==================== block 1
==> src/rtl/regblock_seq.sv <==
// Multicycle sequencer for the RegBlock register-file/ALU datapath.
// Flow: IDLE -> DECODE -> EXEC -> WB, or DECODE -> HALTED for the HALT opcode.
module regblock_seq #(
  parameter int RWIDTH = 6,
  parameter int DWIDTH = 32,
  parameter int IMM_IN = 15,
  parameter int CWIDTH = 16
) (
  input  logic              clk,
  input  logic              rst_n,
  input  logic [DWIDTH-1:0] instr,
  input  logic              instr_valid,
  output logic              instr_ready,
  input  logic [DWIDTH-1:0] ALUresult,
  output logic [RWIDTH-1:0] rs,
  output logic [RWIDTH-1:0] rt,
  output logic [RWIDTH-1:0] rd,
  output logic [IMM_IN-1:0] imm_in,
  output logic              muxsel1,
  output logic [3:0]        ALUopsel,
  output logic [DWIDTH-1:0] wd,
  output logic              we,
  output logic              busy,
  output logic              halted,
  output logic [CWIDTH-1:0] retired
);

  typedef enum logic [2:0] {
    S_IDLE   = 3'd0,
    S_DECODE = 3'd1,
    S_EXEC   = 3'd2,
    S_WB     = 3'd3,
    S_HALTED = 3'd4
  } state_e;

  state_e              state_q, state_d;
  logic [DWIDTH-1:0]   ir_q, ir_d;
  logic [DWIDTH-1:0]   wd_q, wd_d;
  logic [CWIDTH-1:0]   retired_q, retired_d;
  logic                we_q, we_d;
  logic                ready_q, ready_d;
  logic                busy_q, busy_d;
  logic                halted_q, halted_d;
  logic                is_halt_s;
  logic                rd_zero_s;

  assign is_halt_s = ir_q[31] & (ir_q[30:27] == 4'hF);
  assign rd_zero_s = (ir_q[21 +: RWIDTH] == {RWIDTH{1'b0}});

  // State and output registers.
  always_ff @(posedge clk or negedge rst_n) begin
    if (!rst_n) begin
      state_q   <= S_IDLE;
      ir_q      <= {DWIDTH{1'b0}};
      wd_q      <= {DWIDTH{1'b0}};
      retired_q <= {CWIDTH{1'b0}};
      we_q      <= 1'b0;
      ready_q   <= 1'b1;
      busy_q    <= 1'b0;
      halted_q  <= 1'b0;
    end else begin
      state_q   <= state_d;
      ir_q      <= ir_d;
      wd_q      <= wd_d;
      retired_q <= retired_d;
      we_q      <= we_d;
      ready_q   <= ready_d;
      busy_q    <= busy_d;
      halted_q  <= halted_d;
    end
  end

  // Next state and instruction capture.
  always_comb begin
    state_d = state_q;
    ir_d    = ir_q;
    case (state_q)
      S_IDLE: begin
        if (instr_valid) begin
          ir_d    = instr;
          state_d = S_DECODE;
        end else begin
          state_d = S_IDLE;
        end
      end
      S_DECODE: begin
        if (is_halt_s) begin
          state_d = S_HALTED;
        end else begin
          state_d = S_EXEC;
        end
      end
      S_EXEC:   state_d = S_WB;
      S_WB:     state_d = S_IDLE;
      S_HALTED: state_d = S_HALTED;
      default:  state_d = S_IDLE;
    endcase
  end

  // Registered outputs, derived from the upcoming state so they line up with it.
  always_comb begin
    ready_d   = (state_d == S_IDLE);
    busy_d    = (state_d == S_DECODE) | (state_d == S_EXEC) | (state_d == S_WB);
    halted_d  = (state_d == S_HALTED);
    we_d      = (state_d == S_WB) & ~rd_zero_s;
    if (state_q == S_EXEC) begin
      wd_d = ALUresult;
    end else begin
      wd_d = wd_q;
    end
    if (state_q == S_WB) begin
      retired_d = retired_q + CWIDTH'(1);
    end else begin
      retired_d = retired_q;
    end
  end

  assign muxsel1     = ir_q[31];
  assign ALUopsel    = ir_q[30:27];
  assign rd          = ir_q[21 +: RWIDTH];
  assign rs          = ir_q[15 +: RWIDTH];
  assign rt          = ir_q[9 +: RWIDTH];
  assign imm_in      = ir_q[IMM_IN-1:0];
  assign wd          = wd_q;
  assign we          = we_q;
  assign instr_ready = ready_q;
  assign busy        = busy_q;
  assign halted      = halted_q;
  assign retired     = retired_q;

endmodule

==> config.mk <==
export PLATFORM = sky130hd
export DESIGN_NAME = regblock_seq
export DESIGN_NICKNAME = d
export VERILOG_FILES = /design/src/rtl/regblock_seq.sv
export SDC_FILE = /design/constraint.sdc
export NUM_CORES = 1
export LEC_CHECK = 0
export ABC_AREA = 1
export CORE_MARGIN = 2
export CORE_UTILIZATION = 40
export CTS_BUF_LIST = sky130_fd_sc_hd__clkbuf_4
export CTS_CLUSTER_DIAMETER = 60
export DETAILED_ROUTE_END_ITERATION = 10
export GPL_ROUTABILITY_DRIVEN = 0
export PLACE_DENSITY_LB_ADDON = 0.12
export SETUP_SLACK_MARGIN = 0.05
export SLEW_MARGIN = 20
export SYNTH_ARGS = -nofsm -noshare
export SYNTH_HDL_FRONTEND = slang
export SYNTH_SLANG_ARGS = --single-unit
==> constraint.sdc <==
create_clock -name clk -period 1.72 [get_ports clk]
set_input_delay 0.172 -clock clk [delete_from_list [all_inputs] [get_ports clk]]
set_output_delay 0.172 -clock clk [all_outputs]
set_load 0.03 [all_outputs]
==================== block 2
$ cat src/rtl/cdb_arbiter_pkg.sv
// Core-wide CDB definitions: tag/data widths, the reserved "no producer" label,
// and the packed broadcast triple snooped by the register file and stations.
package cdb_arbiter_pkg;

  localparam int LABEL_W = 5;
  localparam int DATA_W  = 32;

  localparam logic [LABEL_W-1:0] NO_LABEL = '0;

  typedef struct packed {
    logic               en;
    logic [LABEL_W-1:0] label;
    logic [DATA_W-1:0]  data;
  } bcast_t;

  // Width of an index into n requesters; at least one bit.
  function automatic int ptr_width(input int n);
    return (n <= 2) ? 1 : $clog2(n);
  endfunction

endpackage

$ cat src/rtl/cdb_arbiter_if.sv
// Request/grant/broadcast bundle between the functional units and the CDB arbiter.
// master = arbiter side; slave = requesters and snoopers.
interface cdb_arbiter_if #(
  parameter int NUM_SRC = 4
) ();
  import cdb_arbiter_pkg::*;

  logic [NUM_SRC-1:0]         req;
  logic [NUM_SRC*LABEL_W-1:0] req_label;
  logic [NUM_SRC*DATA_W-1:0]  req_data;
  logic [NUM_SRC-1:0]         grant;
  logic                       BCEN;
  logic [LABEL_W-1:0]         BClabel;
  logic [DATA_W-1:0]          BCdata;

  modport master (
    input  req, req_label, req_data,
    output grant, BCEN, BClabel, BCdata
  );

  modport slave (
    output req, req_label, req_data,
    input  grant, BCEN, BClabel, BCdata
  );

endinterface

$ cat src/rtl/cdb_arbiter_rr_pick.sv
// Combinational round-robin picker: first eligible index scanning from ptr_i,
// wrapping modulo NUM_SRC; returns the one-hot grant and the winner index.
module rr_pick
  import cdb_arbiter_pkg::*;
#(
  parameter int NUM_SRC = 4,
  parameter int PTR_W   = ptr_width(NUM_SRC)
) (
  input  logic [NUM_SRC-1:0] elig_i,
  input  logic [PTR_W-1:0]   ptr_i,
  output logic [NUM_SRC-1:0] grant_o,
  output logic [PTR_W-1:0]   win_o,
  output logic               valid_o
);

  logic [PTR_W:0] idx;

  // Scan from the farthest offset down so the nearest eligible index wins last.
  always_comb begin
    grant_o = '0;
    win_o   = '0;
    valid_o = 1'b0;
    idx     = '0;
    for (int k = NUM_SRC - 1; k >= 0; k--) begin
      idx = {1'b0, ptr_i} + (PTR_W + 1)'(k);
      if (idx >= (PTR_W + 1)'(NUM_SRC)) begin
        idx = idx - (PTR_W + 1)'(NUM_SRC);
      end
      if (elig_i[idx]) begin
        win_o   = idx[PTR_W-1:0];
        valid_o = 1'b1;
      end
    end
    if (valid_o) begin
      grant_o[win_o] = 1'b1;
    end
  end

endmodule

$ cat src/rtl/cdb_arbiter.sv
// Common-data-bus arbiter: round-robin grant among NUM_SRC result holders and a
// registered BCEN/BClabel/BCdata broadcast. Define CDB_FLUSH_EN to add the flush input.
module cdb_arbiter
  import cdb_arbiter_pkg::*;
#(
  parameter int NUM_SRC = 4
) (
  input  logic          clk,
  input  logic          RST,
`ifdef CDB_FLUSH_EN
  input  logic          flush,
`endif
  cdb_arbiter_if.master cdb_io
);

  localparam int PTR_W = ptr_width(NUM_SRC);

  logic [LABEL_W-1:0] label_arr [NUM_SRC];
  logic [DATA_W-1:0]  data_arr  [NUM_SRC];
  logic [NUM_SRC-1:0] elig;
  logic [NUM_SRC-1:0] pick_grant;
  logic [PTR_W-1:0]   win;
  logic               win_valid;
  logic               suppress;

  bcast_t             bc_q, bc_d;
  logic [PTR_W-1:0]   ptr_q, ptr_d;

  // Label 0 means "no pending producer", so such requests are never eligible.
  for (genvar gi = 0; gi < NUM_SRC; gi++) begin : g_src
    assign label_arr[gi] = cdb_io.req_label[gi*LABEL_W +: LABEL_W];
    assign data_arr[gi]  = cdb_io.req_data[gi*DATA_W +: DATA_W];
    assign elig[gi]      = cdb_io.req[gi] && (label_arr[gi] != NO_LABEL);
  end

`ifdef CDB_FLUSH_EN
  assign suppress = RST | flush;
`else
  assign suppress = RST;
`endif

  rr_pick #(
    .NUM_SRC (NUM_SRC),
    .PTR_W   (PTR_W)
  ) u_pick (
    .elig_i  (elig),
    .ptr_i   (ptr_q),
    .grant_o (pick_grant),
    .win_o   (win),
    .valid_o (win_valid)
  );

  assign cdb_io.grant = suppress ? '0 : pick_grant;

  // Idle cycles drop BCEN but keep the last tag/value on the bus.
  always_comb begin
    bc_d    = bc_q;
    bc_d.en = 1'b0;
    ptr_d   = ptr_q;
    if (!suppress && win_valid) begin
      bc_d.en    = 1'b1;
      bc_d.label = label_arr[win];
      bc_d.data  = data_arr[win];
      ptr_d      = (win == PTR_W'(NUM_SRC - 1)) ? '0 : win + 1'b1;
    end
  end

  always_ff @(posedge clk) begin
    if (RST) begin
      bc_q  <= '0;
      ptr_q <= '0;
    end else begin
      bc_q  <= bc_d;
      ptr_q <= ptr_d;
    end
  end

  assign cdb_io.BCEN    = bc_q.en;
  assign cdb_io.BClabel = bc_q.label;
  assign cdb_io.BCdata  = bc_q.data;

endmodule
$ cat src/flat_wrapper.sv
// flat-port wrapper written by rule: the top's interface ports become plain ports
module cdb_arbiter_flat import cdb_arbiter_pkg::*;
#(
  parameter int NUM_SRC = 4
)
  (clk, RST, cdb_io_req, cdb_io_req_label, cdb_io_req_data, cdb_io_grant, cdb_io_BCEN, cdb_io_BClabel, cdb_io_BCdata);
  cdb_arbiter_if #(.NUM_SRC(NUM_SRC)) cdb_io_i ();
  input  logic clk;
  input  logic RST;
  input wire logic [$bits(cdb_io_i.req)-1:0] cdb_io_req;
  input wire logic [$bits(cdb_io_i.req_label)-1:0] cdb_io_req_label;
  input wire logic [$bits(cdb_io_i.req_data)-1:0] cdb_io_req_data;
  output wire logic [$bits(cdb_io_i.grant)-1:0] cdb_io_grant;
  output wire logic [$bits(cdb_io_i.BCEN)-1:0] cdb_io_BCEN;
  output wire logic [$bits(cdb_io_i.BClabel)-1:0] cdb_io_BClabel;
  output wire logic [$bits(cdb_io_i.BCdata)-1:0] cdb_io_BCdata;
  assign cdb_io_i.req = cdb_io_req;
  assign cdb_io_i.req_label = cdb_io_req_label;
  assign cdb_io_i.req_data = cdb_io_req_data;
  assign cdb_io_grant = cdb_io_i.grant;
  assign cdb_io_BCEN = cdb_io_i.BCEN;
  assign cdb_io_BClabel = cdb_io_i.BClabel;
  assign cdb_io_BCdata = cdb_io_i.BCdata;
  cdb_arbiter #(.NUM_SRC(NUM_SRC)) u_core (.clk(clk), .RST(RST), .cdb_io(cdb_io_i));
endmodule
$ cat config.mk
export PLATFORM = sky130hd
export DESIGN_NAME = cdb_arbiter_flat
export DESIGN_NICKNAME = d
export VERILOG_FILES = /design/src/rtl/cdb_arbiter_pkg.sv /design/src/rtl/cdb_arbiter_if.sv /design/src/rtl/cdb_arbiter_rr_pick.sv /design/src/rtl/cdb_arbiter.sv /design/src/flat_wrapper.sv
export SDC_FILE = /design/constraint.sdc
export NUM_CORES = 1
export LEC_CHECK = 0
export ABC_AREA = 1
export CORE_MARGIN = 3
export CORE_UTILIZATION = 40
export DETAILED_ROUTE_END_ITERATION = 16
export GPL_ROUTABILITY_DRIVEN = 0
export PLACE_DENSITY = 0.87
export SLEW_MARGIN = 20
export SYNTH_ARGS = -nofsm -noshare
export SYNTH_HDL_FRONTEND = slang
export SYNTH_SLANG_ARGS = --single-unit
$ cat constraint.sdc
create_clock -name clk -period 6.5 [get_ports clk]
set_input_delay 1.625 -clock clk [delete_from_list [all_inputs] [get_ports clk]]
set_output_delay 1.625 -clock clk [all_outputs]
set_load 0.005 [all_outputs]

==> gallery <==
Gate families picked out.
Scale bar: 20 um.
panel A
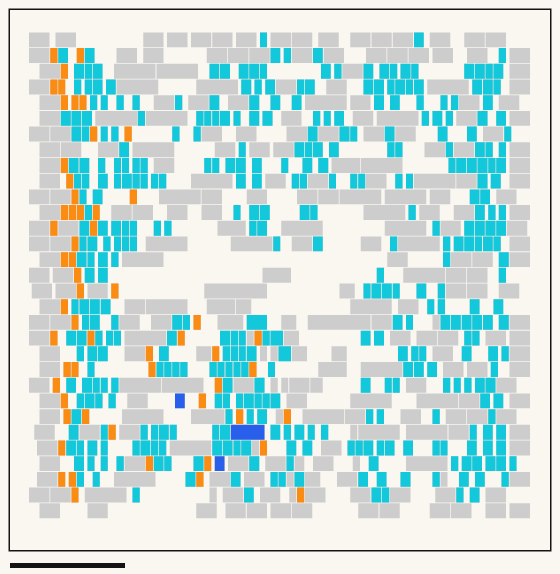
panel B
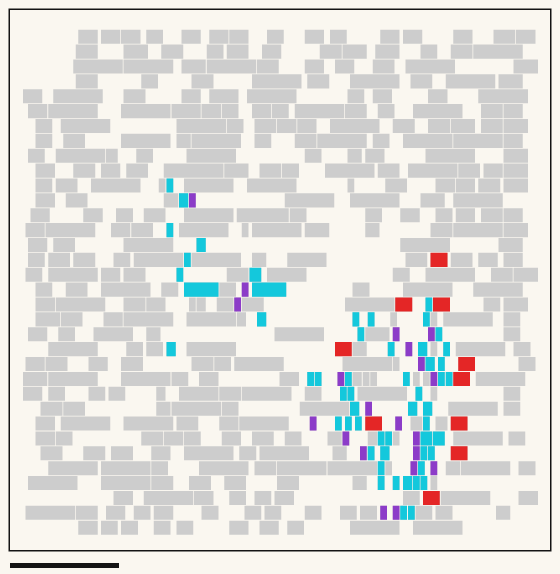
- panel B = block 1
- panel A = block 2
- most cells: panel A

Key to panel B:
| colour | family | cells |
|---|---|---|
| cyan | nand cells | 55 |
| purple | inv cells | 20 |
| red | xor and xnor cells | 10 |

Figure 1. Sequential cells coloured by netlist name (block 2).
Other sequential cells in the stronger grey, the rest of the logic in the fainter grey.
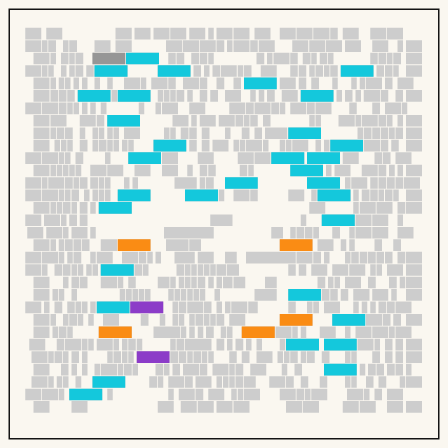
| colour | signal | flops |
|---|---|---|
| purple | u_core.ptr_q | 2 |
| orange | u_core.cdb_io.BClabel | 5 |
| cyan | u_core.cdb_io.BCdata | 32 |
not coloured: 1
Sequential Area: 801 sq um
power attributed to sequential cells: 0.409 mW

Figure 2. Routed metal, one colour a layer (block 2).
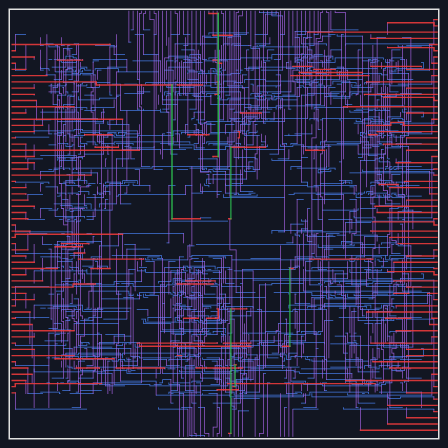
| colour | layer | wire length |
|---|---|---|
| green | metal 4 | 125 um |
| red | metal 3 | 1260 um |
| purple | metal 2 | 5470 um |
| blue | metal 1 | 4620 um |
total number of vias: 4107
sum of routed wire length over all layers: 11.5 mm
total routing usage reported by global routing: 25.1%

==> run notes, block 2 <==
The following summarizes the physical implementation.

Yosys
Per the synthesis report, the dominant area consumer among library cells is nand3_1. The synthesized netlist contains 18 unique library cells. The synthesized-area fraction occupied by adder cells is 0.408%.

For reference, the top cells by area after synthesis are nand3_1 31%, dfxtp_1 26%, nand2_1 24%, inv_1 6.6%, buf_6 2.9%. The most used flip-flop cell after synthesis is dfxtp_1.

Min path
The path category of the worst min-delay check is reg2reg. In the hold timing report, the worst path depth is 2.

Worst setup path
The endpoint identified for the worst register-to-register timing path is u_core.ptr_q[0]. The critical-path maximum fanout is 40. The worst-case reg-to-reg path depth is 9. The STA report counts the stages on the worst setup path as 10.

Outcome
The run finished with clean final reports.

Detailed routing
The per-cell via count in the routed design is 5.06. The detailed-route wire length on metal 1 is 4.62 mm. After detailed routing, no signal wire sits above met4.

STA
The slew at the pin closest to its max-slew limit is 1090 ps. For reference, the final report shows the max-slew violation count at 0.

Finish
The number of sequential cells reported for the layout is 40. At the end of the flow, the number of nets in the layout was 867. The tally of filler cells in the layout is around 630.

Pwr
Summed over all combinational cells, the power is 1.58 mW. The leakage component of the power is 2.43 nW.

Clock network
The insertion delay at the late pin of the worst-skew pair is between 200 and 300 ps.

Place
The worst slack after detailed placement is roughly 430 ps.
Figure 3. Routed metal, one colour a layer (block 1).
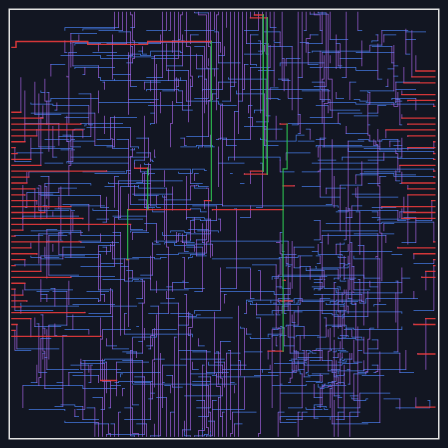
| colour | layer | wire length |
|---|---|---|
| red | metal 3 | 552 um |
| green | metal 4 | 183 um |
| blue | metal 1 | 3370 um |
| purple | metal 2 | 3820 um |
sum of routed wire length over all layers: 7.92 mm
total routing usage reported by global routing: 16.7%

Figure 4. Sequential cells coloured by netlist name (block 1).
Other sequential cells in the stronger grey, the rest of the logic in the fainter grey.
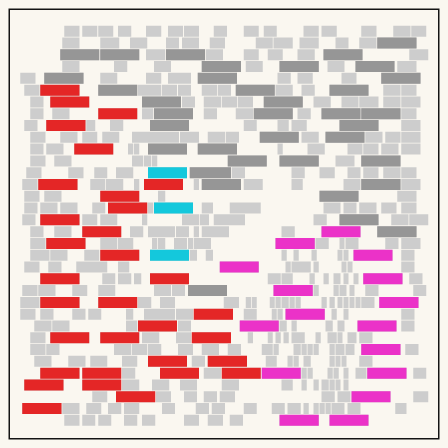
| colour | signal | flops |
|---|---|---|
| cyan | state_q | 3 |
| red | ir_q | 32 |
| magenta | retired | 16 |
share of the core filled with cells: 61.6%
power attributed to sequential cells: 3.47 mW
Sequential Area: 2180 sq um
register fraction of the total cell area: 40.5%

==> run notes, block 1 <==
The following summarizes the physical implementation.

STA
The share of the clock period used by the worst path after layout is 93.1%. The final critical path time including I/O delays and setup is roughly 1600 ps. From the final report, the count of setup violators was given as 0. The peak clock frequency supported by timing is roughly 620 MHz.

Yosys
The tally of yosys warning messages is 0. The sequential fraction of the synthesis area is 60.7%. The synthesized netlist devotes less than 1% of its cell area to compound gates.

The async set or reset register ratio after synthesis is 100%. In the synthesized netlist, the cells that appear most often are 86 x dfrtp_1, 62 x mux2_2, 39 x nand2_1. The cell taking the most area after synthesis is dfrtp_1.

Detailed routing
TritonRoute reported its final design rule violation total as 0. Per the detail_route log, met2 wirelength is roughly 3.8 mm. The detail route stage leaves a number of antenna-violating nets equal to 0.

Before antenna repair, the detailed router went through 4 iterations. The count of routing violations after the opening detailed-route iteration is 45.

Finish
The cell area after layout is 5380 sq um. The area-dominant cell class after layout is registers.

Pwr
The proportion of power drawn by the clock network is 11.6%. For the combinational group, total power comes out at 5.33 mW.

Floorplanning
From left edge to right edge, the die measures 98.7 um. The floorplan step records an initial core utilization of 41.2%. The die is 98.7 um tall.

GRT
For met1 alone, demand over resource in global routing was 21.4%. The highest-utilization routing layer at the global route stage is met2.

Worst setup path
For flop-to-flop paths, the worst setup slack is 230 ps. The element type at the critical path end is an output port.

Outcome
The flow ran to the end, and the final reports show no timing, DRC or antenna violations.

Clock network
The root buffer selected by CTS is clkbuf_4. The number of CTS-inserted buffers is 9.

Place
The HPWL reported at the end of detailed placement is 5.97 mm.

==================== block 3
Figure 5. Pin placement (block 3).
Pins as bars across the die edge, other pins in grey.
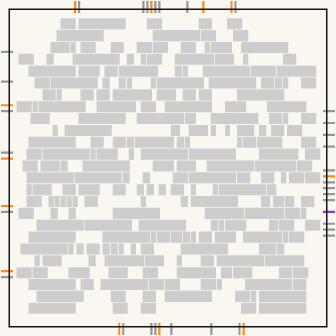

$ cat src/rtl/sub_pkg.sv
// sub_pkg: operand width, segment boundaries, stage-1 payload and borrow helpers
package sub_pkg;
  localparam int OPW  = 12;
  localparam int SEG1 = 2;
  localparam int SEG2 = 4;
  localparam int SEG3 = 7;
  localparam int SEG4 = 11;
  typedef struct packed {
    logic [OPW-1:0] a;
    logic [OPW-1:0] b;
    logic [OPW-1:0] g;
    logic [OPW-1:0] p;
    logic           bi;
    logic           b2;
    logic           b4;
    logic           b7;
    logic           b11;
    logic           bo;
  } s1_t;
  function automatic logic la_borrow(input logic [OPW-1:0] g, input logic [OPW-1:0] p,
                                     input logic bi, input int k);
    logic acc, t;
    acc = bi;
    for (int m = 0; m < k; m++) acc &= p[m];
    for (int j = 0; j < k; j++) begin
      t = g[j];
      for (int m = j + 1; m < k; m++) t &= p[m];
      acc |= t;
    end
    return acc;
  endfunction
  // Local ripple inside one segment; only bits lo..hi-1 of the result are populated
  function automatic logic [OPW-1:0] seg_diff(input s1_t s, input int lo, input int hi, input logic cin);
    logic [OPW-1:0] r;
    logic c;
    r = '0;
    c = cin;
    for (int i = lo; i < hi; i++) begin
      r[i] = s.a[i] ^ s.b[i] ^ c;
      c = s.g[i] | (s.p[i] & c);
    end
    return r;
  endfunction
  function automatic logic [OPW-1:0] seg_pick(input s1_t s, input int lo, input int hi, input logic sel);
    return sel ? seg_diff(s, lo, hi, 1'b1) : seg_diff(s, lo, hi, 1'b0);
  endfunction
endpackage

$ cat src/rtl/borrow_lookahead_unit.sv
// borrow_lookahead_unit: flat sum-of-products borrows into bits 2, 4, 7, 11 and borrow-out
module borrow_lookahead_unit
  import sub_pkg::*;
(
  input  logic [OPW-1:0] g,
  input  logic [OPW-1:0] p,
  input  logic           bi,
  output logic           b2,
  output logic           b4,
  output logic           b7,
  output logic           b11,
  output logic           bo
);
  assign b2  = la_borrow(g, p, bi, SEG1);
  assign b4  = la_borrow(g, p, bi, SEG2);
  assign b7  = la_borrow(g, p, bi, SEG3);
  assign b11 = la_borrow(g, p, bi, SEG4);
  assign bo  = la_borrow(g, p, bi, OPW);
endmodule

$ cat src/rtl/borrow_lookahead_sub_pipe.sv
// borrow_lookahead_sub_pipe: 2-stage valid/ready subtractor a - b - bi with lookahead borrows.
// SUB_SIGNED_OVF_EN adds the registered signed-overflow output ovf.
module borrow_lookahead_sub_pipe
  import sub_pkg::*;
(
  input  logic           clk,
  input  logic           reset,
  input  logic           in_valid,
  output logic           in_ready,
  input  logic [OPW-1:0] a,
  input  logic [OPW-1:0] b,
  input  logic           bi,
  output logic           out_valid,
  input  logic           out_ready,
  output logic [OPW-1:0] d,
  output logic           bo
`ifdef SUB_SIGNED_OVF_EN
  ,
  output logic           ovf
`endif
);
  logic           s1_valid, s1_en, s2_en;
  logic           la_b2, la_b4, la_b7, la_b11, la_bo;
  logic [OPW-1:0] g, p, nd;
  s1_t            s1, s1_n;
  assign g = ~a & b;
  assign p = ~(a ^ b);
  borrow_lookahead_unit u_la (
    .g   (g),
    .p   (p),
    .bi  (bi),
    .b2  (la_b2),
    .b4  (la_b4),
    .b7  (la_b7),
    .b11 (la_b11),
    .bo  (la_bo)
  );
  assign s1_n     = '{a, b, g, p, bi, la_b2, la_b4, la_b7, la_b11, la_bo};
  assign s2_en    = ~out_valid | out_ready;
  assign s1_en    = ~s1_valid | s2_en;
  assign in_ready = s1_en;
  // Each segment is evaluated for both borrow-ins and the stage-1 lookahead borrow picks one
  assign nd = seg_pick(s1, 0, SEG1, s1.bi)
            | seg_pick(s1, SEG1, SEG2, s1.b2)
            | seg_pick(s1, SEG2, SEG3, s1.b4)
            | seg_pick(s1, SEG3, SEG4, s1.b7)
            | seg_pick(s1, SEG4, OPW, s1.b11);
  always_ff @(posedge clk or posedge reset) begin
    if (reset) begin
      s1_valid  <= 1'b0;
      out_valid <= 1'b0;
    end else begin
      if (s1_en) s1_valid <= in_valid;
      if (s2_en) out_valid <= s1_valid;
    end
  end
  always_ff @(posedge clk) begin
    if (in_valid && s1_en) s1 <= s1_n;
  end
  always_ff @(posedge clk or posedge reset) begin
    if (reset) begin
      d   <= '0;
      bo  <= 1'b0;
`ifdef SUB_SIGNED_OVF_EN
      ovf <= 1'b0;
`endif
    end else if (s2_en && s1_valid) begin
      d   <= nd;
      bo  <= s1.bo;
`ifdef SUB_SIGNED_OVF_EN
      ovf <= (s1.a[OPW-1] ^ s1.b[OPW-1]) & (nd[OPW-1] ^ s1.a[OPW-1]);
`endif
    end
  end
endmodule

$ cat config.mk
export PLATFORM = sky130hd
export DESIGN_NAME = borrow_lookahead_sub_pipe
export DESIGN_NICKNAME = d
export VERILOG_FILES = /design/src/rtl/sub_pkg.sv /design/src/rtl/borrow_lookahead_unit.sv /design/src/rtl/borrow_lookahead_sub_pipe.sv
export SDC_FILE = /design/constraint.sdc
export NUM_CORES = 1
export LEC_CHECK = 0
export CAP_MARGIN = 20
export CORE_UTILIZATION = 50
export CTS_CLUSTER_DIAMETER = 100
export DETAILED_ROUTE_END_ITERATION = 7
export GPL_TIMING_DRIVEN = 0
export PLACE_DENSITY_LB_ADDON = 0.1
export SYNTH_ARGS = -nofsm -noshare
export SYNTH_HDL_FRONTEND = slang
export SYNTH_SLANG_ARGS = --single-unit
$ cat constraint.sdc
create_clock -name clk -period 2.9 [get_ports clk]
set_clock_uncertainty 0.1 [all_clocks]
set_input_delay 0.58 -clock clk [delete_from_list [all_inputs] [get_ports clk]]
set_output_delay 0.58 -clock clk [all_outputs]
set_load 0.1 [all_outputs]
==================== block 4
File: src/rtl/sti_s8_pkg.sv
// Shared definitions for the two-share S-box round sequencer and its component-function bank.
package sti_s8_pkg;

  localparam int SHARE_W_DEF = 16;
  localparam int ROUNDS_DEF  = 3;

  // Each share is one byte; share0 sits in the low byte, share1 in the high byte.
  localparam int SHARE_BITS = 8;
  localparam int SHARE0_LSB = 0;
  localparam int SHARE1_LSB = 8;

  typedef enum logic [1:0] {
    IDLE  = 2'd0,
    ROUND = 2'd1,
    DONE  = 2'd2
  } seq_state_e;

  typedef enum logic [1:0] {
    BANK_IDENTITY  = 2'd0,
    BANK_ROUND_XOR = 2'd1,
    BANK_MIX       = 2'd2
  } bank_mode_e;

endpackage

File: src/rtl/sti_s8_round_seq_if.sv
// Valid/ready handshake bundle for the shared S-box state entering and leaving the sequencer.
interface sti_s8_round_seq_if #(
  parameter int SHARE_W = sti_s8_pkg::SHARE_W_DEF
);

  logic               in_valid;
  logic               in_ready;
  logic [SHARE_W-1:0] in_data;
  logic               out_valid;
  logic               out_ready;
  logic [SHARE_W-1:0] out_data;

  modport master (
    output in_valid,
    output in_data,
    output out_ready,
    input  in_ready,
    input  out_valid,
    input  out_data
  );

  modport slave (
    input  in_valid,
    input  in_data,
    input  out_ready,
    output in_ready,
    output out_valid,
    output out_data
  );

endinterface

File: src/rtl/sti_s8_round_seq.sv
// Round sequencer for a two-share threshold S-box: loads shared input, iterates ROUNDS passes
// through an external component-function bank, then presents the result. STI_S8_REFRESH_EN
// enables per-round mask refresh from rnd_data.
module sti_s8_round_seq
  import sti_s8_pkg::*;
#(
  parameter int SHARE_W = SHARE_W_DEF,
  // f_round is two bits wide, so ROUNDS must lie in 1..4.
  parameter int ROUNDS  = ROUNDS_DEF
) (
  input  logic               clk,
  input  logic               rst_n,
  sti_s8_round_seq_if.slave  hs,
  output logic [SHARE_W-1:0] f_in,
  output logic [1:0]         f_round,
  input  logic [SHARE_W-1:0] f_out,
  input  logic [7:0]         rnd_data,
  output logic               busy
);

  localparam logic [1:0] LAST_ROUND = 2'(ROUNDS - 1);

  seq_state_e         state_q, state_d;
  logic [SHARE_W-1:0] data_q, data_d;
  logic [1:0]         round_q, round_d;
  logic [SHARE_W-1:0] round_val;
  logic               in_ready;
  logic               accept;

`ifdef STI_S8_REFRESH_EN
  // The same byte masks both shares, so share0 ^ share1 is unchanged by the refresh.
  assign round_val = f_out ^ {(SHARE_W / SHARE_BITS){rnd_data}};
`else
  logic unused_rnd;
  assign unused_rnd = ^rnd_data;
  assign round_val  = f_out;
`endif

  assign in_ready = (state_q == IDLE) | ((state_q == DONE) & hs.out_ready);
  assign accept   = hs.in_valid & in_ready;

  always_comb begin
    // NOTE: every variable gets its hold value first, so no path through the case infers a latch.
    state_d = state_q;
    data_d  = data_q;
    round_d = round_q;
    unique case (state_q)
      IDLE: begin
        if (accept) begin
          data_d  = hs.in_data;
          round_d = 2'd0;
          state_d = ROUND;
        end
      end
      ROUND: begin
        data_d = round_val;
        if (round_q == LAST_ROUND) begin
          round_d = 2'd0;
          state_d = DONE;
        end else begin
          round_d = round_q + 2'd1;
        end
      end
      DONE: begin
        // A waiting input is loaded on the same edge the result is taken, with no idle bubble.
        if (accept) begin
          data_d  = hs.in_data;
          round_d = 2'd0;
          state_d = ROUND;
        end else if (hs.out_ready) begin
          state_d = IDLE;
        end
      end
      default: begin
        round_d = 2'd0;
        state_d = IDLE;
      end
    endcase
  end

  always_ff @(posedge clk or negedge rst_n) begin
    if (!rst_n) begin
      state_q <= IDLE;
      // NOTE: the state register is reset so an aborted evaluation leaves no secret residue behind.
      data_q  <= '0;
      round_q <= 2'd0;
    end else begin
      // NOTE: non-blocking assignments keep all three registers updating from the same pre-edge values.
      state_q <= state_d;
      data_q  <= data_d;
      round_q <= round_d;
    end
  end

  assign hs.in_ready  = in_ready;
  assign hs.out_valid = (state_q == DONE);
  assign hs.out_data  = data_q;
  assign f_in         = data_q;
  assign f_round      = round_q;
  assign busy         = (state_q == ROUND);

endmodule

File: src/flat_wrapper.sv
// flat-port wrapper written by rule: the top's interface ports become plain ports
module sti_s8_round_seq_flat import sti_s8_pkg::*;
#(
  parameter int SHARE_W = SHARE_W_DEF,
                                                          
  parameter int ROUNDS  = ROUNDS_DEF
)
  (clk, rst_n, f_in, f_round, f_out, rnd_data, busy, hs_in_valid, hs_in_data, hs_out_ready, hs_in_ready, hs_out_valid, hs_out_data);
  sti_s8_round_seq_if #(.SHARE_W(SHARE_W)) hs_i ();
  input  logic clk;
  input  logic rst_n;
  output logic [SHARE_W-1:0] f_in;
  output logic [1:0] f_round;
  input  logic [SHARE_W-1:0] f_out;
  input  logic [7:0] rnd_data;
  output logic busy;
  input wire logic [$bits(hs_i.in_valid)-1:0] hs_in_valid;
  input wire logic [$bits(hs_i.in_data)-1:0] hs_in_data;
  input wire logic [$bits(hs_i.out_ready)-1:0] hs_out_ready;
  output wire logic [$bits(hs_i.in_ready)-1:0] hs_in_ready;
  output wire logic [$bits(hs_i.out_valid)-1:0] hs_out_valid;
  output wire logic [$bits(hs_i.out_data)-1:0] hs_out_data;
  assign hs_i.in_valid = hs_in_valid;
  assign hs_i.in_data = hs_in_data;
  assign hs_i.out_ready = hs_out_ready;
  assign hs_in_ready = hs_i.in_ready;
  assign hs_out_valid = hs_i.out_valid;
  assign hs_out_data = hs_i.out_data;
  sti_s8_round_seq #(.SHARE_W(SHARE_W), .ROUNDS(ROUNDS)) u_core (.clk(clk), .rst_n(rst_n), .hs(hs_i), .f_in(f_in), .f_round(f_round), .f_out(f_out), .rnd_data(rnd_data), .busy(busy));
endmodule
File: config.mk
export PLATFORM = sky130hd
export DESIGN_NAME = sti_s8_round_seq_flat
export DESIGN_NICKNAME = d
export VERILOG_FILES = /design/src/rtl/sti_s8_pkg.sv /design/src/rtl/sti_s8_round_seq_if.sv /design/src/rtl/sti_s8_round_seq.sv /design/src/flat_wrapper.sv
export SDC_FILE = /design/constraint.sdc
export NUM_CORES = 1
export LEC_CHECK = 0
export CAP_MARGIN = 10
export CORE_ASPECT_RATIO = 0.75
export CORE_MARGIN = 2
export CORE_UTILIZATION = 35
export DETAILED_ROUTE_END_ITERATION = 10
export PLACE_DENSITY = 0.8
export SETUP_SLACK_MARGIN = 0.2
export SLEW_MARGIN = 25
export SYNTH_ARGS = -nofsm -noshare
export SYNTH_HDL_FRONTEND = slang
export SYNTH_SLANG_ARGS = --single-unit
File: constraint.sdc
create_clock -name clk -period 1.7 [get_ports clk]
set_input_delay 0.255 -clock clk [delete_from_list [all_inputs] [get_ports clk]]
set_output_delay 0.255 -clock clk [all_outputs]
set_load 0.01 [all_outputs]
==================== block 5
## src/rtl/sim_intf_pkg.sv

```systemverilog
// ============================================================================
// Module      : sim_intf_pkg
// Description : Shared types and defaults for the simulation PC driver
//               (PC type, driver state encoding, boot PC and step size).
// Revision    : 1.0 - initial release
// ============================================================================
`default_nettype none

package sim_intf_pkg;

  typedef logic [63:0] pc_t;

  typedef enum logic [1:0] {
    DRV_IDLE = 2'd0,
    DRV_RUN  = 2'd1,
    DRV_DONE = 2'd2
  } drv_state_e;

  localparam pc_t         DEF_BOOT_PC = 64'h0000_0000_0000_1000;
  localparam int unsigned DEF_PC_STEP = 4;

  // Sequential PC advance; wraps silently modulo 2^64.
  function automatic pc_t pc_advance(input pc_t pc, input int unsigned step);
    return pc + pc_t'(step);
  endfunction

endpackage

`default_nettype wire

```

## src/rtl/sim_miss_run_cnt.sv

```systemverilog
// ============================================================================
// Module      : sim_miss_run_cnt
// Description : Saturating consecutive-miss counter. limit_hit flags that the
//               increment requested this cycle reaches LIMIT.
// Revision    : 1.0 - initial release
// ============================================================================
`default_nettype none

module sim_miss_run_cnt #(
  parameter int unsigned LIMIT = 3
) (
  input  logic clk,
  input  logic rst_n,
  input  logic clr,
  input  logic inc,
  output logic limit_hit
);

  localparam int unsigned W = (LIMIT < 1) ? 1 : $clog2(LIMIT + 1);
  localparam logic [W-1:0] c_limit = W'(LIMIT);
  localparam logic [W-1:0] c_last  = W'((LIMIT < 1) ? 0 : LIMIT - 1);

  logic [W-1:0] cnt_q, cnt_d;

  // Clear wins over increment; count saturates at LIMIT.
  always_comb begin
    cnt_d = cnt_q;
    if (clr) begin
      cnt_d = '0;
    end else if (inc && (cnt_q != c_limit)) begin
      cnt_d = cnt_q + W'(1);
    end
  end

  // Counter register.
  always_ff @(posedge clk or negedge rst_n) begin
    if (!rst_n) begin
      cnt_q <= '0;
    end else begin
      cnt_q <= cnt_d;
    end
  end

  assign limit_hit = inc && (cnt_q >= c_last);

endmodule

`default_nettype wire

```

## src/rtl/sim_pc_driver.sv

```systemverilog
// ============================================================================
// Module      : sim_pc_driver
// Description : Issues a stream of trial PCs to a checker, following checker
//               redirects on a miss, and stops after MAX_STEPS PCs or after
//               MAX_MISS_RUN consecutive misses (abort).
//               Optional statistics ports enabled by SIM_PC_DRIVER_STATS_EN.
// Revision    : 1.0 - initial release
// ============================================================================
`default_nettype none

module sim_pc_driver
  import sim_intf_pkg::*;
#(
  parameter pc_t         BOOT_PC      = DEF_BOOT_PC,
  parameter int unsigned PC_STEP      = DEF_PC_STEP,
  parameter int unsigned MAX_STEPS    = 1024,
  parameter int unsigned MAX_MISS_RUN = 3
) (
  input  logic        clk,
  input  logic        rst_n,
  input  logic        start,
  output logic [63:0] pc_try,
  output logic        pc_valid,
  input  logic        miss,
  input  logic [63:0] pc_factual,
  output logic        done,
  output logic        abort
`ifdef SIM_PC_DRIVER_STATS_EN
  ,
  output logic [31:0] miss_total,
  output logic [63:0] redirect_last_pc
`endif
);

  localparam logic [1:0] ST_IDLE = DRV_IDLE;
  localparam logic [1:0] ST_RUN  = DRV_RUN;
  localparam logic [1:0] ST_DONE = DRV_DONE;

  localparam int unsigned SW = $clog2(MAX_STEPS + 1);
  localparam logic [SW-1:0] c_max_steps = SW'(MAX_STEPS);
  localparam logic [SW-1:0] c_step_one  = SW'(1);

  logic [1:0]    state_q, state_d;
  pc_t           pc_q, pc_d;
  logic [SW-1:0] step_q, step_d;
  logic          done_q, done_d;
  logic          abort_q, abort_d;
  logic          armed_q, armed_d;   // start=0 seen since entering DONE
  logic          fresh_run;
  logic          run_miss;
  logic          cnt_clr;
  logic          miss_limit_hit;

  // Miss only counts while a PC is actually being presented.
  assign run_miss = (state_q == ST_RUN) && miss;

  sim_miss_run_cnt #(
    .LIMIT (MAX_MISS_RUN)
  ) u_miss_run_cnt (
    .clk       (clk),
    .rst_n     (rst_n),
    .clr       (cnt_clr),
    .inc       (run_miss),
    .limit_hit (miss_limit_hit)
  );

  // Next-state logic: abort outranks step limit; finishing freezes pc_try.
  always_comb begin
    state_d   = state_q;
    pc_d      = pc_q;
    step_d    = step_q;
    done_d    = done_q;
    abort_d   = abort_q;
    armed_d   = armed_q;
    fresh_run = 1'b0;
    cnt_clr   = 1'b0;
    case (state_q)
      ST_IDLE: begin
        if (start) fresh_run = 1'b1;
      end
      ST_RUN: begin
        cnt_clr = !miss;
        if (miss_limit_hit) begin
          state_d = ST_DONE;
          done_d  = 1'b1;
          abort_d = 1'b1;
          armed_d = 1'b0;
        end else if (step_q == c_max_steps) begin
          state_d = ST_DONE;
          done_d  = 1'b1;
          armed_d = 1'b0;
        end else begin
          step_d = step_q + c_step_one;
          pc_d   = miss ? pc_factual : pc_advance(pc_q, PC_STEP);
        end
      end
      ST_DONE: begin
        if (!start) begin
          armed_d = 1'b1;
        end else if (armed_q) begin
          fresh_run = 1'b1;
        end
      end
      default: state_d = ST_IDLE;
    endcase
    if (fresh_run) begin
      state_d = ST_RUN;
      pc_d    = BOOT_PC;
      step_d  = c_step_one;
      done_d  = 1'b0;
      abort_d = 1'b0;
      armed_d = 1'b0;
      cnt_clr = 1'b1;
    end
  end

  // Driver state registers.
  always_ff @(posedge clk or negedge rst_n) begin
    if (!rst_n) begin
      state_q <= ST_IDLE;
      pc_q    <= '0;
      step_q  <= '0;
      done_q  <= 1'b0;
      abort_q <= 1'b0;
      armed_q <= 1'b0;
    end else begin
      state_q <= state_d;
      pc_q    <= pc_d;
      step_q  <= step_d;
      done_q  <= done_d;
      abort_q <= abort_d;
      armed_q <= armed_d;
    end
  end

  assign pc_try   = pc_q;
  assign pc_valid = (state_q == ST_RUN);
  assign done     = done_q;
  assign abort    = abort_q;

`ifdef SIM_PC_DRIVER_STATS_EN
  logic [31:0] miss_total_q, miss_total_d;
  pc_t         redirect_last_q, redirect_last_d;

  // Statistics: saturating miss count and PC of the latest miss.
  always_comb begin
    miss_total_d    = miss_total_q;
    redirect_last_d = redirect_last_q;
    if (fresh_run) begin
      miss_total_d    = '0;
      redirect_last_d = '0;
    end else if (run_miss) begin
      if (miss_total_q != 32'hFFFF_FFFF) miss_total_d = miss_total_q + 32'd1;
      redirect_last_d = pc_q;
    end
  end

  // Statistics registers.
  always_ff @(posedge clk or negedge rst_n) begin
    if (!rst_n) begin
      miss_total_q    <= '0;
      redirect_last_q <= '0;
    end else begin
      miss_total_q    <= miss_total_d;
      redirect_last_q <= redirect_last_d;
    end
  end

  assign miss_total       = miss_total_q;
  assign redirect_last_pc = redirect_last_q;
`endif

endmodule

`default_nettype wire
```

## config.mk

```make
export PLATFORM = sky130hd
export DESIGN_NAME = sim_pc_driver
export DESIGN_NICKNAME = d
export VERILOG_FILES = /design/src/rtl/sim_intf_pkg.sv /design/src/rtl/sim_miss_run_cnt.sv /design/src/rtl/sim_pc_driver.sv
export SDC_FILE = /design/constraint.sdc
export NUM_CORES = 1
export LEC_CHECK = 0
export ABC_AREA = 1
export CAP_MARGIN = 15
export CORE_MARGIN = 10
export CORE_UTILIZATION = 55
export DETAILED_ROUTE_END_ITERATION = 16
export PLACE_DENSITY = 0.85
export SLEW_MARGIN = 0
export SYNTH_ARGS = -nofsm -noshare
export SYNTH_HDL_FRONTEND = slang
export SYNTH_SLANG_ARGS = --single-unit
```

## constraint.sdc

```tcl
create_clock -name clk -period 2.5 [get_ports clk]
set_input_delay 0.5 -clock clk [delete_from_list [all_inputs] [get_ports clk]]
set_output_delay 0.5 -clock clk [all_outputs]
set_load 0.1 [all_outputs]
```

==================== block 6
`config.mk`:
```
export PLATFORM = sky130hd
export DESIGN_NAME = fu_result_buffer
export DESIGN_NICKNAME = d
export VERILOG_FILES = /design/src/rtl/fu_result_buffer_pkg.sv /design/src/rtl/fu_result_fifo.sv /design/src/rtl/fu_result_buffer.sv
export SDC_FILE = /design/constraint.sdc
export NUM_CORES = 1
export LEC_CHECK = 0
export CORE_UTILIZATION = 46
export CTS_CLUSTER_DIAMETER = 60
export DETAILED_ROUTE_END_ITERATION = 10
export HOLD_SLACK_MARGIN = 0.12
export PLACE_DENSITY = 0.75
export SLEW_MARGIN = 30
export SYNTH_ARGS = -nofsm -noshare
export SYNTH_HDL_FRONTEND = slang
export SYNTH_HIERARCHICAL = 1
export SYNTH_SLANG_ARGS = --single-unit
```
`constraint.sdc`:
```
create_clock -name clock_i -period 2.8 [get_ports clock_i]
set_clock_uncertainty 0.05 [all_clocks]
set_input_delay 0.84 -clock clock_i [delete_from_list [all_inputs] [get_ports clock_i]]
set_output_delay 0.84 -clock clock_i [all_outputs]
set_load 0.02 [all_outputs]
```
`src/rtl/fu_result_buffer_pkg.sv`:
```
// fu_result_buffer_pkg
//   Shared types for the FU result holding stage: lane count, data and tag
//   widths, the per-entry record and the FU<->CDB packet structs.
package fu_result_buffer_pkg;

    localparam int NUM_FU = 5;
    localparam int XLEN   = 32;
    localparam int ROB_SZ = 8;
    localparam int TAG_W  = $clog2(ROB_SZ);

    typedef struct packed {
        logic [XLEN-1:0]  value;
        logic [TAG_W-1:0] rob_tag;
    } fu_result_entry_t;

    typedef struct packed {
        logic [NUM_FU-1:0]            dones;
        logic [NUM_FU-1:0][XLEN-1:0]  v;
        logic [NUM_FU-1:0][TAG_W-1:0] rob_tags;
    } fu_cdb_packet_t;

    typedef struct packed {
        logic [NUM_FU-1:0] ack;
    } cdb_fu_packet_t;

endpackage

```
`src/rtl/fu_result_fifo.sv`:
```
// fu_result_fifo
//   One lane of the result buffer: a DEPTH-entry circular FIFO of
//   {value, rob_tag}. Push is ignored when full, pop is ignored when empty.
// Ports
//   clock_i, reset_i  clock, synchronous active-high reset
//   clear_i           synchronous flush (drops contents and same-cycle push/pop)
//   push_i, entry_i   write request and data
//   pop_i             advance head
//   head_o            oldest entry
//   count_o           occupancy 0..DEPTH
//   full_o, empty_o   occupancy flags
module fu_result_fifo
    import fu_result_buffer_pkg::*;
#(
    parameter int DEPTH = 2
) (
    input  logic                         clock_i,
    input  logic                         reset_i,
    input  logic                         clear_i,
    input  logic                         push_i,
    input  fu_result_entry_t             entry_i,
    input  logic                         pop_i,
    output fu_result_entry_t             head_o,
    output logic [$clog2(DEPTH+1)-1:0]   count_o,
    output logic                         full_o,
    output logic                         empty_o
);

    localparam int CNT_W = $clog2(DEPTH+1);
    localparam int PTR_W = (DEPTH > 1) ? $clog2(DEPTH) : 1;

    fu_result_entry_t   mem_q [DEPTH];
    logic [PTR_W-1:0]   rd_ptr_q, rd_ptr_d;
    logic [PTR_W-1:0]   wr_ptr_q, wr_ptr_d;
    logic [CNT_W-1:0]   count_q, count_d;
    logic               do_push, do_pop;

    function automatic logic [PTR_W-1:0] ptr_inc(input logic [PTR_W-1:0] p);
        return (p == PTR_W'(DEPTH-1)) ? '0 : p + PTR_W'(1);
    endfunction

    assign full_o  = (count_q == CNT_W'(DEPTH));
    assign empty_o = (count_q == '0);
    assign count_o = count_q;
    assign head_o  = mem_q[rd_ptr_q];

    always_comb begin
        do_push  = push_i && !full_o;
        do_pop   = pop_i && !empty_o;
        rd_ptr_d = do_pop  ? ptr_inc(rd_ptr_q) : rd_ptr_q;
        wr_ptr_d = do_push ? ptr_inc(wr_ptr_q) : wr_ptr_q;
        count_d  = count_q + CNT_W'(do_push) - CNT_W'(do_pop);
    end

    always_ff @(posedge clock_i) begin
        if (reset_i) begin
            rd_ptr_q <= '0;
            wr_ptr_q <= '0;
            count_q  <= '0;
            // Storage is zeroed only at reset so the packet reads all-0
            // afterwards; a clear just rewinds the pointers.
            for (int k = 0; k < DEPTH; k++) mem_q[k] <= '0;
        end else if (clear_i) begin
            rd_ptr_q <= '0;
            wr_ptr_q <= '0;
            count_q  <= '0;
        end else begin
            rd_ptr_q <= rd_ptr_d;
            wr_ptr_q <= wr_ptr_d;
            count_q  <= count_d;
            if (do_push) mem_q[wr_ptr_q] <= entry_i;
        end
    end

endmodule

```
`src/rtl/fu_result_buffer.sv`:
```
// fu_result_buffer
//   Per-FU result holding stage in front of the CDB arbiter. Each lane queues
//   completed results in a fu_result_fifo and presents its head on
//   fu_cdb_packet_o; a lane pops when the CDB acks it while it has a result.
//   fu_ready_o comes only from registered occupancy.
// Ports
//   clock_i, reset_i   clock, synchronous active-high reset
//   clear_i            synchronous flush (mispredict squash)
//   fu_valid_i         per-lane result valid
//   fu_value_i         lane i value at [i*XLEN +: XLEN]
//   fu_rob_tag_i       lane i tag at [i*TAG_W +: TAG_W]
//   fu_ready_o         lane i can accept a push
//   cdb_fu_packet_i    .ack per lane
//   fu_cdb_packet_o    .dones/.v/.rob_tags = lane heads
// Configuration
//   FU_RESULT_BYPASS_EN: an empty lane forwards its input to the CDB in the
//   same cycle; if acked that cycle the result is never written.
module fu_result_buffer
    import fu_result_buffer_pkg::*;
#(
    parameter int DEPTH = 2
) (
    input  logic                       clock_i,
    input  logic                       reset_i,
    input  logic                       clear_i,
    input  logic [NUM_FU-1:0]          fu_valid_i,
    input  logic [NUM_FU*XLEN-1:0]     fu_value_i,
    input  logic [NUM_FU*TAG_W-1:0]    fu_rob_tag_i,
    output logic [NUM_FU-1:0]          fu_ready_o,
    input  cdb_fu_packet_t             cdb_fu_packet_i,
    output fu_cdb_packet_t             fu_cdb_packet_o
);

    localparam int CNT_W = $clog2(DEPTH+1);

    fu_result_entry_t  lane_in   [NUM_FU];
    fu_result_entry_t  lane_head [NUM_FU];
    logic [CNT_W-1:0]  lane_cnt  [NUM_FU];
    logic              lane_full [NUM_FU];
    logic              lane_empty[NUM_FU];
    logic              lane_push [NUM_FU];
    logic              lane_pop  [NUM_FU];

    for (genvar i = 0; i < NUM_FU; i++) begin : g_lane
        fu_result_fifo #(.DEPTH(DEPTH)) u_fifo (
            .clock_i (clock_i),
            .reset_i (reset_i),
            .clear_i (clear_i),
            .push_i  (lane_push[i]),
            .entry_i (lane_in[i]),
            .pop_i   (lane_pop[i]),
            .head_o  (lane_head[i]),
            .count_o (lane_cnt[i]),
            .full_o  (lane_full[i]),
            .empty_o (lane_empty[i])
        );
    end

    always_comb begin
        fu_cdb_packet_o = '0;
        fu_ready_o      = '0;
        for (int i = 0; i < NUM_FU; i++) begin
            lane_in[i].value   = fu_value_i[i*XLEN +: XLEN];
            lane_in[i].rob_tag = fu_rob_tag_i[i*TAG_W +: TAG_W];
            fu_ready_o[i]      = !lane_full[i];
            lane_pop[i]        = cdb_fu_packet_i.ack[i] && !lane_empty[i];
`ifdef FU_RESULT_BYPASS_EN
            // Bypass only from an empty lane; an ack in that cycle consumes
            // the input so it is never written.
            lane_push[i] = fu_valid_i[i] && !lane_full[i] &&
                           !(lane_empty[i] && cdb_fu_packet_i.ack[i]);
            if (lane_empty[i] && fu_valid_i[i]) begin
                fu_cdb_packet_o.dones[i]    = 1'b1;
                fu_cdb_packet_o.v[i]        = lane_in[i].value;
                fu_cdb_packet_o.rob_tags[i] = lane_in[i].rob_tag;
            end else begin
                fu_cdb_packet_o.dones[i]    = (lane_cnt[i] != '0);
                fu_cdb_packet_o.v[i]        = lane_head[i].value;
                fu_cdb_packet_o.rob_tags[i] = lane_head[i].rob_tag;
            end
`else
            lane_push[i]                = fu_valid_i[i] && !lane_full[i];
            fu_cdb_packet_o.dones[i]    = (lane_cnt[i] != '0);
            fu_cdb_packet_o.v[i]        = lane_head[i].value;
            fu_cdb_packet_o.rob_tags[i] = lane_head[i].rob_tag;
`endif
        end
    end

endmodule

```
Figure 6. Routed metal, one colour a layer (block 6).
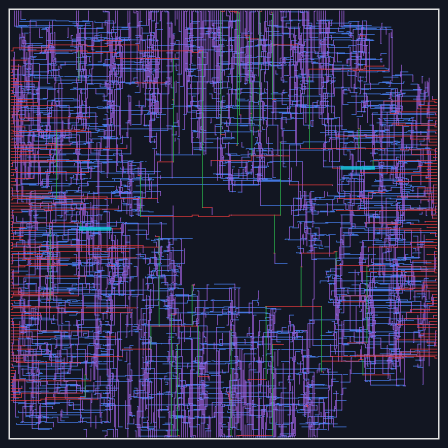
| colour | layer | wire length |
|---|---|---|
| cyan | metal 5 | 26.7 um |
| purple | metal 2 | 18400 um |
| red | metal 3 | 3270 um |
| green | metal 4 | 1030 um |
| blue | metal 1 | 13900 um |
total routing usage reported by global routing: 19.6%
total number of vias: 9804
sum of routed wire length over all layers: 36.6 mm
Wirelength per Cell: 18.5 um

Figure 7. Clock routing (block 6).
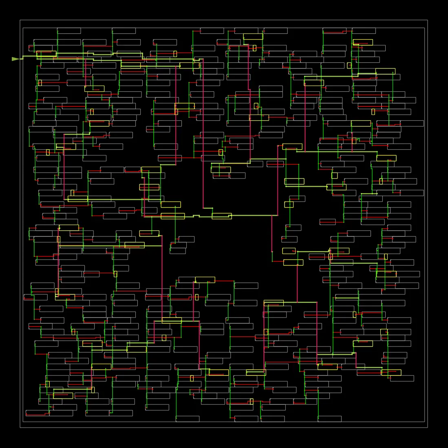
sequential cell count: 375
total CTS buffers: 41
Insertion Delay late pin: 530 ps

==> run notes, block 6 <==
The following summarizes the physical implementation.

Yosys
The net count of the mapped netlist is 1293. By area the synthesized netlist is led by edfxtp_1 64%, and2_1 13%, mux2_2 12%, dfxtp_1 3.0%, buf_2 1.1%. Of all cell types, the one taking the most synthesized area is edfxtp_1. The async set or reset register ratio after synthesis is 0%.

Outcome
The run finished with clean final reports.

Clock network
The number of gates resized after cts is 215.

Finish
645 cells are multi-input combinational gates. Per the layout report, the design carries 409 non-clock buffers. The layout buffering overhead excluding clock cells is 18.7%.

GRT
On met2, the global router reports a usage of 34.2%.

Place
The port buffer count is approximately 370.

Run
Per the run summary, max-cap violations total 0.

Worst setup path
The number of logic stages on the critical path including buffering is 3. The register-to-register setup slack is 760 ps.

Min path
The launch instance of the worst min-delay path is g_lane[4].u_fifo/rd_ptr_q.
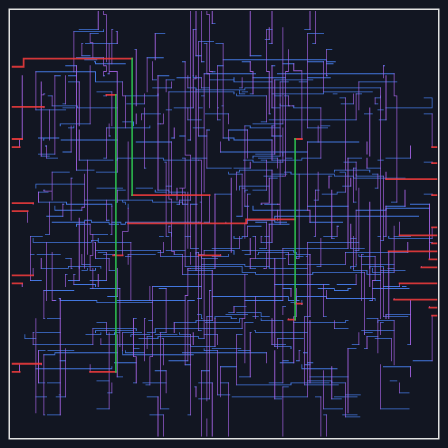
Figure 8: block 3, routed metal, one colour a layer.
| colour | layer | wire length |
|---|---|---|
| red | metal 3 | 148 um |
| green | metal 4 | 101 um |
| purple | metal 2 | 2040 um |
| blue | metal 1 | 1660 um |
sum of routed wire length over all layers: 3.95 mm
total number of vias: 1455
Wirelength per Cell: 13.2 um

## Picture notes: Figure 5
| colour | port | pins | direction | edge |
|---|---|---|---|---|
| orange | b | 12 | input | 4 top, 4 left, 3 bottom, 1 right |
| purple | reset | 1 | input | right |
# port buffers: 43
vertical extent of the die: 72.5 um
Die W: 72.5 um

==> run notes, block 3 <==
The following summarizes the physical implementation.

Outcome
The run finished with clean final reports.

Min path
The launch instance of the worst min-delay path is s1[0]. The path category of the worst min-delay check is reg2reg.

Worst setup path
For this run, the slowest stage of the critical path takes 870 ps. The startpoint kind of the worst setup timing path is an input pin. The element type at the critical path end is an output port.

Finish
The number of cells in the finished layout apart from fillers is 300. Per the run report, area growth between synthesis and finish was 27.9%. The final antenna diode tally reported by the flow is 0. The layout stage reports a final design area of between 3000 and 4000 sq um.

STA
The sum of negative setup slack is 0 ps. The slew check shows that the tightest pin keeps a relative margin of 35.2%. The final max-slew violation count recorded for this run is 0.

Pwr
The highest supply drop recorded on VDD is 0.000411 V. The switching portion of total power comes to 33.8%. The power density relative to cell area is 757 nW/um^2. The flip-flop and latch power is roughly 1.1 mW. Combinational logic is responsible for 28.1% of the overall power.

Yosys
The number of distinct library cells after synthesis is 29.

Clock network
The number of levels in the clock H-tree is 3.
Figure 9. Sequential cells coloured by netlist name (block 5).
Other sequential cells in the stronger grey, the rest of the logic in the fainter grey.
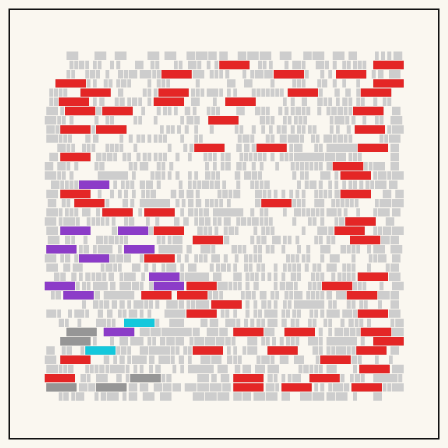
| colour | signal | flops |
|---|---|---|
| cyan | u_miss_run_cnt.cnt_q | 2 |
| red | pc_try | 64 |
| purple | step_q | 11 |
Sequential Area: 2050 sq um
power attributed to sequential cells: 2.88 mW
register fraction of the total cell area: 26.2%
share of the core filled with cells: 71.2%

Figure 10. Routed metal, one colour a layer (block 5).
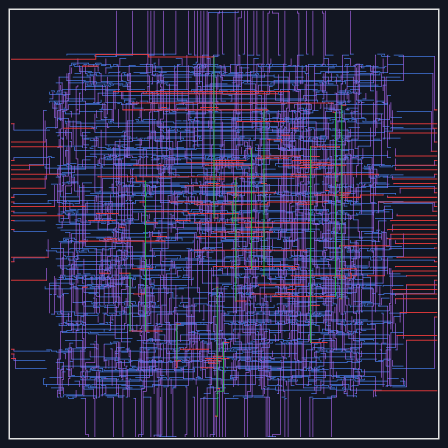
| colour | layer | wire length |
|---|---|---|
| red | metal 3 | 1540 um |
| blue | metal 1 | 9070 um |
| green | metal 4 | 469 um |
| purple | metal 2 | 9750 um |
Wirelength per Cell: 16.0 um
total routing usage reported by global routing: 25.4%
total number of vias: 6903
sum of routed wire length over all layers: 20.8 mm

==> run notes, block 5 <==
The following summarizes the physical implementation.

Worst setup path
The startpoint of the worst-slack reg-to-reg timing path is pc_try[3]. The cell with the largest stage delay on the worst path is dfrtp_1. The critical-path maximum fanout is 6. Broken down by cell family, the worst path's largest delay share belongs to simple AND/OR/NAND/NOR gates.

Pwr
The power density relative to cell area is about 1500 nW/um^2. The design draws 11.9 mW. The portion of total power attributed to combinational logic is 65.6%.

Clock network
Clock latency on the worst-skew pair, taken at its later pin, is 350 ps. The count of hold buffers inserted by post-cts repair is 0.

Finish
Non-clock buffers in the final layout number approximately 150. For this run, the post-layout net count is between 1000 and 1500. Ranked by total area, the top cell class in this layout is multi-input combinational cells.

Detailed routing
According to the report, the first pass of detailed routing completed in 7 iterations.

Outcome
The flow ran to the end, and the final reports show no timing, DRC or antenna violations.

GRT
Entering global routing, the biggest net connects 68 pins.

Yosys
Yosys mapped the design onto 35 distinct sky130hd cell types. Counting instances in the post-synthesis netlist gives the leading cell types as 385 x nand2_1, 232 x nor2_1, 84 x inv_1.

Floorplanning
The total area inside the core boundary comes to 11000 sq um. The standard-cell row count is 38. Across the placement rows, the number of tap cells is 140. The chip height is 126 um.

STA
The share of the clock period used by the worst path after layout is 85.5%. The final timing report gives a worst setup slack of 363 ps.

Place
During placement, the flow inserted port buffers numbering 134.
Figure 11. Clock routing (block 4).
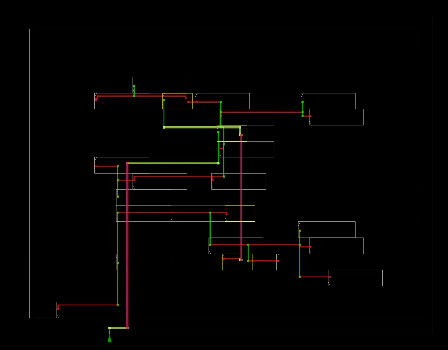
clock buffer instance count of the final layout: 4
CTS sink cnt: 20
Final Skew: 0.777 ps

==> run notes, block 4 <==
The following summarizes the physical implementation.

Outcome
The flow ran to the end, and the final reports show no timing, DRC or antenna violations.

STA
Setup repair after global routing could not meet its margin everywhere. The most critical hold endpoint after final layout shows a slack of between 300 and 400 ps.

Detailed routing
The first-pass iteration count of the detailed router is 4. The average routed wire per standard cell is 13.8 um. Per the detail_route report, DRC violations left total 0.

Clock network
The number of gates resized after cts is 5. Counting the buffers created by CTS gives 3.

Place
The HPWL reported at the end of detailed placement is approximately 2.0 mm. After its last routability iteration, the placer logged a weighted congestion of just under 0.7.

Finish
The fraction of standard cell area in multi-input logic is between 20% and 30%. The register area is 502 sq um. Counting only logic cells after layout, the most numerous master is clkdlybuf4s50_1.

The number of signal-net buffers in the layout is 81. The flip-flop count of the largest register, all copies and words added is 16. Sequential cells placed in the final layout were counted as 20.

Yosys
By area the synthesized netlist is led by dfrtp_1 43%, mux2_2 22%, mux2_4 13%, buf_4 10%, nand2b_1 1.6%. Per the synthesis report, the number of distinct cell types is 15. The synthesized instance count is roughly 87. The mean instance size in the synthesized netlist is 13.3 sq um.

Pwr
The flow reports that combinational logic draws 62.7% of the design power. The relative contribution of sequential cells to total power is 26.8%. In this run, the clock network consumes 10.5% of the power.

Worst setup path
The start point of the critical path is hs_out_ready. The element type at the critical path end is an output port.

Floorplanning
The number of placed I/O pins is 81. Measured along the y axis, the die boundary spans 53.9 um.

==================== block 7
### src/rtl/fp_addsub_if.sv
// Operand/result stream bundle for the pipelined FP adder/subtractor.
// The block sits on the slave side; operand producers and result consumers
// together form the master side.
interface fp_addsub_if #(
    parameter int EXP_W = 5,
    parameter int MAN_W = 10,
    parameter int TAG_W = 4
);
    localparam int FLOAT_W = 1 + EXP_W + MAN_W;

    logic               in_valid;
    logic               in_ready;
    logic [FLOAT_W-1:0] in_a;
    logic [FLOAT_W-1:0] in_b;
    logic               in_sub;
    logic [TAG_W-1:0]   in_tag;
    logic               out_valid;
    logic               out_ready;
    logic [FLOAT_W-1:0] out_res;
    logic [TAG_W-1:0]   out_tag;
    logic [3:0]         out_flags;

    modport master (
        output in_valid, in_a, in_b, in_sub, in_tag, out_ready,
        input  in_ready, out_valid, out_res, out_tag, out_flags
    );

    modport slave (
        input  in_valid, in_a, in_b, in_sub, in_tag, out_ready,
        output in_ready, out_valid, out_res, out_tag, out_flags
    );
endinterface

### src/rtl/fp_addsub_pipe.sv
// 3-stage pipelined floating-point adder/subtractor, round-to-nearest-even.
//   S1: unpack, special-case resolve, swap by magnitude, align with G/R/S
//   S2: effective add (carry renormalise) or subtract
//   S3: leading-one normalise, round, overflow/underflow, pack
// Exponents stay in biased form throughout, so the bias never has to be
// added or removed; subnormal inputs flush to zero and subnormal results
// flush to signed zero with underflow.
// Flags are {invalid, overflow, underflow, inexact}, per result.
module fp_addsub_pipe #(
    parameter int EXP_W = 5,
    parameter int MAN_W = 10,
    parameter int TAG_W = 4
) (
    input  logic          clk,
    input  logic          rst,
    fp_addsub_if.slave    io
);
    localparam int FLOAT_W = 1 + EXP_W + MAN_W;
    localparam int SW      = MAN_W + 1;          // significand incl. hidden bit
    localparam int AW      = MAN_W + 3;          // significand + guard + round
    localparam int W       = MAN_W + 4;          // significand + G + R + sticky
    localparam int XW      = EXP_W + 2;          // signed exponent arithmetic
    localparam int SHW     = $clog2(AW + 1);
    localparam int LZW     = $clog2(W);

    localparam logic [EXP_W-1:0]   EXP_ONES = '1;
    localparam logic [FLOAT_W-1:0] QNAN     = {1'b0, EXP_ONES, 1'b1, {(MAN_W-1){1'b0}}};

    typedef struct packed {
        logic               sign;        // sign of the larger magnitude
        logic [EXP_W-1:0]   exp;         // exponent of the larger magnitude
        logic [SW-1:0]      big_sig;
        logic [W-1:0]       small_sig;   // aligned, with G/R/S in the low 3 bits
        logic               eff_sub;
        logic               special;     // result already decided in S1
        logic [FLOAT_W-1:0] spec_res;
        logic [3:0]         spec_flags;
        logic [TAG_W-1:0]   tag;
    } s1_t;

    typedef struct packed {
        logic               sign;
        logic [XW-1:0]      exp;
        logic [W-1:0]       mag;
        logic               special;
        logic [FLOAT_W-1:0] spec_res;
        logic [3:0]         spec_flags;
        logic [TAG_W-1:0]   tag;
    } s2_t;

    logic [3:1] vld_pipe;
    logic       advance;

    s1_t s1_d, s1_q;
    s2_t s2_d, s2_q;

    logic [FLOAT_W-1:0] res_d, res_q;
    logic [3:0]         flags_d, flags_q;
    logic [TAG_W-1:0]   tag_q;

    // Whole pipe moves together whenever the output slot is free or drained
    assign advance      = !vld_pipe[3] || io.out_ready;
    assign io.in_ready  = advance;
    assign io.out_valid = vld_pipe[3];
    assign io.out_res   = res_q;
    assign io.out_tag   = tag_q;
    assign io.out_flags = flags_q;

    // ---------------- S1: unpack / special / swap / align ----------------
    logic               a_sign, b_sign;
    logic [EXP_W-1:0]   a_exp, b_exp, exp_diff, small_exp;
    logic [MAN_W-1:0]   a_man, b_man, a_manf, b_manf, big_man, small_man;
    logic               a_zero, b_zero, a_inf, b_inf, a_nan, b_nan, a_ge;
    logic               small_sign;
    logic [SHW-1:0]     sh;
    logic [2*AW-1:0]    wide;

    // Classify operands, resolve special results, order by magnitude, align
    always_comb begin
        s1_d      = '0;
        a_sign    = io.in_a[FLOAT_W-1];
        a_exp     = io.in_a[FLOAT_W-2:MAN_W];
        a_man     = io.in_a[MAN_W-1:0];
        b_sign    = io.in_b[FLOAT_W-1] ^ io.in_sub;
        b_exp     = io.in_b[FLOAT_W-2:MAN_W];
        b_man     = io.in_b[MAN_W-1:0];

        a_zero    = (a_exp == '0);
        b_zero    = (b_exp == '0);
        a_inf     = (a_exp == EXP_ONES) && (a_man == '0);
        b_inf     = (b_exp == EXP_ONES) && (b_man == '0);
        a_nan     = (a_exp == EXP_ONES) && (a_man != '0);
        b_nan     = (b_exp == EXP_ONES) && (b_man != '0);
        // subnormal mantissas are discarded so they compare as zero
        a_manf    = a_zero ? '0 : a_man;
        b_manf    = b_zero ? '0 : b_man;
        a_ge      = {a_exp, a_manf} >= {b_exp, b_manf};

        s1_d.sign = a_ge ? a_sign : b_sign;
        s1_d.exp  = a_ge ? a_exp  : b_exp;
        big_man   = a_ge ? a_manf : b_manf;
        small_exp = a_ge ? b_exp  : a_exp;
        small_man = a_ge ? b_manf : a_manf;
        small_sign = a_ge ? b_sign : a_sign;

        s1_d.eff_sub = s1_d.sign ^ small_sign;
        s1_d.big_sig = {1'b1, big_man};

        // shift distance saturates where the whole significand lands in sticky
        exp_diff  = s1_d.exp - small_exp;
        if (int'(exp_diff) >= AW) sh = SHW'(AW);
        else                      sh = SHW'(exp_diff);
        wide      = {{(small_exp != '0), small_man, 2'b00}, {AW{1'b0}}} >> sh;
        s1_d.small_sig = {wide[2*AW-1:AW], |wide[AW-1:0]};

        s1_d.tag     = io.in_tag;
        s1_d.special = 1'b1;
        if (a_nan || b_nan) begin
            s1_d.spec_res = QNAN;
        end else if (a_inf && b_inf) begin
            if (a_sign != b_sign) begin
                s1_d.spec_res   = QNAN;
                s1_d.spec_flags = 4'b1000;
            end else begin
                s1_d.spec_res   = io.in_a;
            end
        end else if (a_inf) begin
            s1_d.spec_res = io.in_a;
        end else if (b_inf) begin
            s1_d.spec_res = {b_sign, b_exp, b_man};
        end else if (a_zero && b_zero) begin
            // only -0 + -0 keeps the minus sign
            s1_d.spec_res = {a_sign & b_sign, {(FLOAT_W-1){1'b0}}};
        end else if (a_zero) begin
            s1_d.spec_res = {b_sign, b_exp, b_man};
        end else if (b_zero) begin
            s1_d.spec_res = io.in_a;
        end else begin
            s1_d.special  = 1'b0;
        end
    end

    // ---------------- S2: effective add / subtract ----------------
    logic [W-1:0] big_ext;
    logic [W:0]   sum;

    // Sticky rides as the LSB so subtraction borrows stay RNE-correct
    always_comb begin
        s2_d            = '0;
        s2_d.sign       = s1_q.sign;
        s2_d.special    = s1_q.special;
        s2_d.spec_res   = s1_q.spec_res;
        s2_d.spec_flags = s1_q.spec_flags;
        s2_d.tag        = s1_q.tag;
        big_ext         = {s1_q.big_sig, 3'b000};
        sum             = {1'b0, big_ext} + {1'b0, s1_q.small_sig};
        s2_d.exp        = {2'b00, s1_q.exp};
        if (s1_q.eff_sub) begin
            s2_d.mag = big_ext - s1_q.small_sig;
        end else if (sum[W]) begin
            s2_d.mag = {sum[W:2], sum[1] | sum[0]};
            s2_d.exp = {2'b00, s1_q.exp} + XW'(1);
        end else begin
            s2_d.mag = sum[W-1:0];
        end
    end

    // ---------------- S3: normalise / round / pack ----------------
    logic [LZW-1:0]   lz;
    logic [W-1:0]     mag_n;
    logic [XW-1:0]    exp_n, exp_f;
    logic [SW-1:0]    sig;
    logic [SW:0]      sig_r;
    logic [MAN_W-1:0] man_f;
    logic             g_bit, r_bit, s_bit, rnd_up, inexact;

    // Leading-one detect over the full significand
    always_comb begin
        lz = '0;
        for (int i = 0; i < W; i++)
            if (s2_q.mag[i]) lz = LZW'(W - 1 - i);
    end

    // Normalise, round to nearest even, then range-check the exponent
    always_comb begin
        mag_n   = s2_q.mag << lz;
        exp_n   = s2_q.exp - XW'(lz);
        sig     = mag_n[W-1:3];
        g_bit   = mag_n[2];
        r_bit   = mag_n[1];
        s_bit   = mag_n[0];
        rnd_up  = g_bit & (r_bit | s_bit | sig[0]);
        inexact = g_bit | r_bit | s_bit;
        sig_r   = {1'b0, sig} + (SW+1)'(rnd_up);
        if (sig_r[SW]) begin
            man_f = sig_r[MAN_W:1];
            exp_f = exp_n + XW'(1);
        end else begin
            man_f = sig_r[MAN_W-1:0];
            exp_f = exp_n;
        end

        if (s2_q.special) begin
            res_d   = s2_q.spec_res;
            flags_d = s2_q.spec_flags;
        end else if (s2_q.mag == '0) begin
            // exact cancellation always yields +0
            res_d   = '0;
            flags_d = 4'b0000;
        end else if ($signed(exp_f) >= $signed(XW'({EXP_ONES}))) begin
            res_d   = {s2_q.sign, EXP_ONES, {MAN_W{1'b0}}};
            flags_d = 4'b0101;
        end else if ($signed(exp_f) <= $signed(XW'(0))) begin
            res_d   = {s2_q.sign, {(FLOAT_W-1){1'b0}}};
            flags_d = 4'b0011;
        end else begin
            res_d   = {s2_q.sign, exp_f[EXP_W-1:0], man_f};
            flags_d = {3'b000, inexact};
        end
    end

    // Stage registers: all shift on advance, all hold otherwise
    always_ff @(posedge clk) begin
        if (rst) begin
            vld_pipe <= '0;
            res_q    <= '0;
            flags_q  <= '0;
            tag_q    <= '0;
            s1_q     <= '0;
            s2_q     <= '0;
        end else if (advance) begin
            vld_pipe <= {vld_pipe[2:1], io.in_valid};
            s1_q     <= s1_d;
            s2_q     <= s2_d;
            res_q    <= res_d;
            flags_q  <= flags_d;
            tag_q    <= s2_q.tag;
        end
    end
endmodule

### src/flat_wrapper.sv
// flat-port wrapper written by rule: the top's interface ports become plain ports
module fp_addsub_pipe_flat 
#(
    parameter int EXP_W = 5,
    parameter int MAN_W = 10,
    parameter int TAG_W = 4
)
  (clk, rst, io_in_valid, io_in_a, io_in_b, io_in_sub, io_in_tag, io_out_ready, io_in_ready, io_out_valid, io_out_res, io_out_tag, io_out_flags);
  fp_addsub_if #(.EXP_W(EXP_W), .MAN_W(MAN_W), .TAG_W(TAG_W)) io_i ();
  input  logic clk;
  input  logic rst;
  input wire logic [$bits(io_i.in_valid)-1:0] io_in_valid;
  input wire logic [$bits(io_i.in_a)-1:0] io_in_a;
  input wire logic [$bits(io_i.in_b)-1:0] io_in_b;
  input wire logic [$bits(io_i.in_sub)-1:0] io_in_sub;
  input wire logic [$bits(io_i.in_tag)-1:0] io_in_tag;
  input wire logic [$bits(io_i.out_ready)-1:0] io_out_ready;
  output wire logic [$bits(io_i.in_ready)-1:0] io_in_ready;
  output wire logic [$bits(io_i.out_valid)-1:0] io_out_valid;
  output wire logic [$bits(io_i.out_res)-1:0] io_out_res;
  output wire logic [$bits(io_i.out_tag)-1:0] io_out_tag;
  output wire logic [$bits(io_i.out_flags)-1:0] io_out_flags;
  assign io_i.in_valid = io_in_valid;
  assign io_i.in_a = io_in_a;
  assign io_i.in_b = io_in_b;
  assign io_i.in_sub = io_in_sub;
  assign io_i.in_tag = io_in_tag;
  assign io_i.out_ready = io_out_ready;
  assign io_in_ready = io_i.in_ready;
  assign io_out_valid = io_i.out_valid;
  assign io_out_res = io_i.out_res;
  assign io_out_tag = io_i.out_tag;
  assign io_out_flags = io_i.out_flags;
  fp_addsub_pipe #(.EXP_W(EXP_W), .MAN_W(MAN_W), .TAG_W(TAG_W)) u_core (.clk(clk), .rst(rst), .io(io_i));
endmodule
### config.mk
export PLATFORM = sky130hd
export DESIGN_NAME = fp_addsub_pipe_flat
export DESIGN_NICKNAME = d
export VERILOG_FILES = /design/src/rtl/fp_addsub_if.sv /design/src/rtl/fp_addsub_pipe.sv /design/src/flat_wrapper.sv
export SDC_FILE = /design/constraint.sdc
export NUM_CORES = 1
export LEC_CHECK = 0
export ABC_AREA = 1
export CAP_MARGIN = 15
export CORE_MARGIN = 2
export CORE_UTILIZATION = 45
export DETAILED_ROUTE_END_ITERATION = 10
export GPL_TIMING_DRIVEN = 0
export PLACE_DENSITY_LB_ADDON = 0.2
export SYNTH_ARGS = -nofsm -noshare
export SYNTH_HDL_FRONTEND = slang
export SYNTH_SLANG_ARGS = --single-unit
### constraint.sdc
create_clock -name clk -period 9 [get_ports clk]
set_clock_uncertainty 0.2 [all_clocks]
set_input_delay 1.8 -clock clk [delete_from_list [all_inputs] [get_ports clk]]
set_output_delay 1.8 -clock clk [all_outputs]
set_load 0.005 [all_outputs]
==================== block 8
===== src/rtl/keypad_pkg.sv =====
// Shared types and helpers for the 4x4 keypad column scanner.
package keypad_pkg;

  // Scanner states: hunting for a key, confirming a press, holding, confirming a release.
  typedef enum logic [1:0] {
    SCAN     = 2'd0,
    DEBOUNCE = 2'd1,
    PRESSED  = 2'd2,
    RELEASE  = 2'd3
  } state_t;

  // Synchronized row value when no row is pulled low.
  localparam logic [3:0] ROWS_IDLE = 4'hF;

  // Hex code for row r, column c: (4*r + c + 1) mod 16; the 4-bit add wraps 16 to 0.
  function automatic logic [3:0] row_code(input logic [1:0] r, input logic [1:0] c);
    return {r, 2'b00} + {2'b00, c} + 4'd1;
  endfunction

  // {valid, row index}: valid only when exactly one row line is low.
  function automatic logic [2:0] single_low(input logic [3:0] rs);
    logic [2:0] res;
    case (rs)
      4'b1110: res = 3'b1_00;
      4'b1101: res = 3'b1_01;
      4'b1011: res = 3'b1_10;
      4'b0111: res = 3'b1_11;
      default: res = 3'b0_00;
    endcase
    return res;
  endfunction

endpackage


===== src/rtl/keypad_scanner_row_sync.sv =====
// Two-flop synchronizer for the asynchronous active-low keypad row lines.
module row_sync (
  input  logic       clock,
  input  logic       reset_n,
  input  logic [3:0] i_async,
  output logic [3:0] o_sync
);

  logic [3:0] r_meta;
  logic [3:0] r_sync;

  // Two-stage capture; resets to "no row low" so nothing looks pressed out of reset.
  always_ff @(posedge clock or negedge reset_n) begin
    if (!reset_n) begin
      r_meta <= 4'hF;
      r_sync <= 4'hF;
    end else begin
      r_meta <= i_async;
      r_sync <= r_meta;
    end
  end

  assign o_sync = r_sync;

endmodule


===== src/rtl/keypad_scanner.sv =====
// 4x4 keypad column scanner with press/release debounce and one-shot key code output.
module keypad_scanner
  import keypad_pkg::*;
#(
  parameter int SCAN_DIV     = 1000,
  parameter int DEBOUNCE_CNT = 8
) (
  input  logic       clock,
  input  logic       reset_n,
  input  logic [3:0] rows_n,
  output logic [3:0] cols_n,
  output logic [1:0] col_idx,
  output logic [3:0] key_code,
  output logic       key_valid,
  output logic       key_held
);

  localparam int DIV_W = $clog2(SCAN_DIV);
  localparam int DEB_W = $clog2(DEBOUNCE_CNT + 1);
  localparam logic [DIV_W-1:0] DIV_LAST   = DIV_W'(SCAN_DIV - 1);
  localparam logic [DEB_W-1:0] DEB_TARGET = DEB_W'(DEBOUNCE_CNT);
  localparam logic [DEB_W-1:0] DEB_ONE    = DEB_W'(1);

  logic [3:0]       w_rs;
  logic [DIV_W-1:0] r_dwell;
  logic             w_tick;
  state_t           r_state;
  state_t           w_state_nxt;
  logic [DEB_W-1:0] r_deb;
  logic [DEB_W-1:0] w_deb_nxt;
  logic [DEB_W-1:0] w_deb_inc;
  logic [1:0]       r_row;
  logic [1:0]       w_row_nxt;
  logic [1:0]       r_col;
  logic [1:0]       w_col_nxt;
  logic [3:0]       r_cols_n;
  logic             w_col_adv;
  logic             w_accept;
  logic             w_release_done;
  logic [2:0]       w_single;
  logic             w_valid;
  logic [1:0]       w_row_idx;
  logic [3:0]       r_key_code;
  logic             r_key_valid;
  logic             r_key_held;

  row_sync u_row_sync (
    .clock   (clock),
    .reset_n (reset_n),
    .i_async (rows_n),
    .o_sync  (w_rs)
  );

  assign w_tick    = (r_dwell == DIV_LAST);
  assign w_single  = single_low(w_rs);
  assign w_valid   = w_single[2];
  assign w_row_idx = w_single[1:0];
  assign w_deb_inc = r_deb + DEB_ONE;
  assign w_col_nxt = r_col + 2'd1;

  // Free-running dwell counter; its last count is the only sampling point.
  always_ff @(posedge clock or negedge reset_n) begin
    if (!reset_n) begin
      r_dwell <= '0;
    end else if (w_tick) begin
      r_dwell <= '0;
    end else begin
      r_dwell <= r_dwell + DIV_W'(1);
    end
  end

  // State, debounce count and captured row.
  always_ff @(posedge clock or negedge reset_n) begin
    if (!reset_n) begin
      r_state <= SCAN;
      r_deb   <= '0;
      r_row   <= 2'd0;
    end else begin
      r_state <= w_state_nxt;
      r_deb   <= w_deb_nxt;
      r_row   <= w_row_nxt;
    end
  end

  // Next-state logic; the column only moves when the scanner gives up on or finishes a key.
  always_comb begin
    w_state_nxt    = r_state;
    w_deb_nxt      = r_deb;
    w_row_nxt      = r_row;
    w_col_adv      = 1'b0;
    w_accept       = 1'b0;
    w_release_done = 1'b0;
    case (r_state)
      SCAN: begin
        if (w_tick && w_valid) begin
          w_row_nxt = w_row_idx;
          w_deb_nxt = DEB_ONE;
          if (DEBOUNCE_CNT == 1) begin
            w_accept    = 1'b1;
            w_state_nxt = PRESSED;
          end else begin
            w_state_nxt = DEBOUNCE;
          end
        end else if (w_tick) begin
          w_col_adv = 1'b1;
        end else begin
          w_state_nxt = SCAN;
        end
      end
      DEBOUNCE: begin
        if (w_tick && w_valid && (w_row_idx == r_row)) begin
          w_deb_nxt = w_deb_inc;
          if (w_deb_inc == DEB_TARGET) begin
            w_accept    = 1'b1;
            w_state_nxt = PRESSED;
          end else begin
            w_state_nxt = DEBOUNCE;
          end
        end else if (w_tick) begin
          w_state_nxt = SCAN;
          w_col_adv   = 1'b1;
        end else begin
          w_state_nxt = DEBOUNCE;
        end
      end
      PRESSED: begin
        if (w_tick && (w_rs == ROWS_IDLE)) begin
          w_deb_nxt = DEB_ONE;
          if (DEBOUNCE_CNT == 1) begin
            w_state_nxt    = SCAN;
            w_release_done = 1'b1;
            w_col_adv      = 1'b1;
          end else begin
            w_state_nxt = RELEASE;
          end
        end else begin
          w_state_nxt = PRESSED;
        end
      end
      RELEASE: begin
        if (w_tick && (w_rs == ROWS_IDLE)) begin
          w_deb_nxt = w_deb_inc;
          if (w_deb_inc == DEB_TARGET) begin
            w_state_nxt    = SCAN;
            w_release_done = 1'b1;
            w_col_adv      = 1'b1;
          end else begin
            w_state_nxt = RELEASE;
          end
        end else if (w_tick) begin
          w_state_nxt = PRESSED;
        end else begin
          w_state_nxt = RELEASE;
        end
      end
      default: begin
        w_state_nxt = SCAN;
      end
    endcase
  end

  // Column strobe and index move together so the encoder never sees them disagree.
  always_ff @(posedge clock or negedge reset_n) begin
    if (!reset_n) begin
      r_col    <= 2'd0;
      r_cols_n <= 4'b1110;
    end else if (w_col_adv) begin
      r_col    <= w_col_nxt;
      r_cols_n <= ~(4'b0001 << w_col_nxt);
    end else begin
      r_col    <= r_col;
      r_cols_n <= r_cols_n;
    end
  end

  // Key outputs: code latched on accept, single-cycle valid, held until release is confirmed.
  always_ff @(posedge clock or negedge reset_n) begin
    if (!reset_n) begin
      r_key_code  <= 4'h0;
      r_key_valid <= 1'b0;
      r_key_held  <= 1'b0;
    end else begin
      r_key_valid <= w_accept;
      if (w_accept) begin
        r_key_code <= row_code(w_row_nxt, r_col);
        r_key_held <= 1'b1;
      end else if (w_release_done) begin
        r_key_held <= 1'b0;
      end else begin
        r_key_held <= r_key_held;
      end
    end
  end

  assign cols_n    = r_cols_n;
  assign col_idx   = r_col;
  assign key_code  = r_key_code;
  assign key_valid = r_key_valid;
  assign key_held  = r_key_held;

endmodule


===== config.mk =====
export PLATFORM = sky130hd
export DESIGN_NAME = keypad_scanner
export DESIGN_NICKNAME = d
export VERILOG_FILES = /design/src/rtl/keypad_pkg.sv /design/src/rtl/keypad_scanner_row_sync.sv /design/src/rtl/keypad_scanner.sv
export SDC_FILE = /design/constraint.sdc
export NUM_CORES = 1
export LEC_CHECK = 0
export CAP_MARGIN = 10
export CORE_UTILIZATION = 57
export CTS_CLUSTER_SIZE = 10
export DETAILED_ROUTE_END_ITERATION = 10
export GPL_ROUTABILITY_DRIVEN = 0
export PLACE_DENSITY = 0.79
export SLEW_MARGIN = 20
export SYNTH_ARGS = -nofsm -noshare
export SYNTH_HDL_FRONTEND = slang
export SYNTH_HIERARCHICAL = 1
export SYNTH_SLANG_ARGS = --single-unit

===== constraint.sdc =====
create_clock -name clock -period 7.62 [get_ports clock]
set_input_delay 1.143 -clock clock [delete_from_list [all_inputs] [get_ports clock]]
set_output_delay 1.143 -clock clock [all_outputs]
set_load 0.05 [all_outputs]

==================== block 9
File: src/rtl/serial_subtractor_pkg.sv
// Shared definitions for the bit-serial subtractor: FSM encoding and legal width bounds.
package serial_subtractor_pkg;

  typedef enum logic [1:0] {
    StIdle = 2'd0,
    StRun  = 2'd1,
    StDone = 2'd2
  } sub_state_e;

  localparam int unsigned WidthMin = 2;
  localparam int unsigned WidthMax = 64;

endpackage

File: src/rtl/serial_subtractor_cell.sv
// Combinational full-subtractor: one difference bit and the borrow into the next bit.
module full_subtractor_cell (
  input  logic a,
  input  logic b,
  input  logic bin,
  output logic d,
  output logic bout
);

  always_comb begin
    d    = a ^ b ^ bin;
    bout = (~a & b) | (~(a ^ b) & bin);
  end

endmodule

File: src/rtl/serial_subtractor.sv
// Bit-serial A - B, LSB first, one bit per clock through a single full-subtractor cell.
module serial_subtractor
  import serial_subtractor_pkg::*;
#(
  parameter int unsigned WIDTH = 8
) (
  input  logic             clk,
  input  logic             rst,
  input  logic             in_valid,
  output logic             in_ready,
  input  logic [WIDTH-1:0] a,
  input  logic [WIDTH-1:0] b,
  output logic             out_valid,
  input  logic             out_ready,
  output logic [WIDTH-1:0] diff,
  output logic             borrow_out,
  output logic             overflow
);

  localparam int unsigned CntW = $clog2(WIDTH + 1);
  localparam logic [CntW-1:0] LastBit = CntW'(WIDTH - 1);

  if (WIDTH < WidthMin || WIDTH > WidthMax) begin : gen_width_check
    $error("serial_subtractor: WIDTH out of range");
  end

  sub_state_e       state_q, state_d;
  logic [WIDTH-1:0] a_sh_q, a_sh_d;
  logic [WIDTH-1:0] b_sh_q, b_sh_d;
  logic [WIDTH-1:0] diff_sh_q, diff_sh_d;
  logic [WIDTH-1:0] diff_q, diff_d;
  logic [CntW-1:0]  count_q, count_d;
  logic             borrow_q, borrow_d;
  logic             a_msb_q, a_msb_d;
  logic             b_msb_q, b_msb_d;
  logic             borrow_out_q, borrow_out_d;
  logic             overflow_q, overflow_d;

  logic cell_d;
  logic cell_bout;

  full_subtractor_cell u_cell (
    .a    (a_sh_q[0]),
    .b    (b_sh_q[0]),
    .bin  (borrow_q),
    .d    (cell_d),
    .bout (cell_bout)
  );

  always_comb begin
    state_d      = state_q;
    a_sh_d       = a_sh_q;
    b_sh_d       = b_sh_q;
    diff_sh_d    = diff_sh_q;
    diff_d       = diff_q;
    count_d      = count_q;
    borrow_d     = borrow_q;
    a_msb_d      = a_msb_q;
    b_msb_d      = b_msb_q;
    borrow_out_d = borrow_out_q;
    overflow_d   = overflow_q;

    unique case (state_q)
      StIdle: begin
        if (in_valid) begin
          a_sh_d   = a;
          b_sh_d   = b;
          borrow_d = 1'b0;
          count_d  = '0;
          a_msb_d  = a[WIDTH-1];
          b_msb_d  = b[WIDTH-1];
          state_d  = StRun;
        end
      end
      StRun: begin
        diff_sh_d = {cell_d, diff_sh_q[WIDTH-1:1]};
        a_sh_d    = {1'b0, a_sh_q[WIDTH-1:1]};
        b_sh_d    = {1'b0, b_sh_q[WIDTH-1:1]};
        borrow_d  = cell_bout;
        count_d   = count_q + 1'b1;
        if (count_q == LastBit) begin
          // Result registers only change here so they hold between operations.
          diff_d       = diff_sh_d;
          borrow_out_d = cell_bout;
          overflow_d   = (a_msb_q ^ b_msb_q) & (cell_d ^ a_msb_q);
          state_d      = StDone;
        end
      end
      StDone: begin
        if (out_ready) begin
          state_d = StIdle;
        end
      end
      default: state_d = StIdle;
    endcase
  end

  always_ff @(posedge clk or posedge rst) begin
    if (rst) begin
      state_q      <= StIdle;
      a_sh_q       <= '0;
      b_sh_q       <= '0;
      diff_sh_q    <= '0;
      diff_q       <= '0;
      count_q      <= '0;
      borrow_q     <= 1'b0;
      a_msb_q      <= 1'b0;
      b_msb_q      <= 1'b0;
      borrow_out_q <= 1'b0;
      overflow_q   <= 1'b0;
    end else begin
      state_q      <= state_d;
      a_sh_q       <= a_sh_d;
      b_sh_q       <= b_sh_d;
      diff_sh_q    <= diff_sh_d;
      diff_q       <= diff_d;
      count_q      <= count_d;
      borrow_q     <= borrow_d;
      a_msb_q      <= a_msb_d;
      b_msb_q      <= b_msb_d;
      borrow_out_q <= borrow_out_d;
      overflow_q   <= overflow_d;
    end
  end

  assign in_ready   = (state_q == StIdle);
  assign out_valid  = (state_q == StDone);
  assign diff       = diff_q;
  assign borrow_out = borrow_out_q;
  assign overflow   = overflow_q;

endmodule

File: config.mk
export PLATFORM = sky130hd
export DESIGN_NAME = serial_subtractor
export DESIGN_NICKNAME = d
export VERILOG_FILES = /design/src/rtl/serial_subtractor_pkg.sv /design/src/rtl/serial_subtractor_cell.sv /design/src/rtl/serial_subtractor.sv
export SDC_FILE = /design/constraint.sdc
export NUM_CORES = 1
export LEC_CHECK = 0
export ABC_CLOCK_PERIOD_IN_PS = 2690
export CORE_MARGIN = 2
export CORE_UTILIZATION = 40
export DETAILED_ROUTE_END_ITERATION = 6
export DONT_BUFFER_PORTS = 1
export GPL_TIMING_DRIVEN = 0
export PLACE_DENSITY = 0.62
export SYNTH_ARGS = -nofsm -noshare
export SYNTH_HDL_FRONTEND = slang
export SYNTH_SLANG_ARGS = --single-unit
File: constraint.sdc
create_clock -name clk -period 2.69 [get_ports clk]
set_input_delay 0.6725 -clock clk [delete_from_list [all_inputs] [get_ports clk]]
set_output_delay 0.6725 -clock clk [all_outputs]
set_load 0.01 [all_outputs]
==================== block 10
==> src/rtl/sipo_pkg.sv <==
`default_nettype none
// ============================================================================
// Module      : sipo_pkg
// Description : Shared types and constants for the SIPO frame controller.
//               - state_t          : frame controller state encoding (2 bits)
//               - c_DEFAULT_WIDTH  : default assembled word width
// Revision    : 1.0 - initial release
// ============================================================================
package sipo_pkg;

    // Frame controller states; encoding is fixed so it can be probed in debug.
    typedef enum logic [1:0] {
        IDLE  = 2'd0,
        SHIFT = 2'd1,
        HOLD  = 2'd2
    } state_t;

    localparam int c_DEFAULT_WIDTH = 4;

endpackage : sipo_pkg
`default_nettype wire

==> src/rtl/sipo_shreg.sv <==
`default_nettype none
// ============================================================================
// Module      : sipo_shreg
// Description : N-bit left-shifting register, serial data enters bit 0.
// Ports       : clk, rst      - clock, synchronous active-high reset
//               i_shift_en    - shift i_din in this cycle
//               i_clr         - synchronous clear (takes priority over shift)
//               i_din         - serial data bit
//               o_q           - current register contents
// Revision    : 1.0 - initial release
// ============================================================================
module sipo_shreg #(
    parameter int N = 4
) (
    input  logic         clk,
    input  logic         rst,
    input  logic         i_shift_en,
    input  logic         i_clr,
    input  logic         i_din,
    output logic [N-1:0] o_q
);

    logic [N-1:0] r_q;

    always_ff @(posedge clk) begin
        if (rst) begin
            r_q <= '0;
        end else if (i_clr) begin
            r_q <= '0;
        end else if (i_shift_en) begin
            r_q <= {r_q[N-2:0], i_din};
        end
    end

    assign o_q = r_q;

endmodule : sipo_shreg
`default_nettype wire

==> src/rtl/sipo_frame_ctrl.sv <==
`default_nettype none
// ============================================================================
// Module      : sipo_frame_ctrl
// Description : Frame controller around a SIPO shift register. Arms on start,
//               collects N qualified serial bits (MSB first), presents the
//               word on a registered output with valid/ready handshake, and
//               keeps sticky overrun / frame-error flags.
// Ports       : clk, rst       - clock, synchronous active-high reset
//               start          - frame-start strobe
//               bit_valid      - serial_in carries a data bit this cycle
//               serial_in      - serial data bit
//               out_ready      - consumer accepts the word
//               clr_err        - clears the sticky error flags
//               parallel_out   - assembled word (stable while out_valid)
//               out_valid      - parallel_out holds a complete word
//               busy           - high in SHIFT and HOLD
//               bit_cnt        - bits received in the current frame
//               overrun        - sticky: bit dropped while holding a word
//               frame_err      - sticky: frame restarted by a mid-frame start
// Revision    : 1.0 - initial release
// ============================================================================
module sipo_frame_ctrl
    import sipo_pkg::*;
#(
    parameter int N  = c_DEFAULT_WIDTH,
    parameter int CW = $clog2(N)
) (
    input  logic          clk,
    input  logic          rst,
    input  logic          start,
    input  logic          bit_valid,
    input  logic          serial_in,
    input  logic          out_ready,
    input  logic          clr_err,
    output logic [N-1:0]  parallel_out,
    output logic          out_valid,
    output logic          busy,
    output logic [CW-1:0] bit_cnt,
    output logic          overrun,
    output logic          frame_err
);

    localparam logic [CW-1:0] c_LAST_CNT = CW'(N - 1);
    localparam logic [CW-1:0] c_CNT_ONE  = CW'(1);

    state_t        r_state;
    state_t        w_next_state;
    logic [CW-1:0] r_bit_cnt;
    logic [CW-1:0] w_cnt_next;
    logic [N-1:0]  r_parallel_out;
    logic          r_out_valid;
    logic          w_out_valid_next;
    logic          r_busy;
    logic          r_overrun;
    logic          r_frame_err;
    logic          w_shift_en;
    logic          w_shreg_clr;
    logic          w_load;
    logic          w_overrun_evt;
    logic          w_frame_err_evt;
    logic [N-1:0]  w_shreg_q;

    sipo_shreg #(
        .N (N)
    ) u_shreg (
        .clk        (clk),
        .rst        (rst),
        .i_shift_en (w_shift_en),
        .i_clr      (w_shreg_clr),
        .i_din      (serial_in),
        .o_q        (w_shreg_q)
    );

    // ------------------------------------------------------------------
    // State register
    // ------------------------------------------------------------------
    always_ff @(posedge clk) begin
        if (rst) begin
            r_state <= IDLE;
        end else begin
            r_state <= w_next_state;
        end
    end

    // ------------------------------------------------------------------
    // Next-state and datapath control
    // ------------------------------------------------------------------
    always_comb begin
        w_next_state     = r_state;
        w_cnt_next       = r_bit_cnt;
        w_out_valid_next = r_out_valid;
        w_shift_en       = 1'b0;
        w_shreg_clr      = 1'b0;
        w_load           = 1'b0;
        w_overrun_evt    = 1'b0;
        w_frame_err_evt  = 1'b0;

        case (r_state)
            IDLE: begin
                // bit_valid is deliberately ignored here, even alongside start.
                if (start) begin
                    w_next_state = SHIFT;
                    w_cnt_next   = '0;
                    w_shreg_clr  = 1'b1;
                end
            end

            SHIFT: begin
                if (start) begin
                    // Restart: the partial word and any coincident bit are lost.
                    w_cnt_next      = '0;
                    w_shreg_clr     = 1'b1;
                    w_frame_err_evt = 1'b1;
                end else if (bit_valid) begin
                    w_shift_en = 1'b1;
                    if (r_bit_cnt == c_LAST_CNT) begin
                        // Last bit goes straight into the output register so the
                        // word is visible right after its final sampling edge.
                        w_load           = 1'b1;
                        w_out_valid_next = 1'b1;
                        w_cnt_next       = '0;
                        w_next_state     = HOLD;
                    end else begin
                        w_cnt_next = r_bit_cnt + c_CNT_ONE;
                    end
                end
            end

            HOLD: begin
                if (bit_valid) begin
                    w_overrun_evt = 1'b1;
                end
                if (r_out_valid && out_ready) begin
                    w_out_valid_next = 1'b0;
                    if (start) begin
                        w_next_state = SHIFT;
                        w_cnt_next   = '0;
                        w_shreg_clr  = 1'b1;
                    end else begin
                        w_next_state = IDLE;
                    end
                end
            end

            default: begin
                w_next_state     = IDLE;
                w_cnt_next       = '0;
                w_out_valid_next = 1'b0;
            end
        endcase
    end

    // ------------------------------------------------------------------
    // Counter, output register, busy and sticky flags
    // ------------------------------------------------------------------
    always_ff @(posedge clk) begin
        if (rst) begin
            r_bit_cnt      <= '0;
            r_parallel_out <= '0;
            r_out_valid    <= 1'b0;
            r_busy         <= 1'b0;
            r_overrun      <= 1'b0;
            r_frame_err    <= 1'b0;
        end else begin
            r_bit_cnt   <= w_cnt_next;
            r_out_valid <= w_out_valid_next;
            r_busy      <= (w_next_state != IDLE);

            if (w_load) begin
                r_parallel_out <= {w_shreg_q[N-2:0], serial_in};
            end

            // A new error event outranks a coincident clear.
            if (w_overrun_evt) begin
                r_overrun <= 1'b1;
            end else if (clr_err) begin
                r_overrun <= 1'b0;
            end

            if (w_frame_err_evt) begin
                r_frame_err <= 1'b1;
            end else if (clr_err) begin
                r_frame_err <= 1'b0;
            end
        end
    end

    assign parallel_out = r_parallel_out;
    assign out_valid    = r_out_valid;
    assign busy         = r_busy;
    assign bit_cnt      = r_bit_cnt;
    assign overrun      = r_overrun;
    assign frame_err    = r_frame_err;

endmodule : sipo_frame_ctrl
`default_nettype wire
==> config.mk <==
export PLATFORM = sky130hd
export DESIGN_NAME = sipo_frame_ctrl
export DESIGN_NICKNAME = d
export VERILOG_FILES = /design/src/rtl/sipo_pkg.sv /design/src/rtl/sipo_shreg.sv /design/src/rtl/sipo_frame_ctrl.sv
export SDC_FILE = /design/constraint.sdc
export NUM_CORES = 1
export LEC_CHECK = 0
export CAP_MARGIN = 10
export CORE_MARGIN = 2
export CORE_UTILIZATION = 41
export DETAILED_ROUTE_END_ITERATION = 12
export GPL_TIMING_DRIVEN = 1
export PLACE_DENSITY = 0.78
export SLEW_MARGIN = 15
export SYNTH_ARGS = -nofsm -noshare
export SYNTH_HDL_FRONTEND = slang
export SYNTH_SLANG_ARGS = --single-unit
==> constraint.sdc <==
create_clock -name clk -period 1.2 [get_ports clk]
set_input_delay 0.3 -clock clk [delete_from_list [all_inputs] [get_ports clk]]
set_output_delay 0.3 -clock clk [all_outputs]
set_load 0.1 [all_outputs]
Figure 12. Routed metal, one colour a layer (block 10).
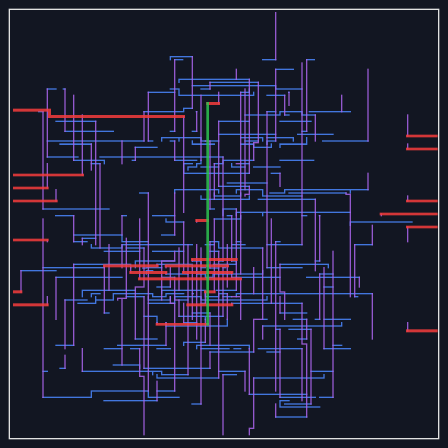
| colour | layer | wire length |
|---|---|---|
| purple | metal 2 | 724 um |
| red | metal 3 | 111 um |
| blue | metal 1 | 658 um |
| green | metal 4 | 23.1 um |
total routing usage reported by global routing: 18.2%
total number of vias: 633
Wirelength per Cell: 13.3 um
sum of routed wire length over all layers: 1.52 mm

Figure 13. Sequential cells coloured by netlist name (block 10).
Other sequential cells in the stronger grey, the rest of the logic in the fainter grey.
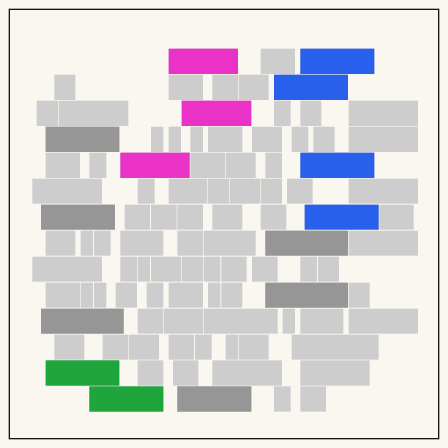
| colour | signal | flops |
|---|---|---|
| magenta | u_shreg.o_q | 3 |
| green | r_state | 2 |
| blue | parallel_out | 4 |
power attributed to sequential cells: 0.512 mW
register fraction of the total cell area: 29.4%
Sequential Area: 323 sq um
share of the core filled with cells: 71.3%

==> run notes, block 10 <==
The following summarizes the physical implementation.

Outcome
The run finished with clean final reports.

Floorplanning
The die is ~45 um wide. The chip occupies about 2000 sq um.

Pwr
The internal power consumption is 0.702 mW. Power attributed to combinational cells is ~0.17 mW. The power report puts the net switching power at around 0.27 mW.

The fraction of power spent switching nets is 27.8%.

Yosys
The chip area from the yosys synthesis statistics is 683 sq um. For this run, asynchronously set or reset flops after synthesis account for 0%. The compound-cell area share of the yosys netlist is 19.8%.

The post-synth count of flops with an enable pin is 0. After synthesis, the cell types taking the most area are dfxtp_1 44%, nand4b_1 5.1%, nand2b_1 4.6%, mux2i_1 4.4%, o21ai_1 3.7%.

Place
The placement summary gives the final routability congestion estimate as about 0.82. The port buffer count is 16.

Worst setup path
The critical register-to-register path endpoint is u_shreg.o_q[1]. The number of buffer and inverter stages on the critical path is 1.

STA
After layout, the setup clock skew is reported as between 2 and 3 ps. The final critical path takes up 97.4% of the cycle.

Clock network
The root buffer selected by CTS is clkbuf_4.
Figure 14. Sequential cells coloured by netlist name (block 7).
Other sequential cells in the stronger grey, the rest of the logic in the fainter grey.
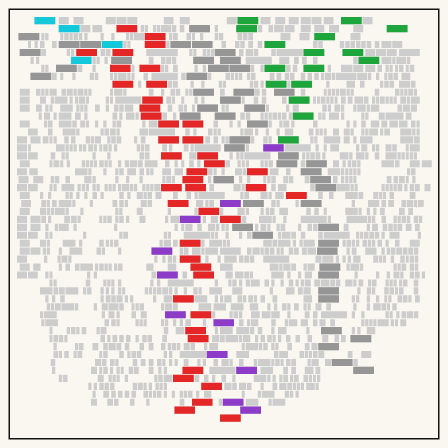
| colour | signal | flops |
|---|---|---|
| purple | u_core.big_ext | 11 |
| cyan | u_core.io.out_tag | 4 |
| green | u_core.io.out_res | 16 |
| red | u_core.s1_q | 43 |
register fraction of the total cell area: 23.2%
share of the core filled with cells: 53.3%
Sequential Area: 2480 sq um
power attributed to sequential cells: 0.673 mW

==> run notes, block 7 <==
The following summarizes the physical implementation.

Yosys
When the netlist entered floorplanning its net count stood at 1520. Per the synthesis report, the simple-gate share of the synthesized area is 33.0%. Summed over all instances, the cell type with the most area after synthesis is dfxtp_1. Yosys mapped a number of flops with a built-in enable equal to 0.

STA
The final critical path time including I/O delays and setup is just under 7000 ps. In the post-route analysis, the smallest setup slack over all paths is 2210 ps.

Pwr
The power drawn by the combinational cells is roughly 1.3 mW. The proportion of power drawn by the clock network is 25.2%. The flow reported a cell area power density of 248 nW/um^2.

Min path
The tightest min-delay check is of the reg2reg type.

GRT
The first global-routing pass estimated about 47 mm of wire.

Worst setup path
The startpoint kind of the worst setup timing path is an input pin.

Outcome
The run finished with clean final reports.

Detailed routing
The amount of wire on met2 after detailed routing is approximately 14 mm. The detail route stage leaves a number of antenna-violating nets equal to 0.

Finish
In the finished layout, the clock tree contains a buffer count of 17. The layout has between 100 and 150 buffers outside the clock class. The net count reported at finish is 1605.

Clock network
The maximum buffer depth of the clock tree is 2.

Floorplanning
In this run the core area contains 52 standard-cell rows.
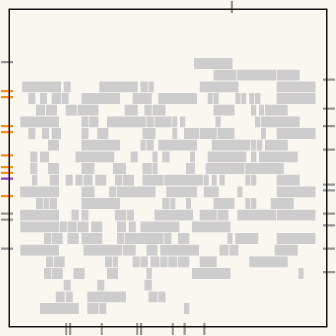
Figure 15: block 9, pin placement.
Pins as bars across the die edge, other pins in grey.
| colour | port | pins | direction | edge |
|---|---|---|---|---|
| orange | b | 8 | input | left |
| purple | in_ready | 1 | output | left |
Die W: 73.7 um
# port buffers: 0
vertical extent of the die: 73.7 um

==> run notes, block 9 <==
The following summarizes the physical implementation.

Outcome
The run finished with clean final reports.

Detailed routing
The amount of wire on met2 after detailed routing is 1.66 mm. The routed length on met3 is 253 um.

STA
The minimum setup slack in the final design is between 600 and 700 ps. The count of final hold-check violations is 0.

GRT
In the global route stage, met1 resource usage came out at 20.4%.

Worst setup path
The largest single stage delay on the critical path is 440 ps. The data arrival time of the critical path is ~1400 ps. Walking the worst path, the cells encountered are buf_2 -> buf_2 -> nor2_1.

Pwr
The leakage component of the power is 0.968 nW.

Finish
The tally of filler cells in the layout is 437. The area-dominant cell class after layout is registers. Counting the clock-network buffers in the layout gives 5.

In the final layout, non-clock buffers account for about 2.9% of the cell area. The register area is approximately 1100 sq um.

Yosys
The area of the mapped netlist is slightly below 2000 sq um. Post-synth the commonest register cell is dfrtp_1. The cell-mix breakdown from Yosys lists the simple-gate area share as 14.4%. The cell count after synthesis came out at 183.

Yosys printed 0 warnings.

Clock network
The count of hold buffers inserted by post-cts repair is 0. Per the skew report, the later register of the worst-skew pair sees a clock latency of 310 ps. On the reported timing paths, the clock transition at the registers reads roughly 90 ps. The longest clock path from root to sink contains 2 buffers.

Floorplanning
The area enclosed by the die boundary is ~5400 sq um.

Min path
The tightest min-delay check is of the in2async type.
Figure 16. Sequential cells coloured by netlist name (block 8).
Other sequential cells in the stronger grey, the rest of the logic in the fainter grey.
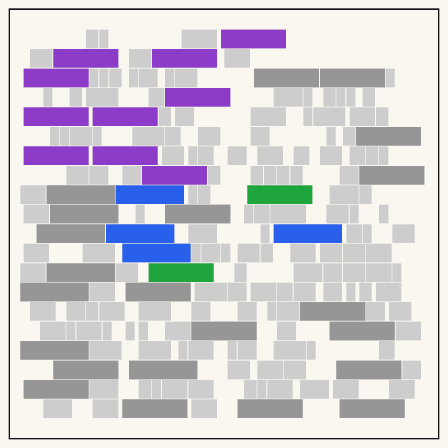
| colour | signal | flops |
|---|---|---|
| purple | r_dwell | 10 |
| green | r_state | 2 |
| blue | u_row_sync/o_sync | 4 |
not coloured: 22
register fraction of the total cell area: 44.8%
share of the core filled with cells: 69.4%
Sequential Area: 965 sq um
power attributed to sequential cells: 0.209 mW

==> run notes, block 8 <==
The following summarizes the physical implementation.

Pwr
The script extracted a net switching power of 0.0773 mW. The internal power consumption is between 0.2 and 0.3 mW.

Clock network
The count of hold buffers inserted by post-cts repair is 0. Counting along the longest clock path gives a buffer depth of 2. CTS built an H-tree with a depth of 2.

Yosys
The commonest register cell is dfrtp_1. By count the netlist is led by 27 x dfrtp_1, 19 x nand2_1, 12 x nor2_1. Of the total synthesized cell area, the portion taken by XOR and XNOR cells is 5.52%. The top cell type by area accounts for a little over a third of the synthesized area.

Outcome
The run finished with clean final reports.

Worst setup path
The timing report notes that buffer and inverter cells on the critical path total 1.

Detailed routing
The first-pass iteration count of the detailed router is 4. The highest routing layer actually used is met4.

STA
The final worst hold slack is about 360 ps. The count of final hold-check violations is 0. Setup slack on the critical path of the routed design comes to roughly 4800 ps.

GRT
For this run the aggregate overflow at the end of global routing stands at 0. The wire length of the first global-routing pass is between 5 and 6 mm.

Floorplanning
The die outline width is 59.8 um.

Finish
The flip-flop count of the largest register, all copies and words added is 10. The final report gives the standard cell area, fillers excluded, as 2150 sq um.

Min path
The launch instance of the worst min-delay path is u_row_sync/r_meta[1].

==> screenshots <==
Clock routing.
picture 1
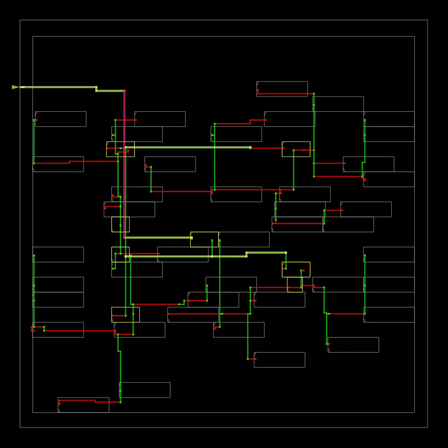
picture 2
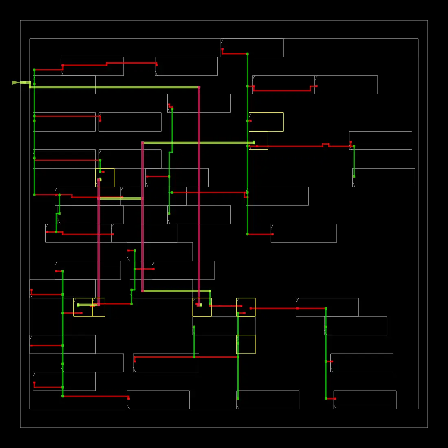
picture 3
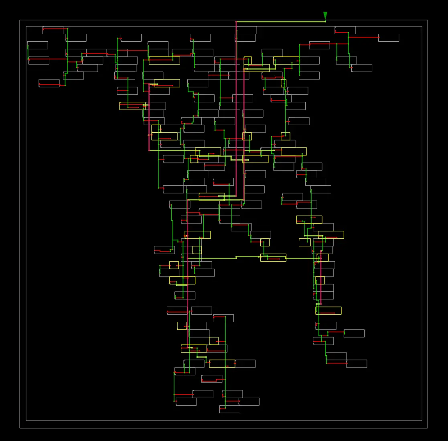
picture 4
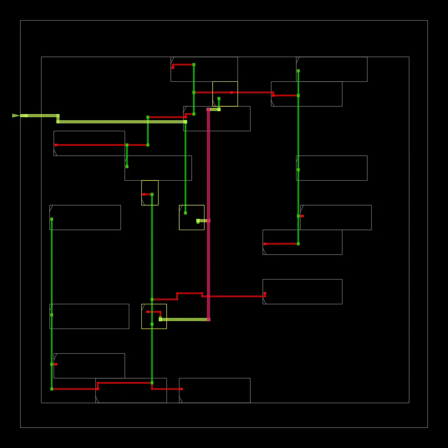
Picture 3 comes from block 7.
Picture 1 comes from block 9.
Picture 2 comes from block 8.
Picture 4 comes from block 10.
The one with the most clock buffers is picture 3.
The one with the fewest sequential cells is picture 4.



==> screenshots <==
Pin placement.
Pins as bars across the die edge, other pins in grey.
shot_01.png
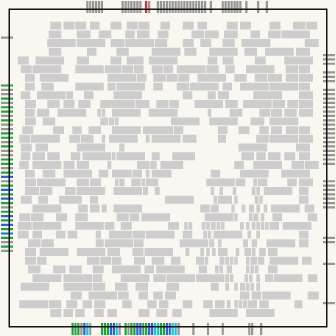
shot_02.png
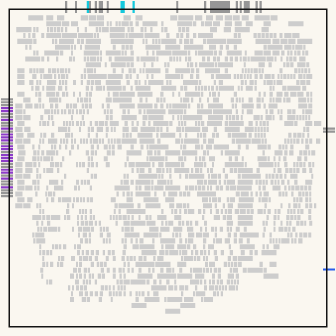
shot_03.png
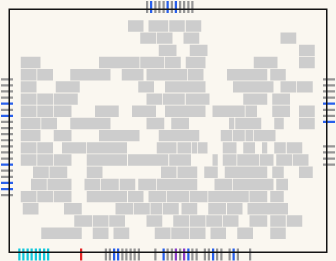
shot_04.png
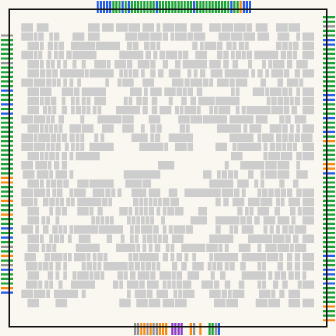
shot_05.png
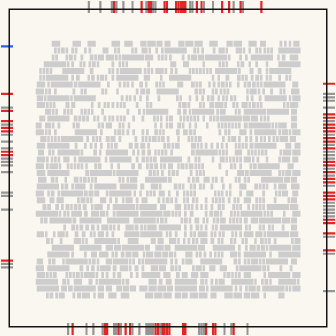
shot_06.png
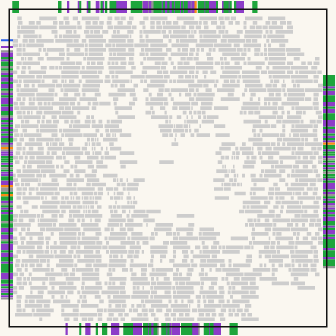
- fewest pins: shot_02.png
- most pins: shot_06.png
block 5: shot_05.png
block 1: shot_01.png
block 6: shot_06.png
block 4: shot_03.png
block 2: shot_04.png
block 7: shot_02.png


==> layout pictures side by side <==
Gate families picked out.
(a)
Scale bar: 20 um.
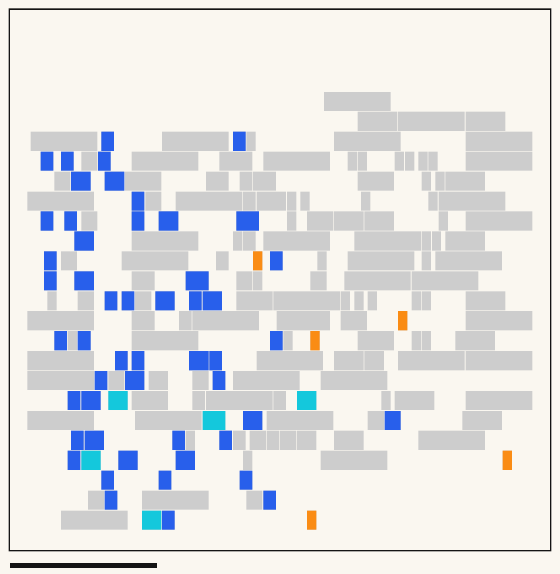
(b)
Scale bar: 50 um.
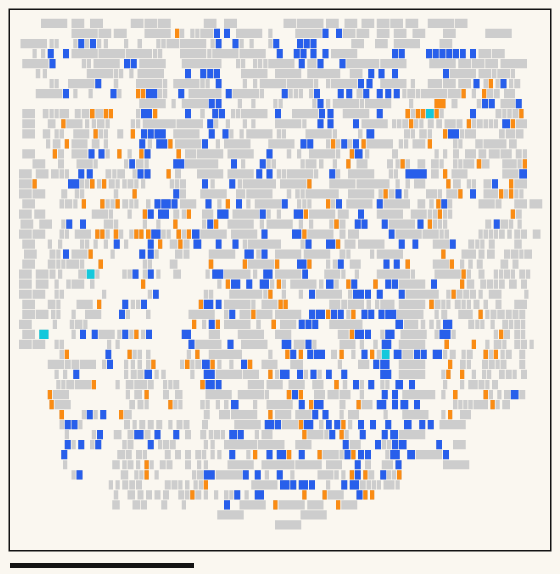
(c)
Scale bar: 20 um.
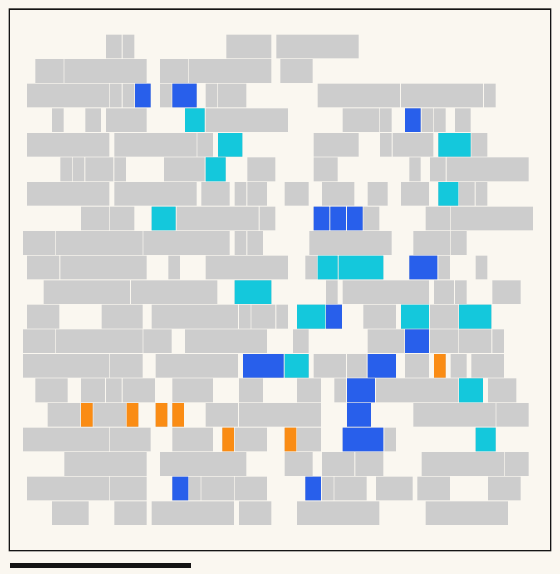
(d)
Scale bar: 20 um.
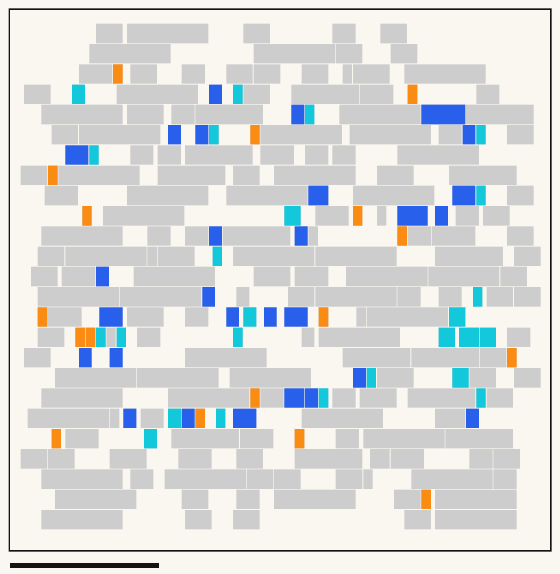
(e)
Scale bar: 50 um.
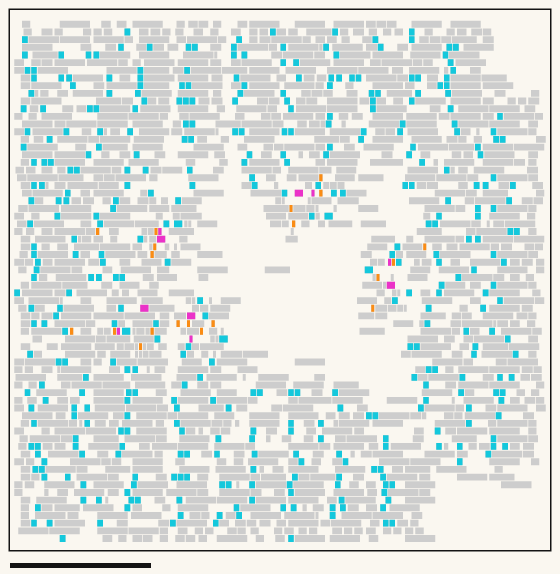
(f)
Scale bar: 10 um.
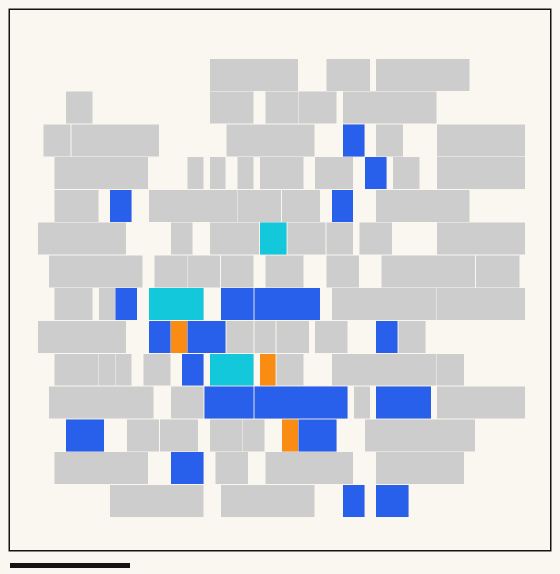
(a) -> block 9
(b) -> block 7
(d) -> block 3
(f) -> block 10
(c) -> block 8
(e) -> block 6
- largest die: (e)
- fewest cells: (f)

Key to (c):
| colour | family | cells |
|---|---|---|
| orange | inv cells | 7 |
| blue | aoi and oai cells | 16 |
| cyan | and/or cells | 15 |

Power is estimated from default activity; no workload was simulated.
